==================== design 1
Fig. 1: design 1, clock wiring as the flow saved it
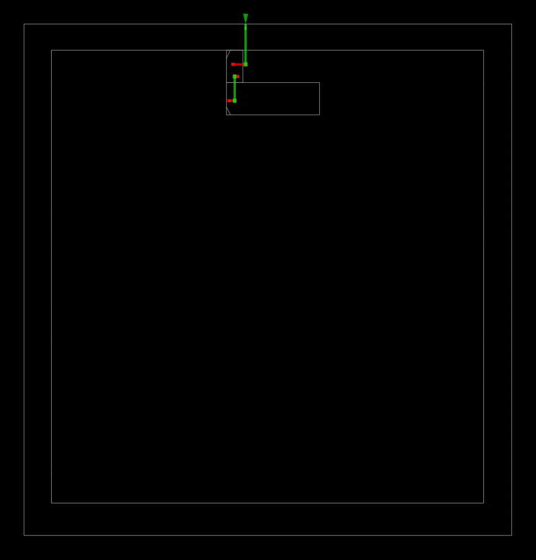

### src/rtl/pipe_ctrl.sv
// Pipeline hazard / redirect controller: load-use stall, branch/jump/exception flush, MDU stall.
// Optional multi-cycle MDU stall support is compiled in with `define PIPE_CTRL_MDU_EN.
module pipe_ctrl #(
  parameter int MDU_LAT = 32
) (
  input  logic       clk,
  input  logic       Reset,
  input  logic [4:0] IfId_Rs,
  input  logic [4:0] IfId_Rt,
  input  logic       IdEx_MemtoReg,
  input  logic [4:0] IdEx_Rd,
  input  logic       MulDiv_start,
  input  logic       Jump_mem,
  input  logic       Zero_mem,
  input  logic       Less_mem,
  input  logic       Exception_mem,
  input  logic [2:0] Condition_mem,
  output logic       PC_Write,
  output logic       IfId_Stall,
  output logic       IfId_Flush,
  output logic       IdEx_Stall,
  output logic       IdEx_Flush,
  output logic       ExMem_Flush,
  output logic [1:0] PCSrc,
  output logic       Busy,
  output logic       Mdu_Abort
);

  localparam logic [1:0] RUN       = 2'd0;
  localparam logic [1:0] EXC_DRAIN = 2'd2;
`ifdef PIPE_CTRL_MDU_EN
  localparam logic [1:0] MDU_WAIT  = 2'd1;
  localparam logic [5:0] LAT_M1    = 6'(MDU_LAT - 1);
`endif

  if (MDU_LAT < 2 || MDU_LAT > 63) begin : g_lat_check
    $error("pipe_ctrl: MDU_LAT must be within 2..63");
  end

  logic [1:0] state_reg, state_next;
  logic       tk;
  logic       redirect;
  logic       load_use;
  logic       in_mdu;

  logic       if_id_stall_raw, id_ex_stall_raw;
  logic       if_id_flush_raw, id_ex_flush_raw;

  always_comb begin
    tk = 1'b0;
    case (Condition_mem)
      3'b001:  tk = Zero_mem;
      3'b010:  tk = ~Zero_mem;
      3'b011:  tk = Less_mem;
      3'b100:  tk = ~Less_mem;
      3'b101:  tk = Less_mem | Zero_mem;
      3'b110:  tk = ~Less_mem & ~Zero_mem;
      default: tk = 1'b0;
    endcase
  end

  assign redirect = Exception_mem | Jump_mem | tk;
  assign load_use = IdEx_MemtoReg && (IdEx_Rd != 5'd0) &&
                    ((IdEx_Rd == IfId_Rs) || (IdEx_Rd == IfId_Rt));

`ifdef PIPE_CTRL_MDU_EN
  logic [5:0] cnt_reg, cnt_next;
  assign in_mdu = (state_reg == MDU_WAIT);
`else
  logic mdu_unused;
  assign mdu_unused = MulDiv_start;
  assign in_mdu     = 1'b0;
`endif

  // Output decode: a single priority chain keeps the responses mutually exclusive.
  always_comb begin
    PC_Write        = 1'b1;
    PCSrc           = 2'd0;
    if_id_stall_raw = 1'b0;
    id_ex_stall_raw = 1'b0;
    if_id_flush_raw = 1'b0;
    id_ex_flush_raw = 1'b0;
    ExMem_Flush     = 1'b0;
    Busy            = 1'b0;
    Mdu_Abort       = 1'b0;
    if (Reset) begin
      if_id_flush_raw = 1'b1;
      id_ex_flush_raw = 1'b1;
      ExMem_Flush     = 1'b1;
    end else if (redirect) begin
      if (Exception_mem)
        PCSrc = 2'd3;
      else if (Jump_mem)
        PCSrc = 2'd2;
      else
        PCSrc = 2'd1;
      if_id_flush_raw = 1'b1;
      id_ex_flush_raw = 1'b1;
      ExMem_Flush     = 1'b1;
      Mdu_Abort       = in_mdu;
    end else if (state_reg == EXC_DRAIN) begin
      if_id_flush_raw = 1'b1;
    end else if (in_mdu) begin
      Busy            = 1'b1;
      PC_Write        = 1'b0;
      if_id_stall_raw = 1'b1;
      id_ex_stall_raw = 1'b1;
      ExMem_Flush     = 1'b1;
    end else if (load_use) begin
      PC_Write        = 1'b0;
      if_id_stall_raw = 1'b1;
      id_ex_flush_raw = 1'b1;
    end
  end

  // Clearing a register always overrides holding it.
  assign IfId_Flush = if_id_flush_raw;
  assign IdEx_Flush = id_ex_flush_raw;
  assign IfId_Stall = if_id_stall_raw & ~if_id_flush_raw;
  assign IdEx_Stall = id_ex_stall_raw & ~id_ex_flush_raw;

  always_comb begin
    state_next = state_reg;
`ifdef PIPE_CTRL_MDU_EN
    cnt_next   = cnt_reg;
`endif
    if (Exception_mem) begin
      state_next = EXC_DRAIN;
`ifdef PIPE_CTRL_MDU_EN
      cnt_next   = 6'd0;
`endif
    end else if (redirect) begin
      state_next = RUN;
`ifdef PIPE_CTRL_MDU_EN
      cnt_next   = 6'd0;
`endif
    end else begin
      case (state_reg)
        EXC_DRAIN: state_next = RUN;
`ifdef PIPE_CTRL_MDU_EN
        MDU_WAIT: begin
          if (cnt_reg == 6'd0)
            state_next = RUN;
          else
            cnt_next = cnt_reg - 6'd1;
        end
        RUN: begin
          if (MulDiv_start) begin
            state_next = MDU_WAIT;
            cnt_next   = LAT_M1;
          end
        end
`endif
        default: state_next = RUN;
      endcase
    end
  end

  // State advances on the falling edge, in step with the pipeline registers.
  always_ff @(negedge clk) begin
    if (Reset) begin
      state_reg <= RUN;
`ifdef PIPE_CTRL_MDU_EN
      cnt_reg   <= 6'd0;
`endif
    end else begin
      state_reg <= state_next;
`ifdef PIPE_CTRL_MDU_EN
      cnt_reg   <= cnt_next;
`endif
    end
  end

endmodule

### config.mk
export PLATFORM = sky130hd
export DESIGN_NAME = pipe_ctrl
export DESIGN_NICKNAME = d
export VERILOG_FILES = /design/src/rtl/pipe_ctrl.sv
export SDC_FILE = /design/constraint.sdc
export NUM_CORES = 1
export LEC_CHECK = 0
export ABC_AREA = 0
export CORE_AREA = 2 2 39 41
export CTS_BUF_LIST = sky130_fd_sc_hd__clkbuf_4
export CTS_CLUSTER_DIAMETER = 200
export DETAILED_ROUTE_END_ITERATION = 8
export DIE_AREA = 0 0 41 43
export GPL_ROUTABILITY_DRIVEN = 0
export GPL_TIMING_DRIVEN = 0
export PLACE_DENSITY_LB_ADDON = 0.1
export SLEW_MARGIN = 0
export SYNTH_ARGS = -nofsm -noshare
export SYNTH_HDL_FRONTEND = slang
export SYNTH_SLANG_ARGS = --single-unit
### constraint.sdc
create_clock -name clk -period 2.1 [get_ports clk]
set_clock_uncertainty 0.05 [all_clocks]
set_input_delay 0.42 -clock clk [delete_from_list [all_inputs] [get_ports clk]]
set_output_delay 0.42 -clock clk [all_outputs]
set_load 0.05 [all_outputs]
==================== design 2
--- src/rtl/fht_result_reader.sv ---
// fht_result_reader: drains the four-bank FHT result RAM row by row and
// re-emits it as a serial valid/ready stream, two-row prefetch buffer.
// Ports: iCLK, iRESET (async, low), iSTART, iABORT, oADDR_RD,
//   iBANK_0..3, oDATA, oINDEX, oVALID, iREADY, oLAST, oBUSY, oDONE.
module fht_result_reader #(
  parameter int D_BIT  = 17,
  parameter int A_BIT  = 8,
  parameter int RD_LAT = 1
) (
  input  logic             iCLK,
  input  logic             iRESET,
  input  logic             iSTART,
  input  logic             iABORT,
  output logic [A_BIT-1:0] oADDR_RD,
  input  logic [D_BIT-1:0] iBANK_0,
  input  logic [D_BIT-1:0] iBANK_1,
  input  logic [D_BIT-1:0] iBANK_2,
  input  logic [D_BIT-1:0] iBANK_3,
  output logic [D_BIT-1:0] oDATA,
  output logic [A_BIT+1:0] oINDEX,
  output logic             oVALID,
  input  logic             iREADY,
  output logic             oLAST,
  output logic             oBUSY,
  output logic             oDONE
);

  localparam logic [1:0] S_IDLE  = 2'd0;
  localparam logic [1:0] S_RUN   = 2'd1;
  localparam logic [1:0] S_FLUSH = 2'd2;

  localparam logic [A_BIT-1:0] ROW_MAX = '1;

  logic [1:0]        state;
  logic [RD_LAT-1:0] tags;
  logic [D_BIT-1:0]  slot [2][4];
  logic              head;
  logic              tail;
  logic [1:0]        buf_cnt;
  logic [1:0]        lane;
  logic [A_BIT-1:0]  out_row;
  logic              done_q;

  logic [2:0] occupancy;
  logic       issue;
  logic       capture;
  logic       hs;
  logic       pop;
  logic       last_word;

  // Rows buffered plus rows still travelling through the RAM latency.
  assign occupancy = 3'(buf_cnt) + 3'($countones(tags));
  assign issue     = (state == S_RUN) && (occupancy < 3'd2) && !iABORT;
  assign capture   = tags[RD_LAT-1];
  assign hs        = oVALID && iREADY;
  assign pop       = hs && (lane == 2'd3);
  assign last_word = (out_row == ROW_MAX) && (lane == 2'd3);

  assign oVALID = (buf_cnt != 2'd0);
  assign oDATA  = slot[head][lane];
  assign oINDEX = {out_row, lane};
  assign oLAST  = oVALID && last_word;
  assign oBUSY  = (state != S_IDLE);
  assign oDONE  = done_q;

  always_ff @(posedge iCLK or negedge iRESET) begin
    if (!iRESET) begin
      state    <= S_IDLE;
      tags     <= '0;
      head     <= 1'b0;
      tail     <= 1'b0;
      buf_cnt  <= 2'd0;
      lane     <= 2'd0;
      out_row  <= '0;
      oADDR_RD <= '0;
      done_q   <= 1'b0;
      for (int i = 0; i < 2; i++)
        for (int k = 0; k < 4; k++)
          slot[i][k] <= '0;
    end else begin
      done_q <= 1'b0;
      if (iABORT) begin
        state   <= S_IDLE;
        tags    <= '0;
        head    <= 1'b0;
        tail    <= 1'b0;
        buf_cnt <= 2'd0;
        lane    <= 2'd0;
      end else begin
        // Datapath first so the start branch below can override it.
        tags <= (tags << 1) | RD_LAT'(issue);
        if (issue && (oADDR_RD != ROW_MAX))
          oADDR_RD <= oADDR_RD + 1'b1;
        if (capture) begin
          slot[tail][0] <= iBANK_0;
          slot[tail][1] <= iBANK_1;
          slot[tail][2] <= iBANK_2;
          slot[tail][3] <= iBANK_3;
          tail <= ~tail;
        end
        if (hs)
          lane <= lane + 2'd1;
        if (pop) begin
          head <= ~head;
          if (out_row != ROW_MAX)
            out_row <= out_row + 1'b1;
        end
        buf_cnt <= buf_cnt + 2'(capture) - 2'(pop);

        case (state)
          S_IDLE: begin
            if (iSTART) begin
              state    <= S_RUN;
              tags     <= '0;
              head     <= 1'b0;
              tail     <= 1'b0;
              buf_cnt  <= 2'd0;
              lane     <= 2'd0;
              out_row  <= '0;
              oADDR_RD <= '0;
            end
          end
          S_RUN: begin
            if (issue && (oADDR_RD == ROW_MAX))
              state <= S_FLUSH;
          end
          S_FLUSH: begin
            if (hs && last_word) begin
              state  <= S_IDLE;
              done_q <= 1'b1;
            end
          end
          default: state <= S_IDLE;
        endcase
      end
    end
  end

endmodule
--- config.mk ---
export PLATFORM = sky130hd
export DESIGN_NAME = fht_result_reader
export DESIGN_NICKNAME = d
export VERILOG_FILES = /design/src/rtl/fht_result_reader.sv
export SDC_FILE = /design/constraint.sdc
export NUM_CORES = 1
export LEC_CHECK = 0
export CAP_MARGIN = 10
export CORE_UTILIZATION = 55
export CTS_CLUSTER_DIAMETER = 200
export DETAILED_ROUTE_END_ITERATION = 7
export HOLD_SLACK_MARGIN = 0.03
export PLACE_DENSITY = 0.8
export SYNTH_ARGS = -nofsm -noshare
export SYNTH_HDL_FRONTEND = slang
export SYNTH_SLANG_ARGS = --single-unit
--- constraint.sdc ---
create_clock -name iCLK -period 5.4 [get_ports iCLK]
set_input_delay 1.08 -clock iCLK [delete_from_list [all_inputs] [get_ports iCLK]]
set_output_delay 1.08 -clock iCLK [all_outputs]
set_load 0.05 [all_outputs]
==================== design 3
[src/rtl/mux_rr_arbiter_pkg.sv]
// Shared constants, state encoding and helpers for the 4:1 round-robin mux arbiter.
package mux_rr_arbiter_pkg;

  localparam int unsigned NREQ  = 4;
  localparam int unsigned IDX_W = 2;
  localparam int unsigned CNT_W = 4;

  typedef enum logic {
    IDLE = 1'b0,
    OWN  = 1'b1
  } state_t;

  // One-hot grant vector for a requester index.
  function automatic logic [NREQ-1:0] onehot(input logic [IDX_W-1:0] idx);
    logic [NREQ-1:0] v;
    v      = '0;
    v[idx] = 1'b1;
    return v;
  endfunction

endpackage

[src/rtl/mux_rr_arbiter_pick4.sv]
// Combinational round-robin pick: first requester at or after ptr (mod 4).
module rr_pick4
  import mux_rr_arbiter_pkg::*;
(
  input  logic [NREQ-1:0]  req,
  input  logic [IDX_W-1:0] ptr,
  output logic [IDX_W-1:0] idx,
  output logic             found
);

  // Scan ptr, ptr+1, ptr+2, ptr+3 and keep the first hit.
  always_comb begin
    logic [IDX_W-1:0] cand;
    idx   = '0;
    found = 1'b0;
    cand  = '0;
    for (int unsigned i = 0; i < NREQ; i++) begin
      cand = ptr + IDX_W'(i);
      if (!found && req[cand]) begin
        idx   = cand;
        found = 1'b1;
      end
    end
  end

endmodule

[src/rtl/mux_rr_arbiter.sv]
// Round-robin arbiter / sequencer for a 4:1 W-bit select mux with tenure cap.
module mux_rr_arbiter
  import mux_rr_arbiter_pkg::*;
#(
  parameter int unsigned W        = 1,
  parameter int unsigned MAX_HOLD = 4
) (
  input  logic              clk,
  input  logic              rst,
  input  logic [NREQ-1:0]   req,
  input  logic [NREQ*W-1:0] din,
  output logic [NREQ-1:0]   gnt,
  output logic [IDX_W-1:0]  sel,
  output logic              busy,
  output logic [W-1:0]      dout
);

  state_t           state;
  logic [IDX_W-1:0] ptr;
  logic [IDX_W-1:0] owner;
  logic [CNT_W-1:0] hold_cnt;

  logic [IDX_W-1:0] next_owner;
  logic [IDX_W-1:0] pick_ptr;
  logic [IDX_W-1:0] win;
  logic             found;
  logic             release_now;

  // Release when the owner lets go or its tenure hits the cap; on release the
  // scan starts just past the owner so the owner is considered last.
  always_comb begin
    next_owner  = owner + 2'd1;
    release_now = (state == OWN) &&
                  (!req[owner] || (hold_cnt == CNT_W'(MAX_HOLD)));
    pick_ptr    = (state == OWN) ? next_owner : ptr;
  end

  rr_pick4 u_pick (
    .req   (req),
    .ptr   (pick_ptr),
    .idx   (win),
    .found (found)
  );

  // Arbitration state machine with registered grant, select, busy and data.
  always_ff @(posedge clk or posedge rst) begin
    if (rst) begin
      state    <= IDLE;
      ptr      <= '0;
      owner    <= '0;
      hold_cnt <= '0;
      gnt      <= '0;
      sel      <= '0;
      busy     <= 1'b0;
      dout     <= '0;
    end else begin
      case (state)
        IDLE: begin
          dout <= '0;
          if (found) begin
            owner    <= win;
            gnt      <= onehot(win);
            sel      <= win;
            busy     <= 1'b1;
            hold_cnt <= CNT_W'(1);
            state    <= OWN;
          end
        end
        OWN: begin
          dout <= din[owner*W +: W];
          if (!release_now) begin
            hold_cnt <= hold_cnt + CNT_W'(1);
          end else begin
            ptr <= next_owner;
            if (found) begin
              owner    <= win;
              gnt      <= onehot(win);
              sel      <= win;
              hold_cnt <= CNT_W'(1);
            end else begin
              gnt      <= '0;
              busy     <= 1'b0;
              hold_cnt <= '0;
              state    <= IDLE;
            end
          end
        end
        default: state <= IDLE;
      endcase
    end
  end

endmodule

[config.mk]
export PLATFORM = sky130hd
export DESIGN_NAME = mux_rr_arbiter
export DESIGN_NICKNAME = d
export VERILOG_FILES = /design/src/rtl/mux_rr_arbiter_pkg.sv /design/src/rtl/mux_rr_arbiter_pick4.sv /design/src/rtl/mux_rr_arbiter.sv
export SDC_FILE = /design/constraint.sdc
export NUM_CORES = 1
export LEC_CHECK = 0
export CAP_MARGIN = 10
export CORE_MARGIN = 10
export CORE_UTILIZATION = 45
export CTS_CLUSTER_SIZE = 28
export DETAILED_ROUTE_END_ITERATION = 10
export DONT_BUFFER_PORTS = 1
export GPL_ROUTABILITY_DRIVEN = 0
export PLACE_DENSITY = 0.71
export SLEW_MARGIN = 40
export SYNTH_ARGS = -nofsm -noshare
export SYNTH_HDL_FRONTEND = slang
export SYNTH_SLANG_ARGS = --single-unit
export TNS_END_PERCENT = 100
[constraint.sdc]
create_clock -name clk -period 5.8 [get_ports clk]
set_clock_uncertainty 0.15 [all_clocks]
set_input_delay 0.87 -clock clk [delete_from_list [all_inputs] [get_ports clk]]
set_output_delay 0.87 -clock clk [all_outputs]
set_load 0.005 [all_outputs]
==================== design 4
<file path="config.mk">
export PLATFORM = sky130hd
export DESIGN_NAME = complex_row_vector_feeder
export DESIGN_NICKNAME = d
export VERILOG_FILES = /design/src/rtl/complex_row_vector_feeder.sv
export SDC_FILE = /design/constraint.sdc
export NUM_CORES = 1
export LEC_CHECK = 0
export ABC_AREA = 1
export ABC_CLOCK_PERIOD_IN_PS = 2950
export CAP_MARGIN = 15
export CORE_AREA = 2 2 359 361
export DETAILED_ROUTE_END_ITERATION = 8
export DIE_AREA = 0 0 361 363
export PLACE_DENSITY_LB_ADDON = 0.08
export RECOVER_POWER = 100
export REMOVE_ABC_BUFFERS = 1
export SYNTH_ARGS = -nofsm -noshare
export SYNTH_HDL_FRONTEND = slang
export SYNTH_SLANG_ARGS = --single-unit
</file>
<file path="constraint.sdc">
create_clock -name clk -period 2.95 [get_ports clk]
set_clock_uncertainty 0.2 [all_clocks]
set_input_delay 0.885 -clock clk [delete_from_list [all_inputs] [get_ports clk]]
set_output_delay 0.885 -clock clk [all_outputs]
set_load 0.01 [all_outputs]
</file>
<file path="src/rtl/complex_row_vector_feeder.sv">
// complex_row_vector_feeder
//   Initiator side of the row-by-vector interface. For each row of a job it
//   walks the chunks of that row through the matrix and vector RAMs, presents
//   each returned chunk pair to the complex row-by-vector unit with
//   start_row_by_vector, then waits for decoder_read_now and writes the
//   captured 64-bit complex result to the result RAM at the row index.
//
//   Optional feature macro: FEEDER_TIMEOUT_EN
//     defined   : a WAIT that lasts TIMEOUT cycles without decoder_read_now
//                 aborts the job with an err pulse (no write, no done).
//     undefined : WAIT is unbounded; err only flags an illegal n_chunks.
//
// Ports
//   clk, reset             clock; synchronous active-high reset
//   go, n_rows, n_chunks   job start and size (sampled in IDLE while not busy)
//   mat_rd_addr/_data      matrix RAM read port, address {row,chunk}, 1-cycle latency
//   vec_rd_addr/_data      vector RAM read port, address chunk, 1-cycle latency
//   a_out, p_out           chunk operands to the row-by-vector unit
//   start_row_by_vector    operands valid this cycle
//   number_of_multiples    chunks per row of the current job
//   decoder_read_now       result-valid strobe from the row-by-vector unit
//   result                 row result, valid with decoder_read_now
//   res_wr_en/_addr/_data  result RAM write port
//   busy, done, err        job status; done/err are single-cycle pulses
module complex_row_vector_feeder #(
  parameter int unsigned ELEM_W = 64,
  parameter int unsigned UNITS  = 3,
  parameter int unsigned ROW_AW = 4,
  parameter int unsigned CHK_AW = 3
`ifdef FEEDER_TIMEOUT_EN
  ,
  parameter int unsigned TIMEOUT = 64
`endif
) (
  input  logic                      clk,
  input  logic                      reset,
  input  logic                      go,
  input  logic [ROW_AW:0]           n_rows,
  input  logic [CHK_AW:0]           n_chunks,
  output logic [ROW_AW+CHK_AW-1:0]  mat_rd_addr,
  output logic [CHK_AW-1:0]         vec_rd_addr,
  input  logic [UNITS*ELEM_W-1:0]   mat_rd_data,
  input  logic [UNITS*ELEM_W-1:0]   vec_rd_data,
  output logic [UNITS*ELEM_W-1:0]   a_out,
  output logic [UNITS*ELEM_W-1:0]   p_out,
  output logic                      start_row_by_vector,
  output logic [CHK_AW:0]           number_of_multiples,
  input  logic                      decoder_read_now,
  input  logic [ELEM_W-1:0]         result,
  output logic                      res_wr_en,
  output logic [ROW_AW-1:0]         res_wr_addr,
  output logic [ELEM_W-1:0]         res_wr_data,
  output logic                      busy,
  output logic                      done,
  output logic                      err
);

  localparam int unsigned DATA_W = UNITS * ELEM_W;

  // Largest legal chunk count (2^CHK_AW) and +1 constants at counter widths.
  localparam logic [CHK_AW:0] CHK_MAX = {1'b1, {CHK_AW{1'b0}}};
  localparam logic [CHK_AW:0] CHK_ONE = {{CHK_AW{1'b0}}, 1'b1};
  localparam logic [ROW_AW:0] ROW_ONE = {{ROW_AW{1'b0}}, 1'b1};

`ifdef FEEDER_TIMEOUT_EN
  localparam int unsigned     TMO_W    = (TIMEOUT > 1) ? $clog2(TIMEOUT) : 1;
  localparam logic [TMO_W-1:0] TMO_LAST = TMO_W'(TIMEOUT - 1);
  localparam logic [TMO_W-1:0] TMO_ONE  = TMO_W'(1);
`endif

  typedef enum logic [1:0] {
    ST_IDLE  = 2'd0,
    ST_FETCH = 2'd1,
    ST_WAIT  = 2'd2,
    ST_FIN   = 2'd3
  } state_t;

  state_t              state_q,   state_d;
  logic [ROW_AW-1:0]   row_q,     row_d;
  logic [CHK_AW-1:0]   chunk_q,   chunk_d;
  logic [ROW_AW:0]     rows_q,    rows_d;
  logic [CHK_AW:0]     nom_q,     nom_d;
  logic                busy_q,    busy_d;
  logic                done_q,    done_d;
  logic                err_q,     err_d;
  logic                start_q,   start_d;
  logic [DATA_W-1:0]   a_hold_q,  a_hold_d;
  logic [DATA_W-1:0]   p_hold_q,  p_hold_d;
  logic                wr_en_q,   wr_en_d;
  logic [ROW_AW-1:0]   wr_addr_q, wr_addr_d;
  logic [ELEM_W-1:0]   wr_data_q, wr_data_d;
`ifdef FEEDER_TIMEOUT_EN
  logic [TMO_W-1:0]    tmo_q,     tmo_d;
`endif

  // Full-width successor indices so the last-index compares never wrap.
  logic [CHK_AW:0] chunk_nxt;
  logic [ROW_AW:0] row_nxt;
  logic            chunk_last;
  logic            row_last;

  assign chunk_nxt  = {1'b0, chunk_q} + CHK_ONE;
  assign row_nxt    = {1'b0, row_q} + ROW_ONE;
  assign chunk_last = (chunk_nxt == nom_q);
  // n_rows above 2^ROW_AW is treated as 2^ROW_AW rather than wrapping the index.
  assign row_last   = (row_nxt >= rows_q) || (&row_q);

  // Next-state and next-output logic.
  always_comb begin
    state_d   = state_q;
    row_d     = row_q;
    chunk_d   = chunk_q;
    rows_d    = rows_q;
    nom_d     = nom_q;
    busy_d    = busy_q;
    done_d    = 1'b0;
    err_d     = 1'b0;
    start_d   = 1'b0;
    wr_en_d   = 1'b0;
    wr_addr_d = wr_addr_q;
    wr_data_d = wr_data_q;
    a_hold_d  = start_q ? mat_rd_data : a_hold_q;
    p_hold_d  = start_q ? vec_rd_data : p_hold_q;
`ifdef FEEDER_TIMEOUT_EN
    tmo_d     = tmo_q;
`endif

    unique case (state_q)
      ST_IDLE: begin
        // busy is still high here for the cycle carrying done/err; go is
        // ignored until it has dropped.
        busy_d = 1'b0;
        if (go && !busy_q) begin
          if ((n_chunks == '0) || (n_chunks > CHK_MAX)) begin
            err_d = 1'b1;
          end else begin
            nom_d  = n_chunks;
            rows_d = n_rows;
            busy_d = 1'b1;
            if (n_rows == '0) begin
              done_d = 1'b1;
            end else begin
              state_d = ST_FETCH;
              row_d   = '0;
              chunk_d = '0;
            end
          end
        end
      end

      ST_FETCH: begin
        // The address held this cycle returns data next cycle, when the strobe fires.
        start_d = 1'b1;
        if (chunk_last) begin
          state_d = ST_WAIT;
`ifdef FEEDER_TIMEOUT_EN
          tmo_d   = '0;
`endif
        end else begin
          chunk_d = chunk_nxt[CHK_AW-1:0];
        end
      end

      ST_WAIT: begin
        if (decoder_read_now) begin
          wr_en_d   = 1'b1;
          wr_addr_d = row_q;
          wr_data_d = result;
          if (row_last) begin
            state_d = ST_FIN;
          end else begin
            state_d = ST_FETCH;
            row_d   = row_nxt[ROW_AW-1:0];
            chunk_d = '0;
          end
        end
`ifdef FEEDER_TIMEOUT_EN
        else if (tmo_q == TMO_LAST) begin
          err_d   = 1'b1;
          state_d = ST_IDLE;
        end else begin
          tmo_d = tmo_q + TMO_ONE;
        end
`endif
      end

      ST_FIN: begin
        done_d  = 1'b1;
        state_d = ST_IDLE;
      end

      default: begin
        state_d = ST_IDLE;
      end
    endcase
  end

  // State and output registers.
  always_ff @(posedge clk) begin
    if (reset) begin
      state_q   <= ST_IDLE;
      row_q     <= '0;
      chunk_q   <= '0;
      rows_q    <= '0;
      nom_q     <= '0;
      busy_q    <= 1'b0;
      done_q    <= 1'b0;
      err_q     <= 1'b0;
      start_q   <= 1'b0;
      a_hold_q  <= '0;
      p_hold_q  <= '0;
      wr_en_q   <= 1'b0;
      wr_addr_q <= '0;
      wr_data_q <= '0;
`ifdef FEEDER_TIMEOUT_EN
      tmo_q     <= '0;
`endif
    end else begin
      state_q   <= state_d;
      row_q     <= row_d;
      chunk_q   <= chunk_d;
      rows_q    <= rows_d;
      nom_q     <= nom_d;
      busy_q    <= busy_d;
      done_q    <= done_d;
      err_q     <= err_d;
      start_q   <= start_d;
      a_hold_q  <= a_hold_d;
      p_hold_q  <= p_hold_d;
      wr_en_q   <= wr_en_d;
      wr_addr_q <= wr_addr_d;
      wr_data_q <= wr_data_d;
`ifdef FEEDER_TIMEOUT_EN
      tmo_q     <= tmo_d;
`endif
    end
  end

  assign mat_rd_addr         = {row_q, chunk_q};
  assign vec_rd_addr         = chunk_q;
  assign start_row_by_vector = start_q;
  assign number_of_multiples = nom_q;
  assign res_wr_en           = wr_en_q;
  assign res_wr_addr         = wr_addr_q;
  assign res_wr_data         = wr_data_q;
  assign busy                = busy_q;
  assign done                = done_q;
  assign err                 = err_q;

  // RAM data arrives in the strobe cycle itself, so the strobe cycle passes it
  // straight through and the hold registers keep it stable between strobes.
  assign a_out = start_q ? mat_rd_data : a_hold_q;
  assign p_out = start_q ? vec_rd_data : p_hold_q;

endmodule
</file>

==> screenshots <==
Signal wires by layer.
Two of the layers only.
Plate I
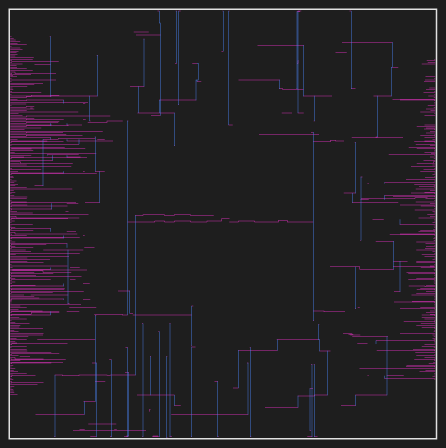
Plate II
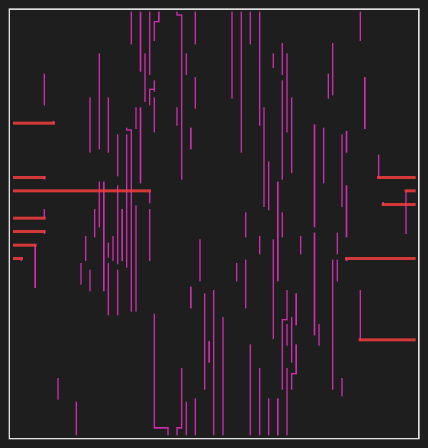
Plate III
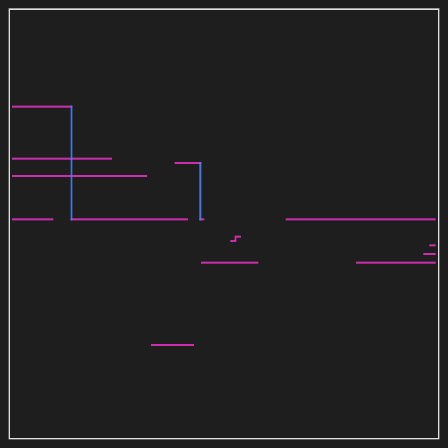
Plate IV
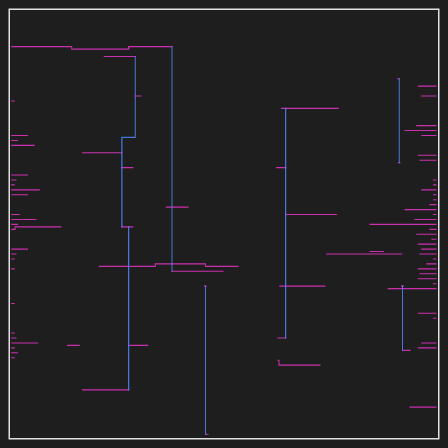
For design 3, see Plate III.
For design 2, see Plate IV.
For design 1, see Plate II.
For design 4, see Plate I.
Of these, least wire: Plate II
Of these, most wire: Plate I

Fig. 2: design 1, M1 wires
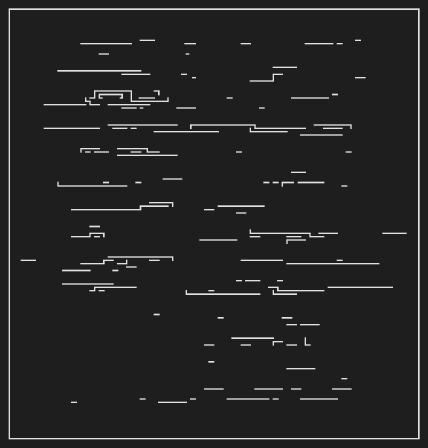
- wire length on this layer: 296 um
- share of all routed wire: 34%
- main direction: horizontal

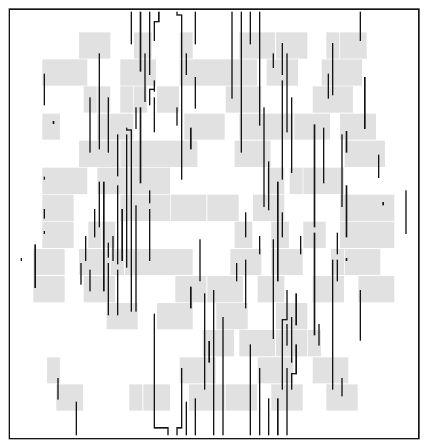
Fig. 3. Met2 routing (design 1).
Cells faint in the background.
- share of all routed wire: 61%
- main direction: vertical
- wire length on this layer: 535 um
- longest straight run: 18.2 um

Notes on Fig. 1 above:
Clk. pwr: 6.70 uW
number of flip-flops and latches: 1

==> run notes, design 1 <==
The run finished, with violations left. The checks that failed: setup timing. Broken down by cell family, the worst path's largest delay share belongs to flip-flops.

For this run, design rule violations remaining after detail routing come to 0. The largest part of the power goes to combinational logic. The run gives 0 as the quantity of hold-fixing buffers added after cts. The height of the chip is 43 um, and the number of DRC violations after detailed-routing iteration 0 is 2.

The initial antenna violation count came out at 0. The run gives 0.0661 as the sequential area share after synthesis. In the post-route report, total wirelength is listed as 879 um. With the number of distinct library cell variants in the gate-level netlist after synthesis at 21, the minimum setup slack in the final design is -0.336 ns. Post-synthesis, Yosys gives the total cell area as 303 um2. The final setup violation count was 4.

The logs give 6 for the largest net degree at the start of global routing and 0 for the Yosys warning count. The die footprint was 0.00176 mm2; the net switching fraction of the power was 0.425. Cell internal power was estimated by the tool at 100 uW. Final-layout setup total negative slack: -0.961 ns. The mean post-synth cell area came out at 6.58 um2. The repair_antennas step left the layout with diodes totalling 0.

Die outline width: 41 um.
[design 1: what timing repair did]
action	4_1_cts	5_1_grt
cloned	0	0
endpoints found under the setup margin	8	7
buffers inserted	2	1
gates resized	63	14
pin swaps	3	2
[design 1: area by class of cell]
| cell class | count | area, um2 | share of cell area |
|---|---|---|---|
| buffer | 3 | 22.5 | 0.0303 |
| clock inverter | 1 | 3.75 | 0.00504 |
| inverter | 2 | 7.51 | 0.0101 |
| multi-input combinational | 41 | 323 | 0.434 |
| sequential | 1 | 21.3 | 0.0286 |
| tap | 16 | 20.0 | 0.0269 |
| timing repair buffer | 34 | 347 | 0.466 |
[design 1: metal layers]
metal  vias to the layer above  routed length (um)  track usage
met2                        12                 535        0.213
met5                         -                   0            0
met4                         0                   0            0
li1                        220                   -            -
met3                         0                  48       0.0105
met1                       186                 295        0.117
[design 1: cell families after synthesis]
group | share of synthesized area
compound gates | 0.182
xor+xnor | 0.289
flops | 0.0661
simple gates | 0.339
other cells | 0.0124
buf+inv | 0.112
[design 1: final timing paths]
path / depth (start not counted) / startpoint / endpoint
worst max-delay path: 5 / state_reg[1]$_SDFF_NP0_ / IfId_Stall
worst min-delay path: 3 / Reset / PCSrc[1]
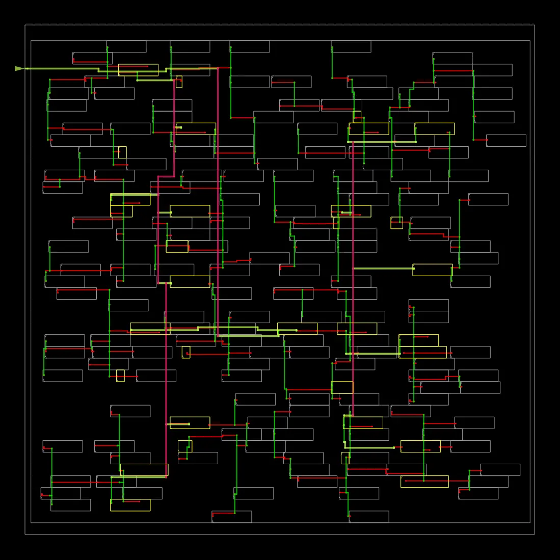
Fig. 4. Clock wiring as the flow saved it (design 2).
number of buffers inserted during clock tree synthesis: 17
post-route clock skew: 0.00526 ns
final-layout clock buffer total: 22
Clk. pwr: 1210 uW
clk latency of the worst-skew pair: 0.42 ns

==> run notes, design 2 <==
The final core area utilization is 0.718. The placed instances occupy a cell area of 0.00864 mm2. Looking at the cell usage after synthesis, the top flip-flop cell is sky130_fd_sc_hd__dfrtp_1.

The type of the worst min-delay path was flip-flop to flip-flop. TritonCTS built the clock tree. The horizontal die dimension reported for this design is 118 um. The power density of the placed cells came out at 393 mW/mm2. For this design the top-level I/O count stands at 112. The flow ran to the end, and the final reports show no timing, DRC or antenna violations. The initial cell density of the core is 0.573, and the total number of sequential cells is 162.

With the multi-input gate count at 289, the via count normalized by instance count is 5.73. The flow reports an fmax of 0.232 GHz. The clock transition at the registers of the reported paths came out at 0.06 ns.

The cell family with the largest share of critical-path delay was buffers and inverters. The power group with the largest share is registers. The run gives 0.0655 for the area fraction of clock buffers and clock inverters.

The portion of total power attributed to combinational logic came out at 0.222. The logic gate fraction of the total cell area is 0.346.
-- design 2: path summary, 6_finish.rpt --
kind	to	start	slack (ns)	depth (start not counted)
worst max-delay path	oDATA[7]	head$_DFF_PN0_	1.09	4
worst min-delay path	slot[74]$_DFFE_PN0P_	slot[74]$_DFFE_PN0P_	0.48	1
worst max register to register	buf_cnt[1]$_DFF_PN0_	lane[0]$_DFF_PN0_	2.73	9
worst min register to register	slot[74]$_DFFE_PN0P_	slot[74]$_DFFE_PN0P_	0.48	1
max in group asynchronous	head$_DFF_PN0_	iRESET	3.59	2
min in group asynchronous	slot[79]$_DFFE_PN0P_	iRESET	0.69	1
-- design 2: kinds of logic after synthesis --
family / after synthesis
flops: 162
mux: 190
fa+ha+maj: 5
simple gates: 56
buf+inv: 36
compound gates: 29
xor+xnor: 9
-- design 2: registers in the layout (all words and copies together) (netlist names) --
register and flops:
lane 2, state 2, slot 136, oADDR_RD 8, oDONE 1, tail 1
capture 1, head 1, out_row 8, buf_cnt 2
-- design 2: routing by layer --
metal	share of wire	vias up	GRT usage
met5	0	-	0
met4	0.020	0	0.0938
met3	0.031	22	0.0504
met2	0.52	93	0.403
met1	0.43	2320	0.305
li1	-	2032	-
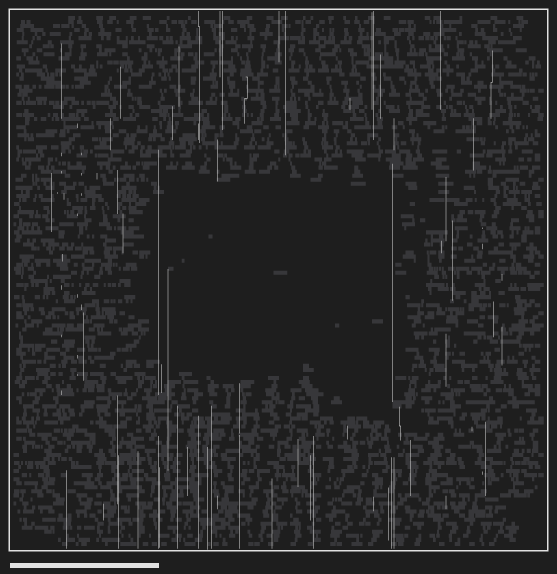
Fig. 5. M4 wires (design 4).
Scale bar: 100 um. Cells faint in the background.
- nets with wire on the layer: 54
- share of all routed wire: 3.1%
- wire length on this layer: 3210 um
- main direction: vertical

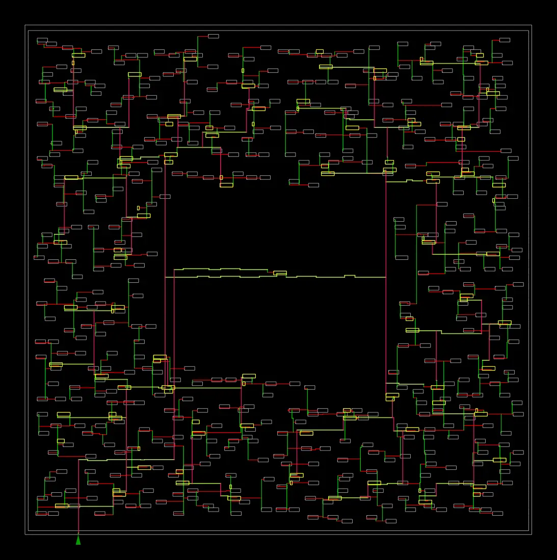
Fig. 6. Clock wiring as the flow saved it (design 4).
final-layout clock buffer total: 105
Clk. pwr: 8020 uW

==> run notes, design 4 <==
In this run the most critical hold path is launched from a_hold_q[95]$_SDFF_PP0_. The met3 global-route usage came out at 0.0606. The run gives 18600 uW as the internal cell power. With the quantity of hold-fixing buffers added after cts at 0, the multi-input gate count is 1875.

In this run the cell area of the synthesized design comes to 0.0182 mm2. Looking at the gate-level netlist, the highest instance count belongs to sky130_fd_sc_hd__nand2_1. Minimum setup slack in the final design: -0.307 ns. With the logic gate fraction of the total cell area at 0.241, the proportion of layout cells with a drive suffix above 1 is 0.363. By instance count after routing, the leading logic cell types are 847 x sky130_fd_sc_hd__nand2_1, 561 x sky130_fd_sc_hd__buf_4, 547 x sky130_fd_sc_hd__clkdlybuf4s50_1.

With the growth of design area from synthesis to finish at 112%, the mean post-synth cell area is 7.17 um2. The run gives 475 for the number of register bits inferred by synthesis. The flow ran to the end, but the final reports show violations. The logs give 304 for the final setup violation count and 28400 uW for the total power after layout.

The checks that failed: setup timing. The run gives 0.247 for the register share of the cell area. The run gives 2541 as the cell total in the yosys stat output.

The Yosys warning count was 0.
## design 4: worst max-delay path by stage
stage | start | end | slack, ns | cells past startpoint
floorplan | start_row_by_vector$_SDFF_PP0_ | a_out[0] | -12.70 | 3
global placement | mat_rd_data[166] | a_out[166] | -0.39 | 5
detailed placement | mat_rd_data[166] | a_out[166] | -0.37 | 5
CTS | start_row_by_vector$_SDFF_PP0_ | p_out[117] | -0.55 | 4
global route | start_row_by_vector$_SDFF_PP0_ | p_out[158] | -0.43 | 10
finish | start_row_by_vector$_SDFF_PP0_ | p_out[123] | -0.31 | 10
## design 4: state kept, by name, indices dropped and copies added, names as in the netlist
name,cells
a_hold_q,192
busy,1
done,1
err,1
number_of_multiples,4
p_hold_q,192
res_wr_addr,4
res_wr_data,64
res_wr_en,1
row_q,4
rows_q,5
start_row_by_vector,1
state_q,2
vec_rd_addr,3
## design 4: logic make-up after synthesis
| group | count (synthesis) | synth area share |
|---|---|---|
| AND/OR/NAND/NOR | 1381 | 0.289 |
| AND-OR/OR-AND | 480 | 0.133 |
| flip-flops | 475 | 0.522 |
| buffers and inverters | 191 | 0.0473 |
| adder cells (fa/ha/maj) | 12 | 0.00824 |
| XOR/XNOR | 2 | 0.000962 |
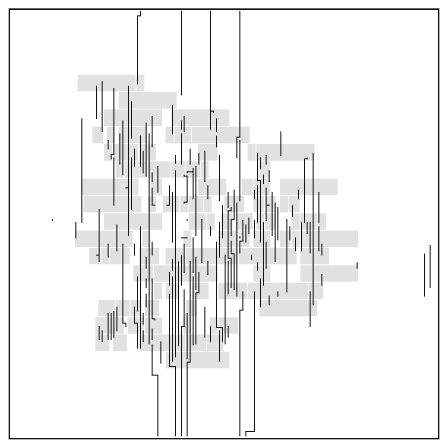
Fig. 7. Met2 routing (design 3).
Cells faint in the background.
- wire length on this layer: 971 um
- nets with wire on the layer: 89
- share of all routed wire: 48%
- longest straight run: 33.0 um

==> run notes, design 3 <==
The mapped netlist covers 0.00100 mm2. Across the run, the number of max-cap violations was 0. Based on the critical path, the design can be clocked at up to 0.448 GHz.

In the final layout, the registers with the most flip-flops are gnt (4), hold_cnt (4). According to the floorplan report, the total die area is 0.00452 mm2. For this design, Yosys synthesis ends with a cell count of 99. The timing report gives the clock slew at the launch and capture registers of the worst setup and hold paths as 0.08 ns. The kind of end point of the critical path was a flip-flop. The run finished with clean final reports. Recorded from the global router log, the overflow total was 0. The layout buffer count excluding clock buffers is 0. Per the area breakdown, the dominant cell category is logic gates.

Initial antenna violation count: 0. The run gives 0.108 for the global routing usage on met1. The H-tree depth reported by CTS is 1, and the largest incremental delay on the critical path is 0.64 ns. The final setup violation count is 0.

The height of the chip is 67.2 um, and the final wirelength is 2.03 mm. Top layer used by detailed routing: met4. During I/O placement, the number of pins put on the boundary was 18. The worst VDD IR drop from the latest analysis is 256 uV. Once the clock tree was built, the setup fixing pass inserted 0 buffers. Relative to the synthesized area, the layout overhead comes to 1.75%.

The run gives 40 for the number of distinct library cell variants in the gate-level netlist after synthesis. Looking at the setup timing report, the critical path kind is input pin to flip-flop. The tools report the worst-case setup slack after placement as 3.29 ns.
-- design 3: path summary, 6_finish.rpt --
kind                                           start  cells past startpoint                       to  slack, ns
worst max-delay path                          req[2]                      6  hold_cnt[0]$_DFFE_PP0P_       3.57
worst min-delay path                             rst                      1       gnt[3]$_DFFE_PP0P_       0.36
worst max register to register  owner[0]$_DFFE_PP0P_                      5     owner[0]$_DFFE_PP0P_       3.64
worst min register to register    gnt[0]$_DFFE_PP0P_                      1       gnt[0]$_DFFE_PP0P_       0.37
max in group asynchronous                        rst                      1          state$_DFF_PP0_       4.79
min in group clk                  gnt[0]$_DFFE_PP0P_                      1       gnt[0]$_DFFE_PP0P_       0.37
-- design 3: power groups by stage --
stage	clock network, uW	registers [uW]	logic [uW]
after floorplan	0	177	211
after CTS	61.1	209	215
after global routing	65.6	217	239
final	58.2	207	213
after global placement	0	208	209
after detailed placement	0	210	215
-- design 3: synthesized netlist by cell type, drive strengths merged, types with 2 or more instances --
cell type	number
dfrtp	15
nand2	11
inv	10
o21ai	10
buf	5
nor2	5
o31ai	4
ha	3
nand3	3
a2111oi	2
a21oi	2
a22o	2
a22oi	2
and2	2
mux4	2
nand3b	2
nor2b	2
or4	2

==================== design 5
Fig. 8: design 5, M4 wires
Scale bar: 20 um. Cells faint in the background.
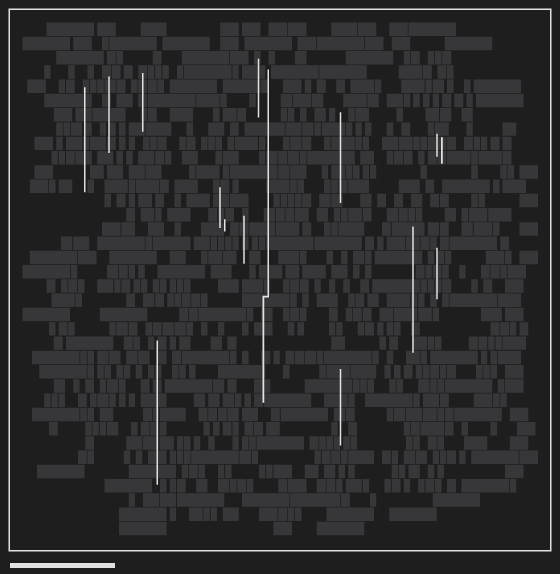

[src/rtl/game_pkg.sv]
// Shared game definitions for the order/score engine, graphics and game control.
// Contents:
//   game_state_e     - encoding of the game_state bus (WELCOME..FINISH)
//   NUM_ORDER_SLOTS  - concurrent customer orders
//   ORDER_TIME_W     - width of a per-order seconds counter
//   SCORE_W          - width of the displayed point total
//   play_mode_e      - collapsed run/hold/idle view of game_state
package game_pkg;

    typedef enum logic [2:0] {
        WELCOME = 3'd0,
        START   = 3'd1,
        PLAY    = 3'd2,
        PAUSE   = 3'd3,
        FINISH  = 3'd4
    } game_state_e;

    localparam int unsigned NUM_ORDER_SLOTS = 4;
    localparam int unsigned SLOT_IDX_W      = 2;
    localparam int unsigned ORDER_TIME_W    = 5;
    localparam int unsigned SCORE_W         = 10;
    // One extra bit so a delivery bonus on top of a near-full score cannot wrap.
    localparam int unsigned SCORE_CALC_W    = SCORE_W + 1;

    typedef enum logic [1:0] {
        MODE_IDLE,  // WELCOME, START and unused encodings: clear everything
        MODE_RUN,   // PLAY: game clock and deliveries live
        MODE_HOLD   // PAUSE, FINISH: freeze state
    } play_mode_e;

    function automatic play_mode_e decode_mode(input logic [2:0] gs);
        play_mode_e m;
        case (gs)
            PLAY:          m = MODE_RUN;
            PAUSE, FINISH: m = MODE_HOLD;
            default:       m = MODE_IDLE;
        endcase
        return m;
    endfunction

endpackage

[src/rtl/second_ticker.sv]
// Game-second prescaler.
// Ports:
//   clock, reset - system clock, asynchronous active-high reset
//   run          - count while high, hold count while low
//   clear        - synchronous return to count 0 (wins over run)
//   tick         - high during the cycle the count sits at CLK_HZ-1 while running;
//                  consumers register it together with their per-second update
module second_ticker #(
    parameter int unsigned CLK_HZ = 65_000_000
) (
    input  logic clock,
    input  logic reset,
    input  logic run,
    input  logic clear,
    output logic tick
);

    localparam int unsigned       CNT_W = (CLK_HZ > 1) ? $clog2(CLK_HZ) : 1;
    localparam logic [CNT_W-1:0]  LAST  = CNT_W'(CLK_HZ - 1);

    logic [CNT_W-1:0] count;

    always_ff @(posedge clock or posedge reset) begin
        if (reset) begin
            count <= '0;
        end else if (clear) begin
            count <= '0;
        end else if (run) begin
            if (count == LAST) begin
                count <= '0;
            end else begin
                count <= count + CNT_W'(1);
            end
        end
    end

    always_comb begin
        tick = run && !clear && (count == LAST);
    end

endmodule

[src/rtl/order_manager.sv]
// Order/score engine for the kitchen display.
// Holds up to four customer orders with per-second countdowns, spawns orders on a
// fixed interval, matches deliveries to the order closest to expiring, and keeps a
// saturating point total.
// Ports:
//   clock, reset            - system clock, asynchronous active-high reset
//   game_state              - WELCOME/START/PLAY/PAUSE/FINISH (5..7 act as WELCOME)
//   deliver_valid           - one pulse per dish dropped at the serving window
//   deliver_ack/nack        - registered verdict, one cycle after deliver_valid
//   orders                  - per-slot active flags
//   order_times             - per-slot seconds remaining (0 for a free slot)
//   point_total             - score, 0..MAX_POINTS
//   second_tick             - pulse in the cycle the per-second update becomes visible
module order_manager
    import game_pkg::*;
#(
    parameter int unsigned CLK_HZ         = 65_000_000,
    parameter int unsigned ORDER_LIFE     = 30,
    parameter int unsigned SPAWN_INTERVAL = 10,
    parameter int unsigned BASE_POINTS    = 20,
    parameter int unsigned EXPIRE_PENALTY = 10,
    parameter int unsigned MAX_POINTS     = 999
) (
    input  logic                                         clock,
    input  logic                                         reset,
    input  logic [2:0]                                   game_state,
    input  logic                                         deliver_valid,
    output logic                                         deliver_ack,
    output logic                                         deliver_nack,
    output logic [NUM_ORDER_SLOTS-1:0]                   orders,
    output logic [NUM_ORDER_SLOTS-1:0][ORDER_TIME_W-1:0] order_times,
    output logic [SCORE_W-1:0]                           point_total,
    output logic                                         second_tick
);

    localparam logic [ORDER_TIME_W-1:0] LIFE_T     = ORDER_TIME_W'(ORDER_LIFE);
    localparam logic [ORDER_TIME_W-1:0] INTERVAL_T = ORDER_TIME_W'(SPAWN_INTERVAL);
    localparam logic [SCORE_CALC_W-1:0] BASE_C     = SCORE_CALC_W'(BASE_POINTS);
    localparam logic [SCORE_CALC_W-1:0] PEN_C      = SCORE_CALC_W'(EXPIRE_PENALTY);
    localparam logic [SCORE_CALC_W-1:0] MAX_C      = SCORE_CALC_W'(MAX_POINTS);

    play_mode_e mode;
    logic       run;
    logic       clear;
    logic       tick;

    logic [NUM_ORDER_SLOTS-1:0]                   slot_valid, slot_valid_next;
    logic [NUM_ORDER_SLOTS-1:0][ORDER_TIME_W-1:0] slot_time, slot_time_next;
    logic [ORDER_TIME_W-1:0]                      spawn_cnt, spawn_cnt_next, spawn_dec;
    logic [SCORE_W-1:0]                           points, points_next;
    logic                                         ack_q, nack_q, tick_q;
    logic                                         ack_next, nack_next;

    logic                    tgt_found;
    logic [SLOT_IDX_W-1:0]   tgt_idx;
    logic [ORDER_TIME_W-1:0] tgt_time;
    logic                    free_found;
    logic [SLOT_IDX_W-1:0]   free_idx;
    logic                    deliver_hit;

    logic [SCORE_CALC_W-1:0] add_pts, pen_pts, sum_pts, net_pts;

    always_comb begin
        mode  = decode_mode(game_state);
        run   = (mode == MODE_RUN);
        clear = (mode == MODE_IDLE);
    end

    second_ticker #(
        .CLK_HZ (CLK_HZ)
    ) u_second_ticker (
        .clock (clock),
        .reset (reset),
        .run   (run),
        .clear (clear),
        .tick  (tick)
    );

    // Delivery target: active slot with least time left; strict '<' keeps the
    // lowest index on ties.
    always_comb begin
        tgt_found = 1'b0;
        tgt_idx   = '0;
        tgt_time  = '1;
        for (int unsigned i = 0; i < NUM_ORDER_SLOTS; i++) begin
            if (slot_valid[i] && (!tgt_found || (slot_time[i] < tgt_time))) begin
                tgt_found = 1'b1;
                tgt_idx   = SLOT_IDX_W'(i);
                tgt_time  = slot_time[i];
            end
        end
    end

    // Spawn target: lowest-index slot that was free before this cycle.
    always_comb begin
        free_found = 1'b0;
        free_idx   = '0;
        for (int unsigned i = 0; i < NUM_ORDER_SLOTS; i++) begin
            if (!slot_valid[i] && !free_found) begin
                free_found = 1'b1;
                free_idx   = SLOT_IDX_W'(i);
            end
        end
    end

    always_comb begin
        deliver_hit = run && deliver_valid && tgt_found;
        ack_next    = deliver_valid && deliver_hit;
        nack_next   = deliver_valid && !deliver_hit;
        spawn_dec   = (spawn_cnt == '0) ? '0 : spawn_cnt - ORDER_TIME_W'(1);
    end

    // Slot and spawn-counter next state. A delivered slot is handled before the
    // expiry check so a slot that is delivered on its final tick earns no penalty.
    always_comb begin
        slot_valid_next = slot_valid;
        slot_time_next  = slot_time;
        spawn_cnt_next  = spawn_cnt;
        pen_pts         = '0;
        case (mode)
            MODE_IDLE: begin
                slot_valid_next = '0;
                slot_time_next  = '0;
                spawn_cnt_next  = ORDER_TIME_W'(1);
            end
            MODE_RUN: begin
                for (int unsigned i = 0; i < NUM_ORDER_SLOTS; i++) begin
                    if (deliver_hit && (tgt_idx == SLOT_IDX_W'(i))) begin
                        slot_valid_next[i] = 1'b0;
                        slot_time_next[i]  = '0;
                    end else if (tick && slot_valid[i]) begin
                        if (slot_time[i] <= ORDER_TIME_W'(1)) begin
                            slot_valid_next[i] = 1'b0;
                            slot_time_next[i]  = '0;
                            pen_pts            = pen_pts + PEN_C;
                        end else begin
                            slot_time_next[i] = slot_time[i] - ORDER_TIME_W'(1);
                        end
                    end
                end
                if (tick) begin
                    // free_idx was free before this cycle, so it cannot collide with
                    // the delivery or expiry updates above.
                    if ((spawn_dec == '0) && free_found) begin
                        slot_valid_next[free_idx] = 1'b1;
                        slot_time_next[free_idx]  = LIFE_T;
                        spawn_cnt_next            = INTERVAL_T;
                    end else begin
                        spawn_cnt_next = spawn_dec;
                    end
                end
            end
            default: begin
            end
        endcase
    end

    // Score: add bonus, subtract summed penalties without going below zero, clamp.
    always_comb begin
        add_pts = deliver_hit ? (BASE_C + SCORE_CALC_W'(tgt_time >> 2)) : '0;
        sum_pts = SCORE_CALC_W'(points) + add_pts;
        net_pts = (sum_pts < pen_pts) ? '0 : (sum_pts - pen_pts);
        if (mode == MODE_IDLE) begin
            points_next = '0;
        end else if (net_pts > MAX_C) begin
            points_next = SCORE_W'(MAX_C);
        end else begin
            points_next = SCORE_W'(net_pts);
        end
    end

    always_ff @(posedge clock or posedge reset) begin
        if (reset) begin
            slot_valid <= '0;
            slot_time  <= '0;
            spawn_cnt  <= ORDER_TIME_W'(1);
            points     <= '0;
            ack_q      <= 1'b0;
            nack_q     <= 1'b0;
            tick_q     <= 1'b0;
        end else begin
            slot_valid <= slot_valid_next;
            slot_time  <= slot_time_next;
            spawn_cnt  <= spawn_cnt_next;
            points     <= points_next;
            ack_q      <= ack_next;
            nack_q     <= nack_next;
            tick_q     <= tick;
        end
    end

    always_comb begin
        orders       = slot_valid;
        order_times  = slot_time;
        point_total  = points;
        deliver_ack  = ack_q;
        deliver_nack = nack_q;
        second_tick  = tick_q;
    end

endmodule

[config.mk]
export PLATFORM = sky130hd
export DESIGN_NAME = order_manager
export DESIGN_NICKNAME = d
export VERILOG_FILES = /design/src/rtl/game_pkg.sv /design/src/rtl/second_ticker.sv /design/src/rtl/order_manager.sv
export SDC_FILE = /design/constraint.sdc
export NUM_CORES = 1
export LEC_CHECK = 0
export ABC_AREA = 1
export CAP_MARGIN = 5
export CORE_MARGIN = 2
export CORE_UTILIZATION = 55
export CTS_CLUSTER_DIAMETER = 30
export CTS_CLUSTER_SIZE = 10
export DETAILED_ROUTE_END_ITERATION = 7
export PLACE_DENSITY = 0.76
export SYNTH_ARGS = -nofsm -noshare
export SYNTH_HDL_FRONTEND = slang
export SYNTH_SLANG_ARGS = --single-unit
[constraint.sdc]
create_clock -name clock -period 22.7 [get_ports clock]
set_input_delay 3.405 -clock clock [delete_from_list [all_inputs] [get_ports clock]]
set_output_delay 3.405 -clock clock [all_outputs]
set_load 0.005 [all_outputs]
==================== design 6
`config.mk`:
```
export PLATFORM = sky130hd
export DESIGN_NAME = bdu_bit_streamer
export DESIGN_NICKNAME = d
export VERILOG_FILES = /design/src/rtl/bdu_bit_streamer.sv
export SDC_FILE = /design/constraint.sdc
export NUM_CORES = 1
export LEC_CHECK = 0
export ABC_AREA = 1
export CORE_AREA = 3 3 149 151
export CTS_BUF_LIST = sky130_fd_sc_hd__clkbuf_4 sky130_fd_sc_hd__clkbuf_8
export CTS_CLUSTER_SIZE = 24
export DETAILED_ROUTE_END_ITERATION = 8
export DIE_AREA = 0 0 152 154
export GPL_TIMING_DRIVEN = 0
export PLACE_DENSITY_LB_ADDON = 0.25
export SYNTH_ARGS = -nofsm -noshare
export SYNTH_HDL_FRONTEND = slang
export SYNTH_SLANG_ARGS = --single-unit
```
`constraint.sdc`:
```
create_clock -name i_clk -period 12.8 [get_ports i_clk]
set_clock_uncertainty 0.15 [all_clocks]
set_input_delay 1.92 -clock i_clk [delete_from_list [all_inputs] [get_ports i_clk]]
set_output_delay 1.92 -clock i_clk [all_outputs]
set_load 0.01 [all_outputs]
```
`src/rtl/bdu_bit_streamer.sv`:
```
// Transmit side of the BDU bit-serial link: latches one query/reference point pair and
// streams it MSB-first, interleaved x,y,z, then reports one result per pair.
module bdu_bit_streamer #(
    parameter int B            = 32,
    parameter int ID_W         = 8,
    parameter int DONE_TIMEOUT = 8
) (
    input  logic                     i_clk,
    input  logic                     i_rst,
    input  logic                     i_in_valid,
    output logic                     o_in_ready,
    input  logic [B-1:0]             i_q_x,
    input  logic [B-1:0]             i_q_y,
    input  logic [B-1:0]             i_q_z,
    input  logic [B-1:0]             i_r_x,
    input  logic [B-1:0]             i_r_y,
    input  logic [B-1:0]             i_r_z,
    input  logic [ID_W-1:0]          i_r_id,
    output logic                     o_valid,
    output logic                     o_q_bit,
    output logic                     o_r_bit,
    output logic [1:0]               o_code,
    output logic [$clog2(B+1)-1:0]   o_b,
    input  logic                     i_bdu_terminate,
    input  logic                     i_bdu_done,
    output logic                     o_res_valid,
    output logic [ID_W-1:0]          o_res_id,
    output logic                     o_res_terminated,
    output logic                     o_res_timeout,
    output logic [$clog2(3*B+1)-1:0] o_res_bits
);
    localparam int BW = $clog2(B + 1);
    localparam int CW = $clog2(3 * B + 1);
    localparam int TW = $clog2(DONE_TIMEOUT + 1);
    localparam logic [BW-1:0] B_MAX    = BW'(B);
    localparam logic [CW-1:0] BITS_MAX = CW'(3 * B);
    localparam logic [TW-1:0] T_LAST   = TW'(DONE_TIMEOUT - 1);
    localparam logic [TW-1:0] T_MAX    = TW'(DONE_TIMEOUT);
    localparam logic [1:0] CODE_X = 2'b01;
    localparam logic [1:0] CODE_Y = 2'b10;
    localparam logic [1:0] CODE_Z = 2'b11;

    typedef enum logic [1:0] {S_IDLE, S_STREAM, S_WAIT} state_t;

    state_t          r_state, w_state_nxt;
    logic [B-1:0]    r_qx, r_qy, r_qz, r_rx, r_ry, r_rz;
    logic [ID_W-1:0] r_id;
    logic            r_valid, r_q_bit, r_r_bit;
    logic [1:0]      r_code;
    logic [BW-1:0]   r_b;
    logic [CW-1:0]   r_cnt;
    logic [TW-1:0]   r_timer;
    logic            r_res_valid, r_res_terminated, r_res_timeout;
    logic [ID_W-1:0] r_res_id;
    logic [CW-1:0]   r_res_bits;

    logic w_ready, w_last, w_accept, w_advance, w_to_wait;
    logic w_res, w_res_term, w_res_tmo;

    // The result cycle is already IDLE but must still refuse a new pair.
    assign w_ready = (r_state == S_IDLE) && !r_res_valid;
    assign w_last  = (r_code == CODE_Z) && (r_b == B_MAX);

    always_ff @(posedge i_clk) begin
        if (i_rst) r_state <= S_IDLE;
        else       r_state <= w_state_nxt;
    end

    always_comb begin
        w_state_nxt = r_state;
        w_accept    = 1'b0;
        w_advance   = 1'b0;
        w_to_wait   = 1'b0;
        w_res       = 1'b0;
        w_res_term  = 1'b0;
        w_res_tmo   = 1'b0;
        case (r_state)
            S_IDLE: begin
                if (i_in_valid && w_ready) begin
                    w_accept    = 1'b1;
                    w_state_nxt = S_STREAM;
                end
            end
            S_STREAM: begin
                if (i_bdu_terminate) begin
                    w_res       = 1'b1;
                    w_res_term  = 1'b1;
                    w_state_nxt = S_IDLE;
                end else if (w_last) begin
                    if (i_bdu_done) begin
                        w_res       = 1'b1;
                        w_state_nxt = S_IDLE;
                    end else begin
                        w_to_wait   = 1'b1;
                        w_state_nxt = S_WAIT;
                    end
                end else begin
                    w_advance = 1'b1;
                end
            end
            S_WAIT: begin
                if (i_bdu_terminate || i_bdu_done || (r_timer == T_LAST)) begin
                    w_res       = 1'b1;
                    w_res_term  = i_bdu_terminate;
                    w_res_tmo   = !i_bdu_terminate && !i_bdu_done;
                    w_state_nxt = S_IDLE;
                end
            end
            default: w_state_nxt = S_IDLE;
        endcase
    end

    always_ff @(posedge i_clk) begin
        if (i_rst) begin
            r_valid          <= 1'b0;
            r_q_bit          <= 1'b0;
            r_r_bit          <= 1'b0;
            r_code           <= 2'b00;
            r_b              <= '0;
            r_cnt            <= '0;
            r_timer          <= '0;
            r_res_valid      <= 1'b0;
            r_res_id         <= '0;
            r_res_terminated <= 1'b0;
            r_res_timeout    <= 1'b0;
            r_res_bits       <= '0;
        end else begin
            r_res_valid <= w_res;
            if (w_res) begin
                r_res_id         <= r_id;
                r_res_terminated <= w_res_term;
                r_res_timeout    <= w_res_tmo;
                r_res_bits       <= r_cnt;
            end
            if (w_accept) begin
                r_valid <= 1'b1;
                r_code  <= CODE_X;
                r_b     <= BW'(1);
                r_cnt   <= CW'(1);
                r_q_bit <= i_q_x[B-1];
                r_r_bit <= i_r_x[B-1];
            end else if (w_advance) begin
                r_valid <= 1'b1;
                r_cnt   <= (r_cnt == BITS_MAX) ? r_cnt : r_cnt + CW'(1);
                case (r_code)
                    CODE_X: begin
                        r_code  <= CODE_Y;
                        r_q_bit <= r_qy[B-1];
                        r_r_bit <= r_ry[B-1];
                    end
                    CODE_Y: begin
                        r_code  <= CODE_Z;
                        r_q_bit <= r_qz[B-1];
                        r_r_bit <= r_rz[B-1];
                    end
                    default: begin
                        r_code  <= CODE_X;
                        r_b     <= r_b + BW'(1);
                        r_q_bit <= r_qx[B-1];
                        r_r_bit <= r_rx[B-1];
                    end
                endcase
            end else begin
                r_valid <= 1'b0;
                r_code  <= 2'b00;
                r_b     <= '0;
                r_q_bit <= 1'b0;
                r_r_bit <= 1'b0;
            end
            if (w_to_wait)                                  r_timer <= '0;
            else if (r_state == S_WAIT && r_timer != T_MAX) r_timer <= r_timer + TW'(1);
        end
    end

    // Each coordinate register keeps its next unsent bit at the MSB; x's first bit leaves at accept.
    always_ff @(posedge i_clk) begin
        if (w_accept) begin
            r_qx <= {i_q_x[B-2:0], 1'b0};
            r_rx <= {i_r_x[B-2:0], 1'b0};
            r_qy <= i_q_y;
            r_ry <= i_r_y;
            r_qz <= i_q_z;
            r_rz <= i_r_z;
            r_id <= i_r_id;
        end else if (w_advance) begin
            case (r_code)
                CODE_X: begin
                    r_qy <= {r_qy[B-2:0], 1'b0};
                    r_ry <= {r_ry[B-2:0], 1'b0};
                end
                CODE_Y: begin
                    r_qz <= {r_qz[B-2:0], 1'b0};
                    r_rz <= {r_rz[B-2:0], 1'b0};
                end
                default: begin
                    r_qx <= {r_qx[B-2:0], 1'b0};
                    r_rx <= {r_rx[B-2:0], 1'b0};
                end
            endcase
        end
    end

    assign o_in_ready       = w_ready;
    assign o_valid          = r_valid;
    assign o_q_bit          = r_q_bit;
    assign o_r_bit          = r_r_bit;
    assign o_code           = r_code;
    assign o_b              = r_b;
    assign o_res_valid      = r_res_valid;
    assign o_res_id         = r_res_id;
    assign o_res_terminated = r_res_terminated;
    assign o_res_timeout    = r_res_timeout;
    assign o_res_bits       = r_res_bits;
endmodule
```
Fig. 9: design 6, met2 routing
Cells faint in the background.
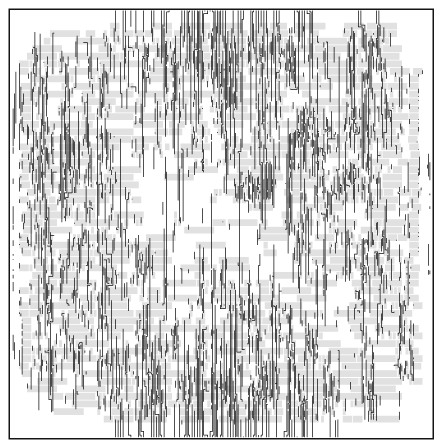
- share of all routed wire: 48%
- main direction: vertical
- longest straight run: 53.4 um
- nets with wire on the layer: 1245
- wire length on this layer: 11700 um

==> run notes, design 6 <==
The run finished with clean final reports. The run gives 0.459 for the sequential share of power. Detailed routing inserted a total of 8042 vias. Yosys mapped a number of flops with a built-in enable equal to 198.

The number of instances resized during post-cts repair is 0. The biggest area consumer among cell classes is flip-flops and latches. The critical path class is input pin to flip-flop.

Non-clock inverters in the final layout number 36. Registers take 0.00679 mm2. With the count of input and output buffers at 234, the length of routed met2 wiring is 11.7 mm.

With the number of warning messages in the logs at 35, the multiplexer share of the synthesized area is 0. The xor/xnor cell area share of the yosys netlist is 0.00502. Per the timing report, the most critical flop-to-flop path finishes at r_rx[9]$_DFFE_PP_. By area the synthesized netlist is led by sky130_fd_sc_hd__edfxtp_1 57%, sky130_fd_sc_hd__nand2_1 22%, sky130_fd_sc_hd__dfxtp_1 8.0%, sky130_fd_sc_hd__ha_1 1.7%, sky130_fd_sc_hd__nor2_1 1.6%. After detailed placement, the design holds a cell count of 1608. The tools report the worst setup path endpoint as r_rx[9]$_DFFE_PP_. The logic gate fraction of the total cell area came out at 0.234. With the die footprint at 0.0234 mm2, the number of register bits inferred by synthesis is 240.

STA reports the tightest min-delay check as being of type flip-flop to flip-flop. Number of stages on the worst setup path: 7. For reference, the clock transition at the flip-flops on the worst setup and hold paths is 0.06 ns. The kind of end point of the critical path is a flip-flop. The tools report the buffer count from post-CTS setup fixing as 0.

STA classifies the critical path startpoint as an input pin. In the final layout, excluding clock buffers the buffer count is 287.
## design 6: power by group through the flow
stage / logic, uW / clock network [uW] / registers [uW]
after CTS: 1000 / 669 / 1400
after global routing: 1130 / 704 / 1430
final: 990 / 653 / 1400
after global placement: 938 / 0 / 1440
after detailed placement: 1000 / 0 / 1410
after floorplan: 645 / 0 / 1410
## design 6: cell usage in the layout (no fill, tap or decap), types with 15 or more instances in the layout
| cell | n |
|---|---|
| sky130_fd_sc_hd__clkbuf_4 | 17 |
| sky130_fd_sc_hd__buf_4 | 15 |
| sky130_fd_sc_hd__buf_2 | 24 |
| sky130_fd_sc_hd__nand2_1 | 611 |
| sky130_fd_sc_hd__inv_1 | 32 |
| sky130_fd_sc_hd__clkbuf_8 | 43 |
| sky130_fd_sc_hd__nor2_1 | 46 |
| sky130_fd_sc_hd__edfxtp_1 | 198 |
| sky130_fd_sc_hd__clkdlybuf4s50_1 | 234 |
| sky130_fd_sc_hd__nand3_1 | 19 |
| sky130_fd_sc_hd__a21oi_1 | 30 |
| sky130_fd_sc_hd__dfxtp_1 | 42 |
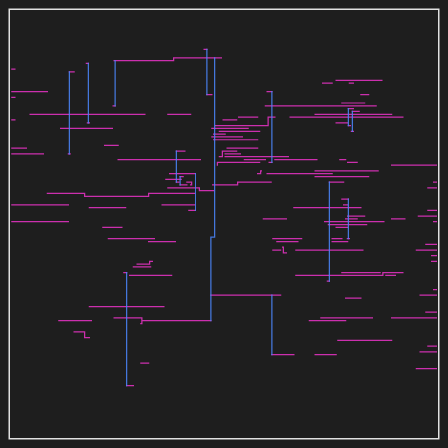
Fig. 10. Signal wires by layer (design 5).
Two of the layers only.
- magenta: M3 (wire length 882 um)
- blue: M4 (wire length 239 um)

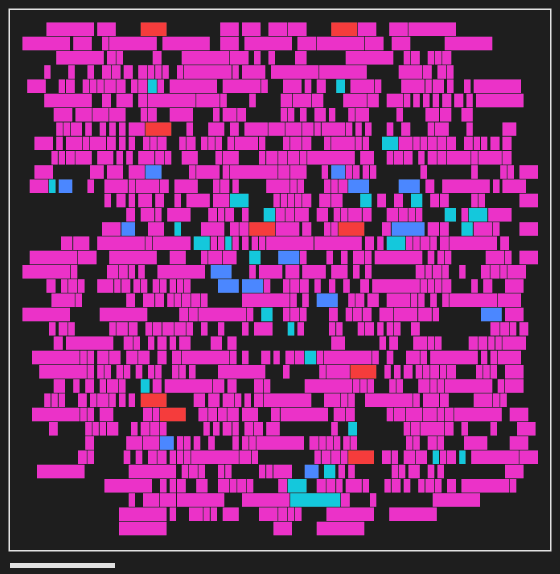
Fig. 11. Cells by drive strength (design 5).
Scale bar: 20 um.
- magenta: x1 and smaller (cells 763; share 94%)
- blue: x3 and x4 (cells 15; share 1.8%)
- cyan: x2 (cells 26; share 3.2%)
- red: x6 and larger (cells 9; share 1.1%)

## Picture notes: Fig. 8
- main direction: vertical
- share of all routed wire: 1.7%
- nets with wire on the layer: 13
- longest straight run: 43.2 um
- wire length on this layer: 239 um

==> run notes, design 5 <==
The flow ran to the end, and the final reports show no timing, DRC or antenna violations. For the worst min-delay path, the startpoint reported by OpenROAD is spawn_cnt[0]$_DFFE_PP1P_. The register share of the cell area is 0.278, and the mean post-synth cell area is 7.05 um2. The depth of the worst hold-timing path is 2, and the tally of non-filler cells in the final layout is 946.

The final critical delay including setup and external delays came out at 9.08 ns. For this design, Yosys synthesis ends with a cell count of 764. The tightest slew margin relative to the limit is 0.412, and the number of warning messages in the logs is 30.

The critical path is of the input pin to flip-flop type. The main area contributors are sky130_fd_sc_hd__dfrtp_1 31%, sky130_fd_sc_hd__nand2_1 10%, sky130_fd_sc_hd__inv_1 8.7%, sky130_fd_sc_hd__ha_1 8.1%, sky130_fd_sc_hd__o21ai_0 5.8%. Die outline width: 103 um.

The analysis reports a worst IR drop on VDD of 53.9 uV. Counting plain and timing-repair buffers in the layout gives 45.
[design 5: worst min-delay path, delay by kind of cell (launching register included)]
family / cells / cell delay [ns]
AOI/OAI and AO/OA: 1 / 0.05
and+or+nand+nor: 1 / 0.09
DFF: 1 / 0.38
[design 5: per-layer routing]
metal	vias up	global-route usage	wire (um)
met5	-	0	0
met4	0	0.0992	238
met3	32	0.0536	882
met2	216	0.478	6950
met1	2560	0.356	6110
li1	2635	-	-
[design 5: report_power, final]
group          switching [uW]  leakage (uW)  internal (uW)
sequential               4.28      0.000941            126
clock                    51.1     0.0000848           38.9
combinational            47.3       0.00181           31.0
total                     103       0.00283            196
[design 5: stage by stage]
| stage | cell area (um2) | setup WS (ns) |
|---|---|---|
| 2_1_floorplan | 5390 | 14.68 |
| 4_1_cts | 6120 | 13.77 |
| 3_5_place_dp | 5950 | 13.42 |
| 6_report | 6120 | 13.62 |
| 3_3_place_gp | 5950 | 13.78 |
| 5_1_grt | 6120 | 13.00 |
[design 5: registers in the layout, indices dropped and copies added (netlist names)]
signal / flops
u_second_ticker.count: 26
order_times: 20
point_total: 10
spawn_cnt: 5
orders: 4
deliver_ack: 1
deliver_nack: 1
second_tick: 1

==================== design 7
Fig. 12: design 7, signal wires by layer
Two of the layers only.
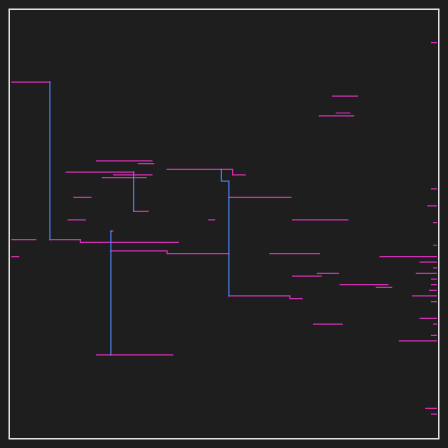

### src/rtl/syn_acortex_codec_init.sv
// syn_acortex_codec_init
//
// Configuration sequencer for the WM8731 codec. It sits upstream of the
// acortex I2C master. After a start pulse it programs the master's clock
// divider and device address once. Then, for each of the 11 ROM words, it
// writes the DATA register, triggers the transfer through STATUS and polls
// STATUS until the master is no longer busy. A NACK is retried up to
// P_MAX_RETRY times. Retry exhaustion or a poll timeout ends in a sticky
// error.
//
// Ports:
//   clk_ir         system clock, rising edge
//   rst_sync       synchronous active-high reset
//   init_start     start pulse, ignored unless idle
//   init_busy      sequence in progress
//   init_done      one-cycle pulse on successful completion
//   init_err       sticky error flag, cleared by the next accepted start
//   init_err_idx   ROM index of the failing word
//   i2cm_wr_en     local-bus write strobe
//   i2cm_rd_en     local-bus read strobe
//   i2cm_addr      local-bus register address
//   i2cm_wr_data   local-bus write data
//   i2cm_wr_valid  write acknowledge, one cycle after the strobe
//   i2cm_rd_valid  read acknowledge, one cycle after the strobe
//   i2cm_rd_data   read data; STATUS bit0 = busy, bit1 = nack

module syn_acortex_codec_init #(
    parameter int unsigned P_LB_ADDR_W    = 8,
    parameter int unsigned P_LB_DATA_W    = 16,
    parameter logic [7:0]  P_DEV_ADDR     = 8'h34,
    parameter logic [7:0]  P_CLK_DIV      = 8'hff,
    parameter int unsigned P_MAX_RETRY    = 3,
    parameter int unsigned P_POLL_GAP     = 16,
    parameter int unsigned P_POLL_TIMEOUT = 16'hffff,
    parameter logic [P_LB_ADDR_W-1:0] ACORTEX_I2CM_STATUS_REG_ADDR  = 'h00,
    parameter logic [P_LB_ADDR_W-1:0] ACORTEX_I2CM_ADDR_REG_ADDR    = 'h01,
    parameter logic [P_LB_ADDR_W-1:0] ACORTEX_I2CM_DATA_REG_ADDR    = 'h02,
    parameter logic [P_LB_ADDR_W-1:0] ACORTEX_I2CM_CLK_DIV_REG_ADDR = 'h03
) (
    input  logic                   clk_ir,
    input  logic                   rst_sync,
    input  logic                   init_start,
    output logic                   init_busy,
    output logic                   init_done,
    output logic                   init_err,
    output logic [3:0]             init_err_idx,
    output logic                   i2cm_wr_en,
    output logic                   i2cm_rd_en,
    output logic [P_LB_ADDR_W-1:0] i2cm_addr,
    output logic [P_LB_DATA_W-1:0] i2cm_wr_data,
    input  logic                   i2cm_wr_valid,
    input  logic                   i2cm_rd_valid,
    input  logic [P_LB_DATA_W-1:0] i2cm_rd_data
);

    localparam int unsigned RetryW  = (P_MAX_RETRY > 0) ? $clog2(P_MAX_RETRY + 1) : 1;
    localparam logic [3:0]  LastIdx = 4'd10;

    typedef enum logic [3:0] {
        StIdle,
        StWrClkdiv,
        StWrDev,
        StWrData,
        StTrig,
        StPollGap,
        StPollRd,
        StCheck,
        StDone,
        StErr
    } state_e;

    state_e              state_q, state_d;
    logic [3:0]          idx_q, idx_d;
    logic [RetryW-1:0]   retry_q, retry_d;
    logic [15:0]         poll_q, poll_d;
    logic [15:0]         gap_q, gap_d;
    logic                sent_q, sent_d;     // strobe of the current access already issued
    logic [1:0]          status_q, status_d; // {nack, busy}
    logic                err_q, err_d;
    logic [3:0]          err_idx_q, err_idx_d;
    logic [15:0]         poll_inc;
    logic                unused_rd_data;

    assign unused_rd_data = ^i2cm_rd_data[P_LB_DATA_W-1:2];

    // WM8731 control words: {reg[6:0], data[8:0]}
    function automatic logic [15:0] rom_word(input logic [3:0] i);
        logic [15:0] w;
        case (i)
            4'd0:    w = 16'h1E00;
            4'd1:    w = 16'h0C00;
            4'd2:    w = 16'h0017;
            4'd3:    w = 16'h0217;
            4'd4:    w = 16'h0479;
            4'd5:    w = 16'h0679;
            4'd6:    w = 16'h0812;
            4'd7:    w = 16'h0A00;
            4'd8:    w = 16'h0E02;
            4'd9:    w = 16'h1000;
            4'd10:   w = 16'h1201;
            default: w = 16'h0000;
        endcase
        return w;
    endfunction

    always_ff @(posedge clk_ir) begin
        if (rst_sync) begin
            state_q   <= StIdle;
            idx_q     <= '0;
            retry_q   <= '0;
            poll_q    <= '0;
            gap_q     <= '0;
            sent_q    <= 1'b0;
            status_q  <= '0;
            err_q     <= 1'b0;
            err_idx_q <= '0;
        end else begin
            state_q   <= state_d;
            idx_q     <= idx_d;
            retry_q   <= retry_d;
            poll_q    <= poll_d;
            gap_q     <= gap_d;
            sent_q    <= sent_d;
            status_q  <= status_d;
            err_q     <= err_d;
            err_idx_q <= err_idx_d;
        end
    end

    assign init_err     = err_q;
    assign init_err_idx = err_idx_q;

    always_comb begin
        state_d      = state_q;
        idx_d        = idx_q;
        retry_d      = retry_q;
        poll_d       = poll_q;
        gap_d        = gap_q;
        sent_d       = sent_q;
        status_d     = status_q;
        err_d        = err_q;
        err_idx_d    = err_idx_q;
        poll_inc     = (poll_q == 16'hffff) ? poll_q : poll_q + 16'd1;
        init_busy    = 1'b1;
        init_done    = 1'b0;
        i2cm_wr_en   = 1'b0;
        i2cm_rd_en   = 1'b0;
        i2cm_addr    = '0;
        i2cm_wr_data = '0;

        unique case (state_q)
            StIdle: begin
                init_busy = 1'b0;
                sent_d    = 1'b0;
                if (init_start) begin
                    state_d   = StWrClkdiv;
                    idx_d     = '0;
                    retry_d   = '0;
                    poll_d    = '0;
                    err_d     = 1'b0;
                    err_idx_d = '0;
                end
            end
            StWrClkdiv: begin
                i2cm_addr    = ACORTEX_I2CM_CLK_DIV_REG_ADDR;
                i2cm_wr_data = P_LB_DATA_W'(P_CLK_DIV);
                i2cm_wr_en   = ~sent_q;
                sent_d       = 1'b1;
                if (sent_q && i2cm_wr_valid) begin
                    sent_d  = 1'b0;
                    state_d = StWrDev;
                end
            end
            StWrDev: begin
                i2cm_addr    = ACORTEX_I2CM_ADDR_REG_ADDR;
                i2cm_wr_data = P_LB_DATA_W'(P_DEV_ADDR);
                i2cm_wr_en   = ~sent_q;
                sent_d       = 1'b1;
                if (sent_q && i2cm_wr_valid) begin
                    sent_d  = 1'b0;
                    state_d = StWrData;
                end
            end
            StWrData: begin
                i2cm_addr    = ACORTEX_I2CM_DATA_REG_ADDR;
                i2cm_wr_data = P_LB_DATA_W'(rom_word(idx_q));
                i2cm_wr_en   = ~sent_q;
                sent_d       = 1'b1;
                if (sent_q && i2cm_wr_valid) begin
                    sent_d  = 1'b0;
                    state_d = StTrig;
                end
            end
            StTrig: begin
                // Writing STATUS starts the transfer and clears the master's nack flag
                i2cm_addr    = ACORTEX_I2CM_STATUS_REG_ADDR;
                i2cm_wr_data = '0;
                i2cm_wr_en   = ~sent_q;
                sent_d       = 1'b1;
                if (sent_q && i2cm_wr_valid) begin
                    sent_d  = 1'b0;
                    gap_d   = '0;
                    state_d = StPollGap;
                end
            end
            StPollGap: begin
                if (32'(gap_q) + 32'd1 >= P_POLL_GAP) begin
                    gap_d   = '0;
                    state_d = StPollRd;
                end else begin
                    gap_d = gap_q + 16'd1;
                end
            end
            StPollRd: begin
                i2cm_addr  = ACORTEX_I2CM_STATUS_REG_ADDR;
                i2cm_rd_en = ~sent_q;
                sent_d     = 1'b1;
                if (sent_q && i2cm_rd_valid) begin
                    sent_d   = 1'b0;
                    status_d = i2cm_rd_data[1:0];
                    state_d  = StCheck;
                end
            end
            StCheck: begin
                if (status_q[0]) begin
                    poll_d  = poll_inc;
                    state_d = (32'(poll_inc) >= P_POLL_TIMEOUT) ? StErr : StPollGap;
                end else if (!status_q[1]) begin
                    idx_d   = idx_q + 4'd1;
                    retry_d = '0;
                    poll_d  = '0;
                    state_d = (idx_q == LastIdx) ? StDone : StWrData;
                end else if (32'(retry_q) < P_MAX_RETRY) begin
                    retry_d = retry_q + RetryW'(1);
                    poll_d  = '0;
                    state_d = StWrData;
                end else begin
                    state_d = StErr;
                end
            end
            StDone: begin
                init_busy = 1'b0;
                init_done = 1'b1;
                state_d   = StIdle;
            end
            StErr: begin
                init_busy = 1'b0;
                err_d     = 1'b1;
                err_idx_d = idx_q;
                state_d   = StIdle;
            end
            default: begin
                state_d = StIdle;
            end
        endcase
    end

endmodule

### config.mk
export PLATFORM = sky130hd
export DESIGN_NAME = syn_acortex_codec_init
export DESIGN_NICKNAME = d
export VERILOG_FILES = /design/src/rtl/syn_acortex_codec_init.sv
export SDC_FILE = /design/constraint.sdc
export NUM_CORES = 1
export LEC_CHECK = 0
export CAP_MARGIN = 0
export CORE_UTILIZATION = 35
export DETAILED_ROUTE_END_ITERATION = 12
export HOLD_SLACK_MARGIN = 0.08
export PLACE_DENSITY = 0.65
export SYNTH_ARGS = -nofsm -noshare
export SYNTH_HDL_FRONTEND = slang
export SYNTH_SLANG_ARGS = --single-unit
### constraint.sdc
create_clock -name clk_ir -period 5.9 [get_ports clk_ir]
set_input_delay 1.18 -clock clk_ir [delete_from_list [all_inputs] [get_ports clk_ir]]
set_output_delay 1.18 -clock clk_ir [all_outputs]
set_load 0.02 [all_outputs]
==================== design 8
--- src/rtl/pattern_detector_pkg.sv ---
// Shared types and reset-time configuration for the serial pattern detector.
// The reset configuration makes the block look for the sequence 0-then-1.
package pattern_detector_pkg;

    typedef enum logic [1:0] {
        DISABLED = 2'd0,
        FILLING  = 2'd1,
        ARMED    = 2'd2
    } state_e;

    localparam int   RST_PATTERN = 1;
    localparam int   RST_LEN     = 2;
    localparam logic RST_OVERLAP = 1'b1;

endpackage

--- src/rtl/pattern_detector_sat_counter.sv ---
// Saturating up-counter with a synchronous clear that wins over increment.
// Holds at all-ones instead of wrapping.
module sat_counter #(
    parameter int WIDTH = 8
) (
    input  logic             clk,
    input  logic             rst,
    input  logic             clr,
    input  logic             inc,
    output logic [WIDTH-1:0] count
);

    logic [WIDTH-1:0] count_q;
    logic [WIDTH-1:0] count_d;

    always_comb begin
        count_d = count_q;
        if (clr) begin
            count_d = '0;
        end else if (inc && (count_q != {WIDTH{1'b1}})) begin
            count_d = count_q + WIDTH'(1);
        end
    end

    always_ff @(posedge clk or posedge rst) begin
        if (rst) begin
            count_q <= '0;
        end else begin
            count_q <= count_d;
        end
    end

    assign count = count_q;

endmodule

--- src/rtl/pattern_detector.sv ---
// Serial pattern detector: configurable length/pattern, overlapping or
// non-overlapping matches, registered match pulse and saturating match count.
module pattern_detector
    import pattern_detector_pkg::*;
#(
    parameter  int MAX_LEN = 8,
    parameter  int CNT_W   = 8,
    localparam int LEN_W   = $clog2(MAX_LEN) + 1
) (
    input  logic               clk,
    input  logic               rst,
    input  logic               A,
    input  logic               in_valid,
    input  logic               cfg_we,
    input  logic [MAX_LEN-1:0] cfg_pattern,
    input  logic [LEN_W-1:0]   cfg_len,
    input  logic               cfg_overlap,
    input  logic               clr_count,
    output logic               Y,
    output logic [CNT_W-1:0]   match_count
);

    logic [MAX_LEN-1:0] pattern_q,  pattern_d;
    logic [LEN_W-1:0]   len_q,      len_d;
    logic               overlap_q,  overlap_d;
    // The oldest history bit only ever falls off the end, so the stored part is
    // one bit short; together with the incoming bit it forms the full window.
    logic [MAX_LEN-2:0] history_q,  history_d;
    logic [LEN_W-1:0]   fill_q,     fill_d;
    state_e             state_q,    state_d;
    logic               match_q,    match_d;

    logic               accept;
    logic [MAX_LEN-1:0] window;
    logic [MAX_LEN-1:0] lenMask;
    logic [LEN_W-1:0]   fillInc;
    logic [LEN_W-1:0]   cfgLenClamped;
    logic               matchHit;

    assign accept        = in_valid & ~cfg_we;
    assign window        = {history_q, A};
    assign fillInc       = (fill_q >= LEN_W'(MAX_LEN)) ? fill_q : fill_q + LEN_W'(1);
    assign cfgLenClamped = (cfg_len > LEN_W'(MAX_LEN)) ? LEN_W'(MAX_LEN) : cfg_len;

    always_comb begin
        lenMask = '0;
        for (int i = 0; i < MAX_LEN; i++) begin
            lenMask[i] = (i < int'(len_q));
        end
    end

    assign matchHit = accept && (state_q != DISABLED) && (fillInc >= len_q) &&
                      ((window & lenMask) == (pattern_q & lenMask));

    always_comb begin
        pattern_d = pattern_q;
        len_d     = len_q;
        overlap_d = overlap_q;
        history_d = history_q;
        fill_d    = fill_q;
        state_d   = state_q;
        match_d   = 1'b0;

        if (cfg_we) begin
            pattern_d = cfg_pattern;
            len_d     = cfgLenClamped;
            overlap_d = cfg_overlap;
            history_d = '0;
            fill_d    = '0;
            state_d   = (cfgLenClamped == '0) ? DISABLED : FILLING;
        end else if (accept) begin
            history_d = window[MAX_LEN-2:0];
            match_d   = matchHit;
            fill_d    = (matchHit && !overlap_q) ? '0 : fillInc;
            case (state_q)
                DISABLED: state_d = DISABLED;
                FILLING,
                ARMED:    state_d = (fill_d >= len_q) ? ARMED : FILLING;
                default:  state_d = FILLING;
            endcase
        end
    end

    always_ff @(posedge clk or posedge rst) begin
        if (rst) begin
            pattern_q <= MAX_LEN'(RST_PATTERN);
            len_q     <= LEN_W'(RST_LEN);
            overlap_q <= RST_OVERLAP;
            history_q <= '0;
            fill_q    <= '0;
            state_q   <= FILLING;
            match_q   <= 1'b0;
        end else begin
            pattern_q <= pattern_d;
            len_q     <= len_d;
            overlap_q <= overlap_d;
            history_q <= history_d;
            fill_q    <= fill_d;
            state_q   <= state_d;
            match_q   <= match_d;
        end
    end

    sat_counter #(
        .WIDTH(CNT_W)
    ) u_count (
        .clk  (clk),
        .rst  (rst),
        .clr  (clr_count),
        .inc  (match_d),
        .count(match_count)
    );

    assign Y = match_q;

endmodule
--- config.mk ---
export PLATFORM = sky130hd
export DESIGN_NAME = pattern_detector
export DESIGN_NICKNAME = d
export VERILOG_FILES = /design/src/rtl/pattern_detector_pkg.sv /design/src/rtl/pattern_detector_sat_counter.sv /design/src/rtl/pattern_detector.sv
export SDC_FILE = /design/constraint.sdc
export NUM_CORES = 1
export LEC_CHECK = 0
export CAP_MARGIN = 20
export CORE_AREA = 2 2 70 72
export CTS_CLUSTER_DIAMETER = 80
export DETAILED_ROUTE_END_ITERATION = 6
export DIE_AREA = 0 0 72 74
export PLACE_DENSITY_LB_ADDON = 0.2
export RECOVER_POWER = 100
export SETUP_SLACK_MARGIN = 0.5
export SYNTH_ARGS = -nofsm -noshare
export SYNTH_HDL_FRONTEND = slang
export SYNTH_SLANG_ARGS = --single-unit
--- constraint.sdc ---
create_clock -name clk -period 3.03 [get_ports clk]
set_input_delay 0.606 -clock clk [delete_from_list [all_inputs] [get_ports clk]]
set_output_delay 0.606 -clock clk [all_outputs]
set_load 0.01 [all_outputs]
==================== design 9
==> src/rtl/pll_reset_sequencer.sv <==
// Qualifies a synchronized PLL lock flag, then releases a bank of domain resets in order.
// Any loss of lock after release has begun re-asserts every reset and bumps the loss counter.
module pll_reset_sequencer #(
   parameter int SYNC_STAGES        = 2,
   parameter int LOCK_STABLE_CYCLES = 1024,
   parameter int NUM_RESETS         = 3,
   parameter int STAGE_GAP_CYCLES   = 16
) (
   input  logic                  clk_in,
   input  logic                  reset_n,
   input  logic                  pll_locked,
   input  logic                  clear_lost,
   output logic [NUM_RESETS-1:0] rst_out_n,
   output logic                  ready,
   output logic                  lock_lost,
   output logic [7:0]            lost_count,
   output logic [1:0]            dbg_state
);

   localparam int SW = (LOCK_STABLE_CYCLES > 1) ? $clog2(LOCK_STABLE_CYCLES) : 1;
   localparam int GW = (STAGE_GAP_CYCLES > 1) ? $clog2(STAGE_GAP_CYCLES) : 1;
   localparam int IW = (NUM_RESETS > 1) ? $clog2(NUM_RESETS) : 1;

   typedef enum logic [1:0] {
      WAIT_LOCK = 2'd0,
      STABLE    = 2'd1,
      RELEASE   = 2'd2,
      RUN       = 2'd3
   } state_e;

   state_e                  state_q, state_d;
   logic [SYNC_STAGES-1:0]  sync_q, sync_d;
   logic [SW-1:0]           stab_q, stab_d;
   logic [GW-1:0]           gap_q, gap_d;
   logic [IW-1:0]           idx_q, idx_d;
   logic [NUM_RESETS-1:0]   rst_q, rst_d;
   logic                    ready_q, ready_d;
   logic                    lost_q, lost_d;
   logic [7:0]              cnt_q, cnt_d;
   logic                    lock_s;
   logic                    loss;

   assign lock_s = sync_q[SYNC_STAGES-1];

   always_comb begin
      sync_d  = {sync_q[SYNC_STAGES-2:0], pll_locked};
      state_d = state_q;
      stab_d  = stab_q;
      gap_d   = gap_q;
      idx_d   = idx_q;
      rst_d   = rst_q;
      ready_d = ready_q;
      lost_d  = lost_q;
      cnt_d   = cnt_q;
      loss    = 1'b0;

      case (state_q)
         WAIT_LOCK: begin
            if (lock_s) begin
               state_d = STABLE;
               stab_d  = '0;
            end
         end
         STABLE: begin
            // A drop here is only a failed qualification, never a counted loss.
            if (!lock_s) begin
               state_d = WAIT_LOCK;
            end else if (stab_q == SW'(LOCK_STABLE_CYCLES - 1)) begin
               state_d = RELEASE;
               gap_d   = '0;
               idx_d   = '0;
            end else begin
               stab_d = stab_q + SW'(1);
            end
         end
         RELEASE: begin
            if (!lock_s) begin
               loss = 1'b1;
            end else if (gap_q == GW'(STAGE_GAP_CYCLES - 1)) begin
               rst_d = rst_q | (NUM_RESETS'(1) << idx_q);
               gap_d = '0;
               idx_d = idx_q + IW'(1);
               if (idx_q == IW'(NUM_RESETS - 1)) begin
                  state_d = RUN;
                  ready_d = 1'b1;
               end
            end else begin
               gap_d = gap_q + GW'(1);
            end
         end
         RUN: begin
            if (!lock_s) loss = 1'b1;
         end
         default: state_d = WAIT_LOCK;
      endcase

      if (clear_lost) begin
         lost_d = 1'b0;
         cnt_d  = 8'd0;
      end

      // Loss overrides a same-cycle clear, so the event is never dropped.
      if (loss) begin
         state_d = WAIT_LOCK;
         rst_d   = '0;
         ready_d = 1'b0;
         lost_d  = 1'b1;
         if (clear_lost)         cnt_d = 8'd1;
         else if (cnt_q != 8'hFF) cnt_d = cnt_q + 8'd1;
         else                     cnt_d = cnt_q;
      end
   end

   always_ff @(posedge clk_in or negedge reset_n) begin
      if (!reset_n) begin
         state_q <= WAIT_LOCK;
         sync_q  <= '0;
         stab_q  <= '0;
         gap_q   <= '0;
         idx_q   <= '0;
         rst_q   <= '0;
         ready_q <= 1'b0;
         lost_q  <= 1'b0;
         cnt_q   <= 8'd0;
      end else begin
         state_q <= state_d;
         sync_q  <= sync_d;
         stab_q  <= stab_d;
         gap_q   <= gap_d;
         idx_q   <= idx_d;
         rst_q   <= rst_d;
         ready_q <= ready_d;
         lost_q  <= lost_d;
         cnt_q   <= cnt_d;
      end
   end

   assign rst_out_n  = rst_q;
   assign ready      = ready_q;
   assign lock_lost  = lost_q;
   assign lost_count = cnt_q;
   assign dbg_state  = state_q;

endmodule

==> config.mk <==
export PLATFORM = sky130hd
export DESIGN_NAME = pll_reset_sequencer
export DESIGN_NICKNAME = d
export VERILOG_FILES = /design/src/rtl/pll_reset_sequencer.sv
export SDC_FILE = /design/constraint.sdc
export NUM_CORES = 1
export LEC_CHECK = 0
export CORE_MARGIN = 2
export CORE_UTILIZATION = 40
export DETAILED_ROUTE_END_ITERATION = 6
export PLACE_DENSITY = 0.62
export SYNTH_ARGS = -nofsm -noshare
export SYNTH_HDL_FRONTEND = slang
export SYNTH_SLANG_ARGS = --single-unit
==> constraint.sdc <==
create_clock -name clk_in -period 4 [get_ports clk_in]
set_input_delay 0.6 -clock clk_in [delete_from_list [all_inputs] [get_ports clk_in]]
set_output_delay 0.6 -clock clk_in [all_outputs]
set_load 0.02 [all_outputs]
Fig. 13: design 8, signal wires by layer
Two of the layers only.
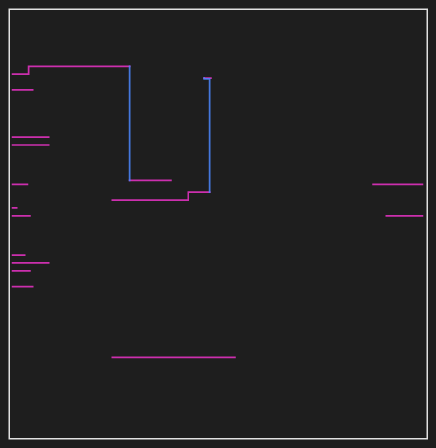
- blue: M4 (wire length 40.4 um)
- magenta: M3 (wire length 121 um)

==> run notes, design 8 <==
The synthesized design contains 0 enable-type register cells. Looking at the max-slew report, the worst-margin pin has a slew of 1.84 ns. In this run the worst path has a maximum fanout of 3. With the max-capacitance violation count at 1, the fraction of met2 tracks used by global routing is 0.308.

The number of stages on the worst setup path works out to 17. Growth of design area from synthesis to finish: 32.8%. Looking at the gate-level netlist, the highest instance count belongs to sky130_fd_sc_hd__dfrtp_1. The checks that failed: capacitance limit, slew limit. STA classifies the critical path endpoint as a flip-flop.

The run finished, with violations left. 0 antenna diodes ended up in the layout. The run gives 0.136 for the area fraction in compound gates after synthesis. The fraction of cell area in non-clock buffers was 0.158; the max-slew violation count was 36.

The final critical delay including setup and external delays is 2.92 ns, and the length of routed met2 wiring is 2.14 mm. The endpoint of the lowest-slack register-to-register path was state_q[1]$_DFFE_PP0P_. According to the cell report, flip-flops and latches in the layout number 35. The timing report notes that buffer and inverter cells on the critical path total 2.
## design 8: cell usage in the layout, fill, tap and decap left out, types with 7 or more instances in the layout
cell	netlist	routed
sky130_fd_sc_hd__dfrtp_1	31	29
sky130_fd_sc_hd__clkdlybuf4s50_1	0	27
sky130_fd_sc_hd__buf_4	0	18
sky130_fd_sc_hd__nor2_1	15	14
sky130_fd_sc_hd__inv_1	14	12
sky130_fd_sc_hd__nand2_1	11	10
sky130_fd_sc_hd__ha_1	13	10
sky130_fd_sc_hd__mux2_2	9	9
sky130_fd_sc_hd__mux2i_1	9	8
sky130_fd_sc_hd__xnor2_1	8	7
## design 8: power by group
group	switching [uW]	internal, uW	total [uW]
sequential	27.5	495	523
combinational	104	124	229
clock	163	161	324
## design 8: state kept, by name, indices dropped and copies added (netlist names)
name,cells
pattern_q,8
overlap_q,1
state_q,2
Y,1
history_q,7
len_q,4
fill_q,4
u_count.count,8
## design 8: per-stage QoR
stage	total power [uW]	std cells	instance area [um2]
2_1_floorplan	656	192	2040
3_3_place_gp	725	280	2450
3_5_place_dp	729	280	2450
4_1_cts	1080	292	2590
5_1_grt	1140	294	2660
6_report	1080	294	2660
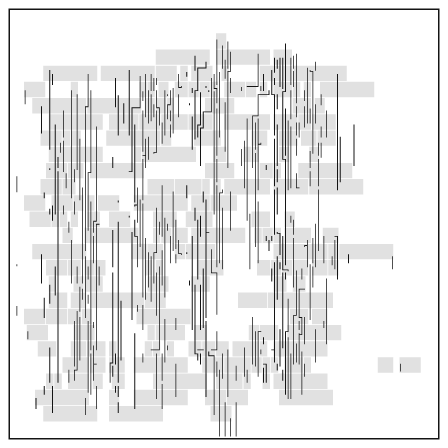
Fig. 14. Met2 routing (design 9).
Cells faint in the background.
- longest straight run: 35.4 um
- share of all routed wire: 47%
- wire length on this layer: 1840 um
- nets with wire on the layer: 184
- main direction: vertical

==> run notes, design 9 <==
With the largest net degree at the start of global routing at 34, the H-tree depth reported by CTS is 2. The number of nets in the synthesized netlist came out at 198. Setup repair after global routing left no endpoint under its margin. The first detailed-routing pass took 4 iterations. The run gives 2.39 ns for the endpoint arrival time on the critical path. The proportion of layout cells with a drive suffix above 1 is 0.0882. Non-clock inverter total of the final layout: 7.

The run finished with clean final reports. The count of input and output buffers is 18, and the final antenna-violating net count is 0. The height of the chip works out to 71.8 um. The worst register-to-register path has a depth of 6. Summed over all nets, the half-perimeter wirelength after detailed placement is 2.74 mm.

The core region is 0.00438 mm2. Area fraction of clock buffers and clock inverters: 0.0535. Per the gpl log, the routability congestion estimate is 0.894.

Counting the fill cells in the layout gives 408. In this run the critical register-to-register path is captured at lost_count[7]$_DFFE_PN0P_.
## design 9: flip-flops by register name, summed over array words and instances (netlist names)
register	cells
stab_q	10
sync_q	2
ready	1
lost_count	8
rst_out_n	3
dbg_state	2
idx_q	2
lock_lost	1
gap_q	4
## design 9: through the flow
stage / total power [uW] / std cells / hold WS (ns) / setup WS, ns
global placement: 744 / 248 / 0.332 / 1.99
CTS: 1090 / 256 / 0.357 / 1.80
finish: 1090 / 256 / 0.362 / 1.81
global route: 1150 / 256 / 0.368 / 1.55
detailed placement: 767 / 248 / 0.341 / 1.81
floorplan: 660 / 184 / 0.304 / 2.15
## design 9: routing by layer
layer  vias up  GRT usage  routed length (um)
met3         4     0.0450                 183
met5         -          0                   0
met2        29      0.266                1840
met1       699      0.203                1820
met4         0     0.0713                  54
li1        715          -                   -
## design 9: where the power goes
part | leakage [uW] | switching, uW | internal (uW)
Clock | 0.0000585 | 122 | 203
Combinational | 0.000409 | 199 | 139
Sequential | 0.000451 | 50.7 | 371
Total | 0.000918 | 372 | 714
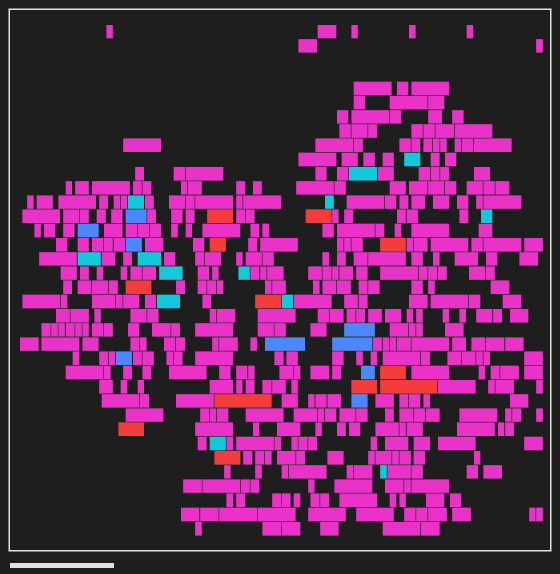
Fig. 15. Cells by drive strength (design 7).
Scale bar: 20 um.
- magenta: x1 and smaller (cells 437; share 93%)
- red: x6 and larger (cells 12; share 2.5%)
- blue: x3 and x4 (cells 9; share 1.9%)
- cyan: x2 (cells 13; share 2.8%)

About Fig. 12:
- magenta: M3 (wire length 351 um)
- blue: M4 (wire length 110 um)

==> run notes, design 7 <==
The worst reg2reg path depth works out to 7. After detailed routing, the met2 layer carries 3.90 mm of wire. The aggregate global-route resource usage is 0.171. Critical path class: flip-flop to output port. The run gives 8.41 mm as the final wirelength. The critical-path maximum fanout was 22. The flow ran to the end, and the final reports show no timing, DRC or antenna violations.

Post-CTS repair changed the size of 0 cells. The number of register bits inferred by synthesis works out to 59. The leakage power in the latest report is 0.00143 uW. On the critical path the largest part of the delay comes from flip-flops. The met3 global-route usage was 0.0457.

The total number of sequential cells was 59. The tools report the global-route wire length before repair as 14.2 mm. The final setup violation count came out at 0.
[design 7: synthesized netlist by cell type (all sizes together), types with 4 or more instances]
| cell type | instances | share of area |
|---|---|---|
| a211oi | 4 | 0.0083 |
| a21o | 4 | 0.0083 |
| a21oi | 30 | 0.046 |
| a22oi | 8 | 0.021 |
| a311oi | 4 | 0.0097 |
| a31oi | 9 | 0.016 |
| and2 | 17 | 0.030 |
| and3 | 17 | 0.030 |
| and4 | 5 | 0.014 |
| buf | 21 | 0.042 |
| clkbuf | 19 | 0.020 |
| dfxtp | 59 | 0.33 |
| ha | 8 | 0.028 |
| inv | 15 | 0.016 |
| mux2i | 8 | 0.022 |
| nand2 | 41 | 0.043 |
| nand2b | 4 | 0.0069 |
| nand3 | 19 | 0.026 |
| nand4 | 9 | 0.017 |
| nor2 | 38 | 0.040 |
| nor2b | 4 | 0.0069 |
| nor3 | 16 | 0.022 |
| nor4 | 10 | 0.027 |
| o21a | 5 | 0.010 |
| o21ai | 25 | 0.035 |
| or2 | 4 | 0.0070 |
| or3 | 5 | 0.0087 |
| xnor2 | 8 | 0.019 |

==================== design 10
Fig. 16: design 10, M4 wires
Scale bar: 50 um. Cells faint in the background.
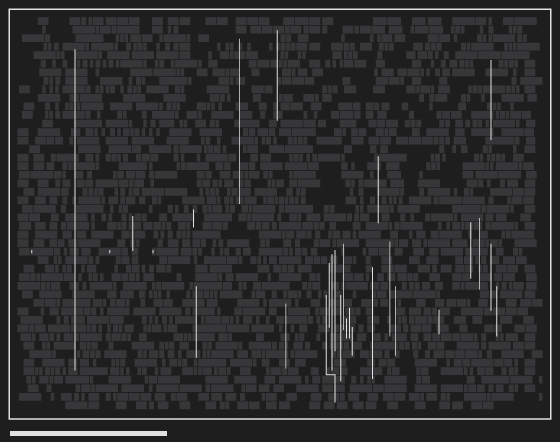

===== src/rtl/load_store_unit.sv =====
// Load/store unit: turns one core load/store into one or two word-aligned,
// byte-enabled memory beats and returns a single extended response.
module load_store_unit #(
    parameter int ADDR_W = 32
) (
    input  logic              clk,
    input  logic              rst,
    input  logic              req_valid,
    output logic              req_ready,
    input  logic              req_write,
    input  logic [1:0]        req_size,
    input  logic              req_unsigned,
    input  logic [ADDR_W-1:0] req_addr,
    input  logic [31:0]       req_wdata,
    output logic              rsp_valid,
    output logic [31:0]       rsp_rdata,
    output logic              rsp_err,
    output logic              busy,
    output logic              mem_valid,
    input  logic              mem_ready,
    output logic              mem_write,
    output logic [ADDR_W-1:0] mem_addr,
    output logic [3:0]        mem_be,
    output logic [31:0]       mem_wdata,
    input  logic              mem_rvalid,
    input  logic [31:0]       mem_rdata
);

    typedef enum logic [2:0] {IDLE, CMD0, WAIT0, CMD1, WAIT1, RESP} state_t;

    state_t            state_reg, state_next;
    logic [ADDR_W-1:0] addr_reg, addr_next;
    logic [1:0]        size_reg, size_next;
    logic              write_reg, write_next;
    logic              unsigned_reg, unsigned_next;
    logic              err_reg, err_next;
    logic [2:0]        be1_reg, be1_next;
    logic [31:0]       wdata1_reg, wdata1_next;
    logic [31:0]       rdata0_reg, rdata0_next;
    logic [31:0]       rdata1_reg, rdata1_next;
    logic              mem_valid_reg, mem_valid_next;
    logic              mem_write_reg, mem_write_next;
    logic [ADDR_W-1:0] mem_addr_reg, mem_addr_next;
    logic [3:0]        mem_be_reg, mem_be_next;
    logic [31:0]       mem_wdata_reg, mem_wdata_next;

    function automatic logic [6:0] lane_mask(input logic [1:0] size, input logic [1:0] off);
        logic [6:0] m;
        case (size)
            2'b01:   m = 7'b0000001;
            2'b10:   m = 7'b0000011;
            2'b11:   m = 7'b0001111;
            default: m = 7'b0000000;
        endcase
        return m << off;
    endfunction

    function automatic logic [31:0] size_mask(input logic [1:0] size);
        case (size)
            2'b01:   return 32'h0000_00FF;
            2'b10:   return 32'h0000_FFFF;
            2'b11:   return 32'hFFFF_FFFF;
            default: return 32'h0000_0000;
        endcase
    endfunction

    // Acceptance-time beat geometry, computed straight from the request inputs.
    logic [6:0]  req_mask;
    logic [31:0] req_data;
    logic [4:0]  req_sh0;
    logic [5:0]  req_sh1;
    assign req_mask = lane_mask(req_size, req_addr[1:0]);
    assign req_data = req_wdata & size_mask(req_size);
    assign req_sh0  = {req_addr[1:0], 3'b000};
    assign req_sh1  = 6'd32 - {1'b0, req_addr[1:0], 3'b000};

    logic              two_beats;
    logic [ADDR_W-1:0] base_reg;
    logic [4:0]        sh0_reg;
    logic [5:0]        sh1_reg;
    assign two_beats = |be1_reg;
    assign base_reg  = {addr_reg[ADDR_W-1:2], 2'b00};
    assign sh0_reg   = {addr_reg[1:0], 3'b000};
    assign sh1_reg   = 6'd32 - {1'b0, addr_reg[1:0], 3'b000};

    // Little-endian reassembly; stale beat-1 bytes of a single-beat load fall outside the size mask.
    logic [31:0] load_raw, load_ext;
    always_comb begin
        load_raw = ((rdata0_reg >> sh0_reg) | (rdata1_reg << sh1_reg)) & size_mask(size_reg);
        case (size_reg)
            2'b01:   load_ext = {{24{load_raw[7] & ~unsigned_reg}}, load_raw[7:0]};
            2'b10:   load_ext = {{16{load_raw[15] & ~unsigned_reg}}, load_raw[15:0]};
            default: load_ext = load_raw;
        endcase
    end

    always_comb begin
        state_next     = state_reg;
        addr_next      = addr_reg;
        size_next      = size_reg;
        write_next     = write_reg;
        unsigned_next  = unsigned_reg;
        err_next       = err_reg;
        be1_next       = be1_reg;
        wdata1_next    = wdata1_reg;
        rdata0_next    = rdata0_reg;
        rdata1_next    = rdata1_reg;
        mem_valid_next = mem_valid_reg;
        mem_write_next = mem_write_reg;
        mem_addr_next  = mem_addr_reg;
        mem_be_next    = mem_be_reg;
        mem_wdata_next = mem_wdata_reg;
        case (state_reg)
            IDLE: begin
                if (req_valid) begin
                    addr_next     = req_addr;
                    size_next     = req_size;
                    write_next    = req_write;
                    unsigned_next = req_unsigned;
                    err_next      = (req_size == 2'b00);
                    be1_next      = req_mask[6:4];
                    wdata1_next   = req_write ? (req_data >> req_sh1) : 32'h0;
                    if (req_size == 2'b00) begin
                        state_next = RESP;
                    end else begin
                        state_next     = CMD0;
                        mem_valid_next = 1'b1;
                        mem_write_next = req_write;
                        mem_addr_next  = {req_addr[ADDR_W-1:2], 2'b00};
                        mem_be_next    = req_mask[3:0];
                        mem_wdata_next = req_write ? (req_data << req_sh0) : 32'h0;
                    end
                end
            end
            CMD0: begin
                if (mem_ready) begin
                    mem_valid_next = 1'b0;
                    if (!write_reg) begin
                        state_next = WAIT0;
                    end else if (two_beats) begin
                        state_next     = CMD1;
                        mem_valid_next = 1'b1;
                        mem_addr_next  = base_reg + ADDR_W'(4);
                        mem_be_next    = {1'b0, be1_reg};
                        mem_wdata_next = wdata1_reg;
                    end else begin
                        state_next = RESP;
                    end
                end
            end
            WAIT0: begin
                if (mem_rvalid) begin
                    rdata0_next = mem_rdata;
                    if (two_beats) begin
                        state_next     = CMD1;
                        mem_valid_next = 1'b1;
                        mem_addr_next  = base_reg + ADDR_W'(4);
                        mem_be_next    = {1'b0, be1_reg};
                        mem_wdata_next = wdata1_reg;
                    end else begin
                        state_next = RESP;
                    end
                end
            end
            CMD1: begin
                if (mem_ready) begin
                    mem_valid_next = 1'b0;
                    state_next     = write_reg ? RESP : WAIT1;
                end
            end
            WAIT1: begin
                if (mem_rvalid) begin
                    rdata1_next = mem_rdata;
                    state_next  = RESP;
                end
            end
            RESP:    state_next = IDLE;
            default: state_next = IDLE;
        endcase
    end

    always_ff @(posedge clk) begin
        if (rst) begin
            state_reg     <= IDLE;
            addr_reg      <= '0;
            size_reg      <= '0;
            write_reg     <= 1'b0;
            unsigned_reg  <= 1'b0;
            err_reg       <= 1'b0;
            be1_reg       <= '0;
            wdata1_reg    <= '0;
            rdata0_reg    <= '0;
            rdata1_reg    <= '0;
            mem_valid_reg <= 1'b0;
            mem_write_reg <= 1'b0;
            mem_addr_reg  <= '0;
            mem_be_reg    <= '0;
            mem_wdata_reg <= '0;
        end else begin
            state_reg     <= state_next;
            addr_reg      <= addr_next;
            size_reg      <= size_next;
            write_reg     <= write_next;
            unsigned_reg  <= unsigned_next;
            err_reg       <= err_next;
            be1_reg       <= be1_next;
            wdata1_reg    <= wdata1_next;
            rdata0_reg    <= rdata0_next;
            rdata1_reg    <= rdata1_next;
            mem_valid_reg <= mem_valid_next;
            mem_write_reg <= mem_write_next;
            mem_addr_reg  <= mem_addr_next;
            mem_be_reg    <= mem_be_next;
            mem_wdata_reg <= mem_wdata_next;
        end
    end

    assign req_ready = (state_reg == IDLE) && !rst;
    assign busy      = (state_reg != IDLE);
    assign rsp_valid = (state_reg == RESP);
    assign rsp_err   = (state_reg == RESP) && err_reg;
    assign rsp_rdata = (state_reg == RESP && !write_reg && !err_reg) ? load_ext : 32'h0;
    assign mem_valid = mem_valid_reg;
    assign mem_write = mem_write_reg;
    assign mem_addr  = mem_addr_reg;
    assign mem_be    = mem_be_reg;
    assign mem_wdata = mem_wdata_reg;

endmodule


===== config.mk =====
export PLATFORM = sky130hd
export DESIGN_NAME = load_store_unit
export DESIGN_NICKNAME = d
export VERILOG_FILES = /design/src/rtl/load_store_unit.sv
export SDC_FILE = /design/constraint.sdc
export NUM_CORES = 1
export LEC_CHECK = 0
export CORE_ASPECT_RATIO = 0.75
export CORE_MARGIN = 2
export CORE_UTILIZATION = 53
export DETAILED_ROUTE_END_ITERATION = 8
export PLACE_DENSITY_LB_ADDON = 0.15
export SYNTH_ARGS = -nofsm -noshare
export SYNTH_HDL_FRONTEND = slang
export SYNTH_SLANG_ARGS = --single-unit

===== constraint.sdc =====
create_clock -name clk -period 3.4 [get_ports clk]
set_input_delay 0.34 -clock clk [delete_from_list [all_inputs] [get_ports clk]]
set_output_delay 0.34 -clock clk [all_outputs]
set_load 0.02 [all_outputs]

==================== design 11
$ cat config.mk
export PLATFORM = sky130hd
export DESIGN_NAME = sev_seg_scan
export DESIGN_NICKNAME = d
export VERILOG_FILES = /design/src/rtl/sev_seg_scan.sv
export SDC_FILE = /design/constraint.sdc
export NUM_CORES = 1
export LEC_CHECK = 0
export CORE_UTILIZATION = 30
export CTS_BUF_LIST = sky130_fd_sc_hd__clkbuf_8
export CTS_CLUSTER_DIAMETER = 60
export DETAILED_ROUTE_END_ITERATION = 7
export SLEW_MARGIN = 0
export SYNTH_ARGS = -nofsm -noshare
export SYNTH_HDL_FRONTEND = slang
export SYNTH_SLANG_ARGS = --single-unit
$ cat constraint.sdc
create_clock -name clk -period 2.63 [get_ports clk]
set_input_delay 0.526 -clock clk [delete_from_list [all_inputs] [get_ports clk]]
set_output_delay 0.526 -clock clk [all_outputs]
set_load 0.01 [all_outputs]
$ cat src/rtl/sev_seg_scan.sv
`timescale 1ns/1ps
// Four-digit multiplexed seven-segment scanner: a prescaler sets the slot length, each slot
// opens with a guard gap, and leading zero digits can be blanked.
module sev_seg_scan #(
    parameter int unsigned CLK_DIV = 50000,
    parameter int unsigned GUARD   = 2
) (
    input  logic        clk,
    input  logic        rst_n,
    input  logic [15:0] value,
    input  logic        load,
    input  logic        blank_lz,
    output logic [3:0]  hex_digit,
    output logic [3:0]  digit_en,
    output logic        frame_tick
);

    localparam int unsigned CW = (CLK_DIV > 1) ? $clog2(CLK_DIV) : 1;

    logic [CW-1:0] cnt_q, cnt_d;
    logic [1:0]    idx_q, idx_d;
    logic [15:0]   disp_q, disp_d;
    logic          blank_q, blank_d;
    logic          frame_tick_q, frame_tick_d;
    logic          slot_tick;
    logic          in_guard;
    logic          lz_blank;
    logic [3:0]    en_raw;

    always_comb begin
        slot_tick    = (cnt_q == CW'(CLK_DIV - 1));
        cnt_d        = slot_tick ? '0 : cnt_q + CW'(1);
        idx_d        = slot_tick ? idx_q + 2'd1 : idx_q;
        disp_d       = load ? value : disp_q;
        blank_d      = blank_lz;
        frame_tick_d = slot_tick && (idx_q == 2'd3);
    end

    always_ff @(posedge clk or negedge rst_n) begin
        if (!rst_n) begin
            cnt_q        <= '0;
            idx_q        <= 2'd0;
            disp_q       <= 16'h0000;
            blank_q      <= 1'b0;
            frame_tick_q <= 1'b0;
        end else begin
            cnt_q        <= cnt_d;
            idx_q        <= idx_d;
            disp_q       <= disp_d;
            blank_q      <= blank_d;
            frame_tick_q <= frame_tick_d;
        end
    end

    // A zero-length guard would make the unsigned compare constant, so it is elided.
    generate
        if (GUARD == 0) begin : g_no_guard
            assign in_guard = 1'b0;
        end else begin : g_guard
            assign in_guard = (cnt_q < CW'(GUARD));
        end
    endgenerate

    always_comb begin
        hex_digit = disp_q[{idx_q, 2'b00} +: 4];
        // Blank when this digit and every more-significant digit is zero; digit 0 always shows.
        lz_blank  = blank_q && (idx_q != 2'd0) && ((disp_q >> {idx_q, 2'b00}) == 16'h0000);
        en_raw    = ~(4'b0001 << idx_q);
        if (in_guard || lz_blank) begin
            en_raw = 4'b1111;
        end
        // Keeps the digits dark during reset even when no guard interval exists.
        digit_en  = rst_n ? en_raw : 4'b1111;
    end

    assign frame_tick = frame_tick_q;

endmodule

==> gallery <==
Signal wires by layer.
Two of the layers only.
(a)
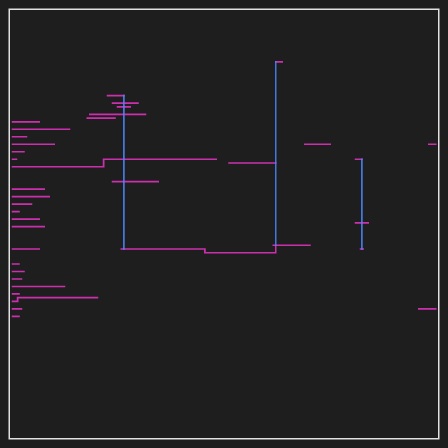
(b)
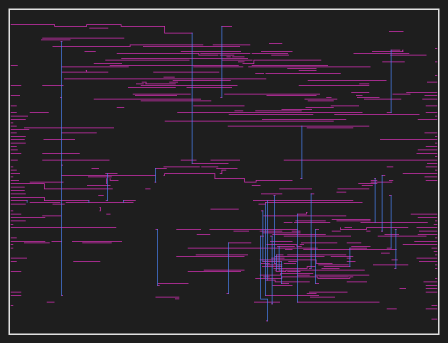
Design 11 is (a).
Design 10 is (b).

Key to (a):
- magenta: M3 (wire length 225 um)
- blue: M4 (wire length 77.5 um)

Fig. 17: design 11, clock wiring as the flow saved it
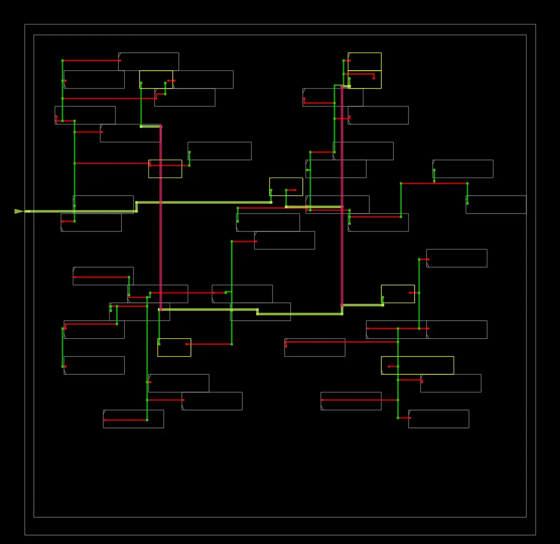
total number of clock tree sinks: 36
number of buffers inserted during clock tree synthesis: 5
post-route clock skew: 0.00465 ns

==> run notes, design 11 <==
Cell count after synthesis: 140. The top cell type by instance count after synthesis was sky130_fd_sc_hd__dfrtp_1. The core region is 0.00551 mm2. The worst reg2reg path depth was 5. The flow ran to the end, but the final reports show violations. The final reports fail on setup timing. Max-cap violations in this run came to 0.

The tools report the final setup violation count as 1. With the minimum setup slack in the final design at -0.0104 ns, the number of DRC violations after detailed-routing iteration 0 is 63. The tools report the final core area utilization as 0.433.

In this run the critical path is formed by mux4_2, or2_1, a2111o_1, buf_6, nand3_2, buf_6. Buffers inserted to repair hold after CTS numbered 0. The via count normalized by instance count is 4.90. Initial antenna violation count: 0.

The aggregate global-route resource usage came out at 0.144. The final antenna-violating net count came out at 0. The routability congestion estimate from global placement is 0.786, and the proportion of layout cells with a drive suffix above 1 is 0.319. The tally of non-filler cells in the final layout is 263, and the synthesis area per yosys is 0.00172 mm2. The xor/xnor cell area share of the yosys netlist is 0.0661. Tally of filler cells in the layout: 533.

After synthesis, the mean cell area works out to 12.3 um2. STA lists the startpoint of the worst register-to-register path as cnt_q[0]$_DFF_PN0_. The tools report the global-route wire length before repair as 6.67 mm. Growth of design area from synthesis to finish: 38.3%. The maximum resistive drop on vdd is 389 uV, and the worst hold slack across all endpoints is 0.312 ns.
-- design 11: metal layers --
metal | up-vias | GRT usage | routed length [um]
li1 | 609 | - | -
met2 | 46 | 0.225 | 1760
met5 | - | 0 | 0
met1 | 626 | 0.186 | 1700
met3 | 7 | 0.0447 | 224
met4 | 0 | 0.0566 | 77
-- design 11: layout make-up --
class                   instances  area (um2)  share of cell area
flip-flops and latches         36         905               0.380
well taps                      72        90.1              0.0378
clock buffers                   7        96.3              0.0404
repair buffers                 46         415               0.174
multi-input cells              98         836               0.351
clock inverters                 1        30.0              0.0126
inverters                       3        11.3             0.00472
-- design 11: report_power, final --
group          total (uW)  internal, uW  switching (uW)
sequential            600           579            21.3
clock                 548           335             213
combinational         126          82.7            43.5
-- design 11: sequential cells by signal, summed over array words and instances (netlist names) --
| signal | flops |
|---|---|
| disp_q | 16 |
| frame_tick | 1 |
| idx_q | 2 |
| blank_q | 1 |
| cnt_q | 16 |
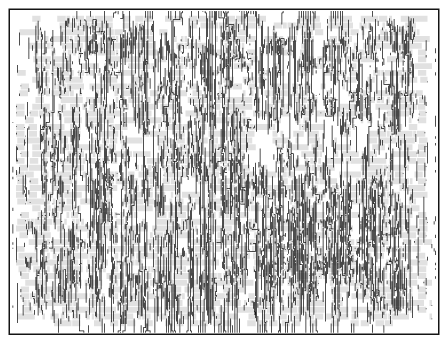
Fig. 18. Met2 routing (design 10).
Cells faint in the background.
- longest straight run: 48.3 um
- wire length on this layer: 15000 um
- share of all routed wire: 40%
- nets with wire on the layer: 1393

Notes on Fig. 16 above:
- share of all routed wire: 1.8%
- longest straight run: 102 um
- wire length on this layer: 666 um

==> run notes, design 10 <==
The gate-level netlist out of Yosys references 68 unique cell types. The via count of the first global-routing pass came out at 10500. Initial cell density of the core: 0.535. The via count normalized by instance count was 6.13; the number of register bits inferred by synthesis was 207.

Buffers added to address setup during post-CTS repair amount to 0. Clock tree synthesis found a total of 207 sinks. The total congestion overflow is 0. STA shows the worst min-delay path finishing at be1_reg[2]$_SDFFE_PP0P_.

For the DRC violation count after routing, the log shows 0. The chip occupies 0.0224 mm2. The height of the chip works out to 130 um. The worst setup path is captured at an output port.

Across all stage logs, warnings added up to 30. The count of cells in the finished layout, fillers not included, comes to 1912. Post-synth tally of flip-flops with integrated enable: 0.

The flow ran to the end, and the final reports show no timing, DRC or antenna violations. The run gives 0.0112 mm2 as the cell area after synthesis. At the pin with the least slew margin, the transition time is 1.26 ns.

For the final hold violation count, the log shows 0. For reference, the final report shows the max-slew violation count at 0. The first TritonRoute pass finished after 5 iterations.
design 10: layer usage:
metal / part of all wire / GRT usage
met1: 0.47 / 0.515
met3: 0.11 / 0.0722
met5: 0.00078 / 0
met4: 0.018 / 0.0643
met2: 0.40 / 0.459
design 10: power by group:
part           leakage [uW]  switching [uW]  internal (uW)
Clock              0.000338             982           1330
Combinational       0.00292            1820           1190
Sequential          0.00169             251           2760
design 10: cell type report:
cell class	count	area [um2]
Fill cell	1854	6780
Tap cell	288	360
Multi-Input combinational cell	1117	6520
Inverter	16	60.1
Timing Repair Buffer	247	2400
Clock inverter	7	67.6
Clock buffer	30	609
Sequential cell	207	4150
design 10: stage by stage:
stage	total power, uW	worst slack [ns]	hold slack (ns)	utilization	area, um2
6_report	8330	0.107	0.217	0.676	14200
5_1_grt	8770	0.00149	0.224	0.676	14200
4_1_cts	8330	0.0202	0.205	0.675	14100
3_5_place_dp	6020	0.424	0.446	0.642	13500
3_3_place_gp	5980	0.460	0.442	0.642	13500
2_1_floorplan	4850	0.304	0.433	-	11200
design 10: timing repair:
item,CTS,global route
hold buffers,0,0
gates resized,10,11
endpoints found under the setup margin,12,9


==> screenshots <==
Cells by drive strength.
shot_01.png
Scale bar: 20 um.
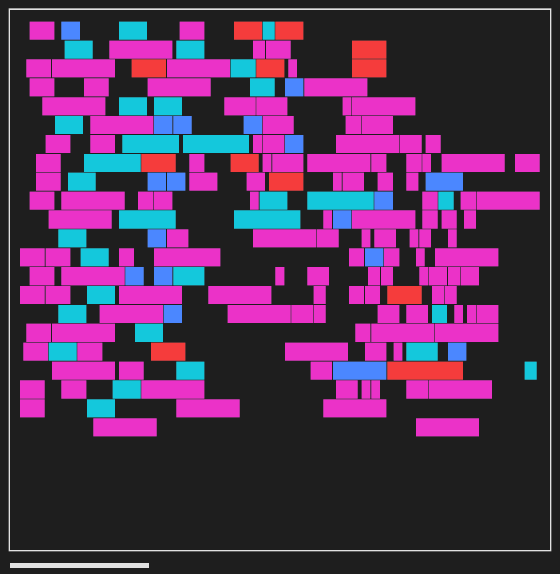
shot_02.png
Scale bar: 100 um.
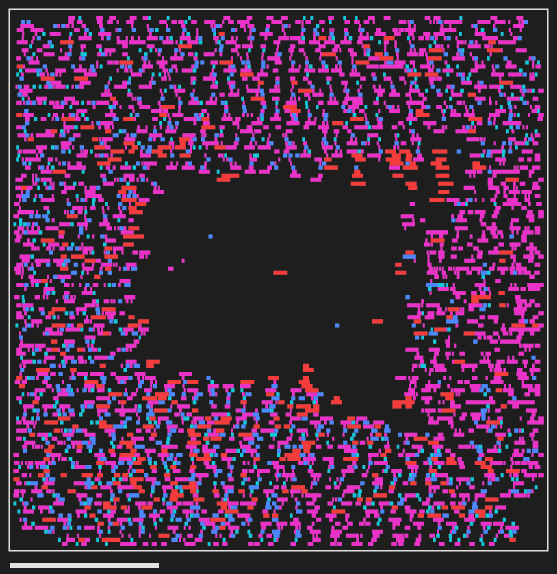
shot_03.png
Scale bar: 20 um.
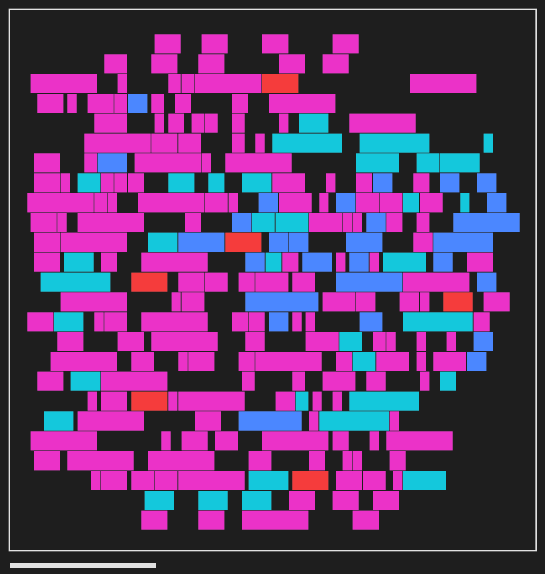
shot_04.png
Scale bar: 20 um.
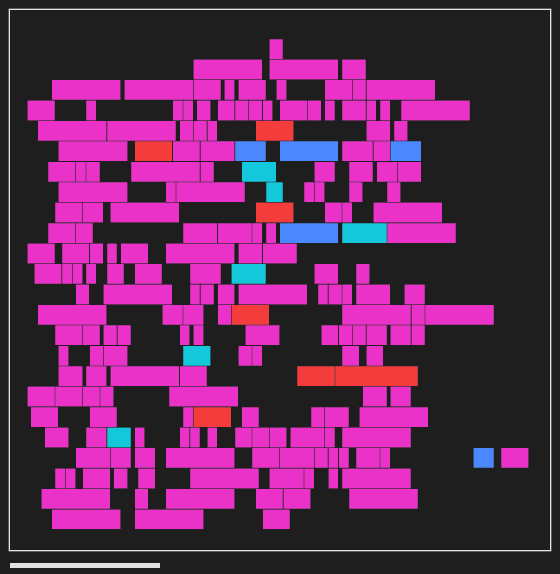
shot_05.png
Scale bar: 50 um.
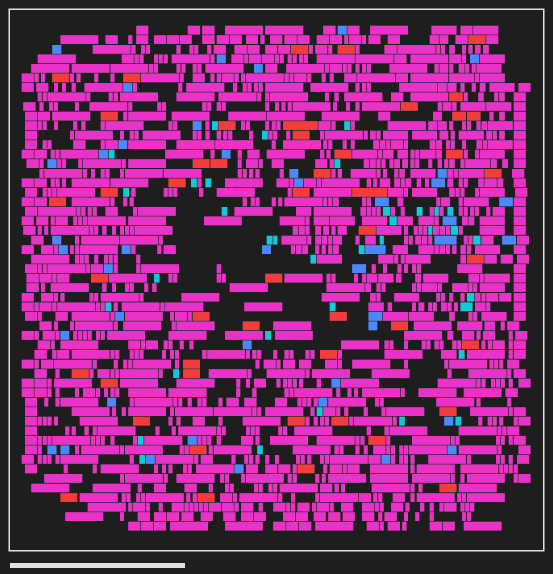
shot_06.png
Scale bar: 20 um.
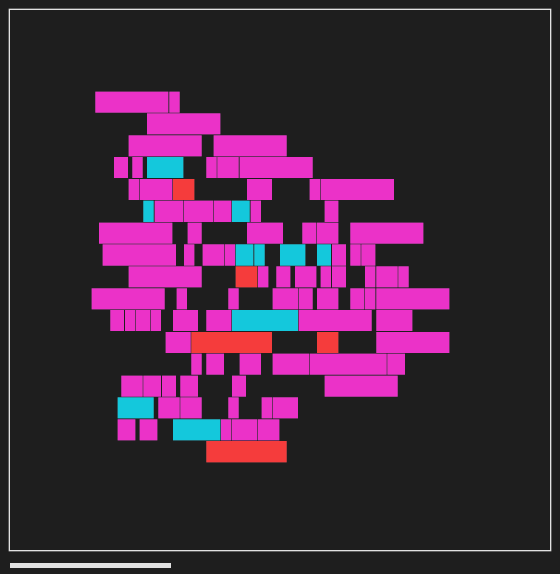
design 4 -> shot_02.png
design 3 -> shot_06.png
design 8 -> shot_03.png
design 11 -> shot_01.png
design 6 -> shot_05.png
design 9 -> shot_04.png
Of these, largest die: shot_02.png
Of these, fewest cells: shot_06.png


==> gallery <==
Met2 routing.
Cells faint in the background.
panel A
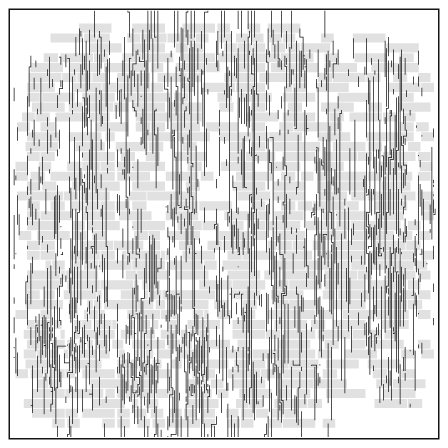
panel B
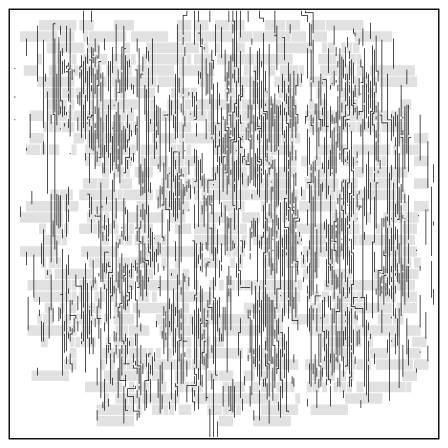
panel C
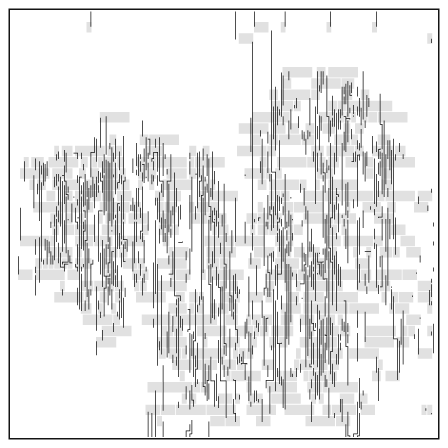
panel D
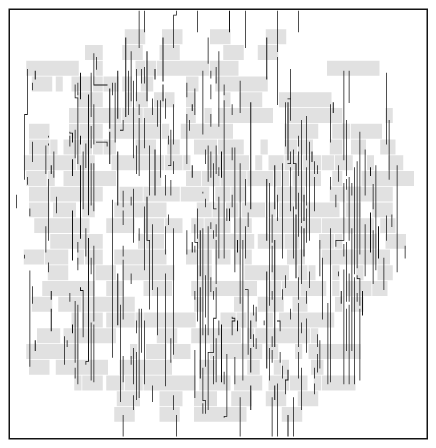
panel E
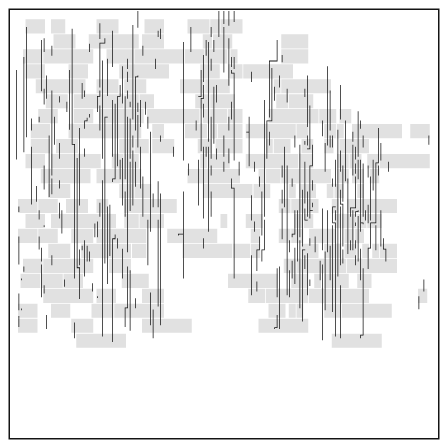
panel F
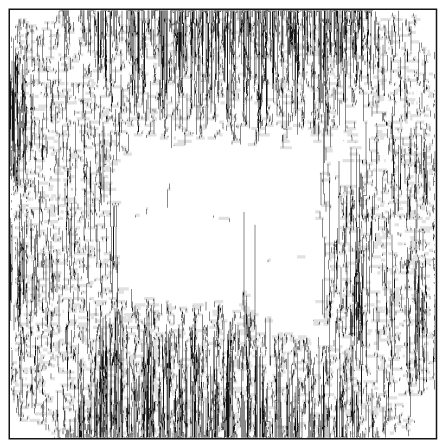
Panel E is design 11.
Panel B is design 5.
Panel A is design 2.
Panel C is design 7.
Panel D is design 8.
Panel F is design 4.

Power and IR drop assume default switching activity.
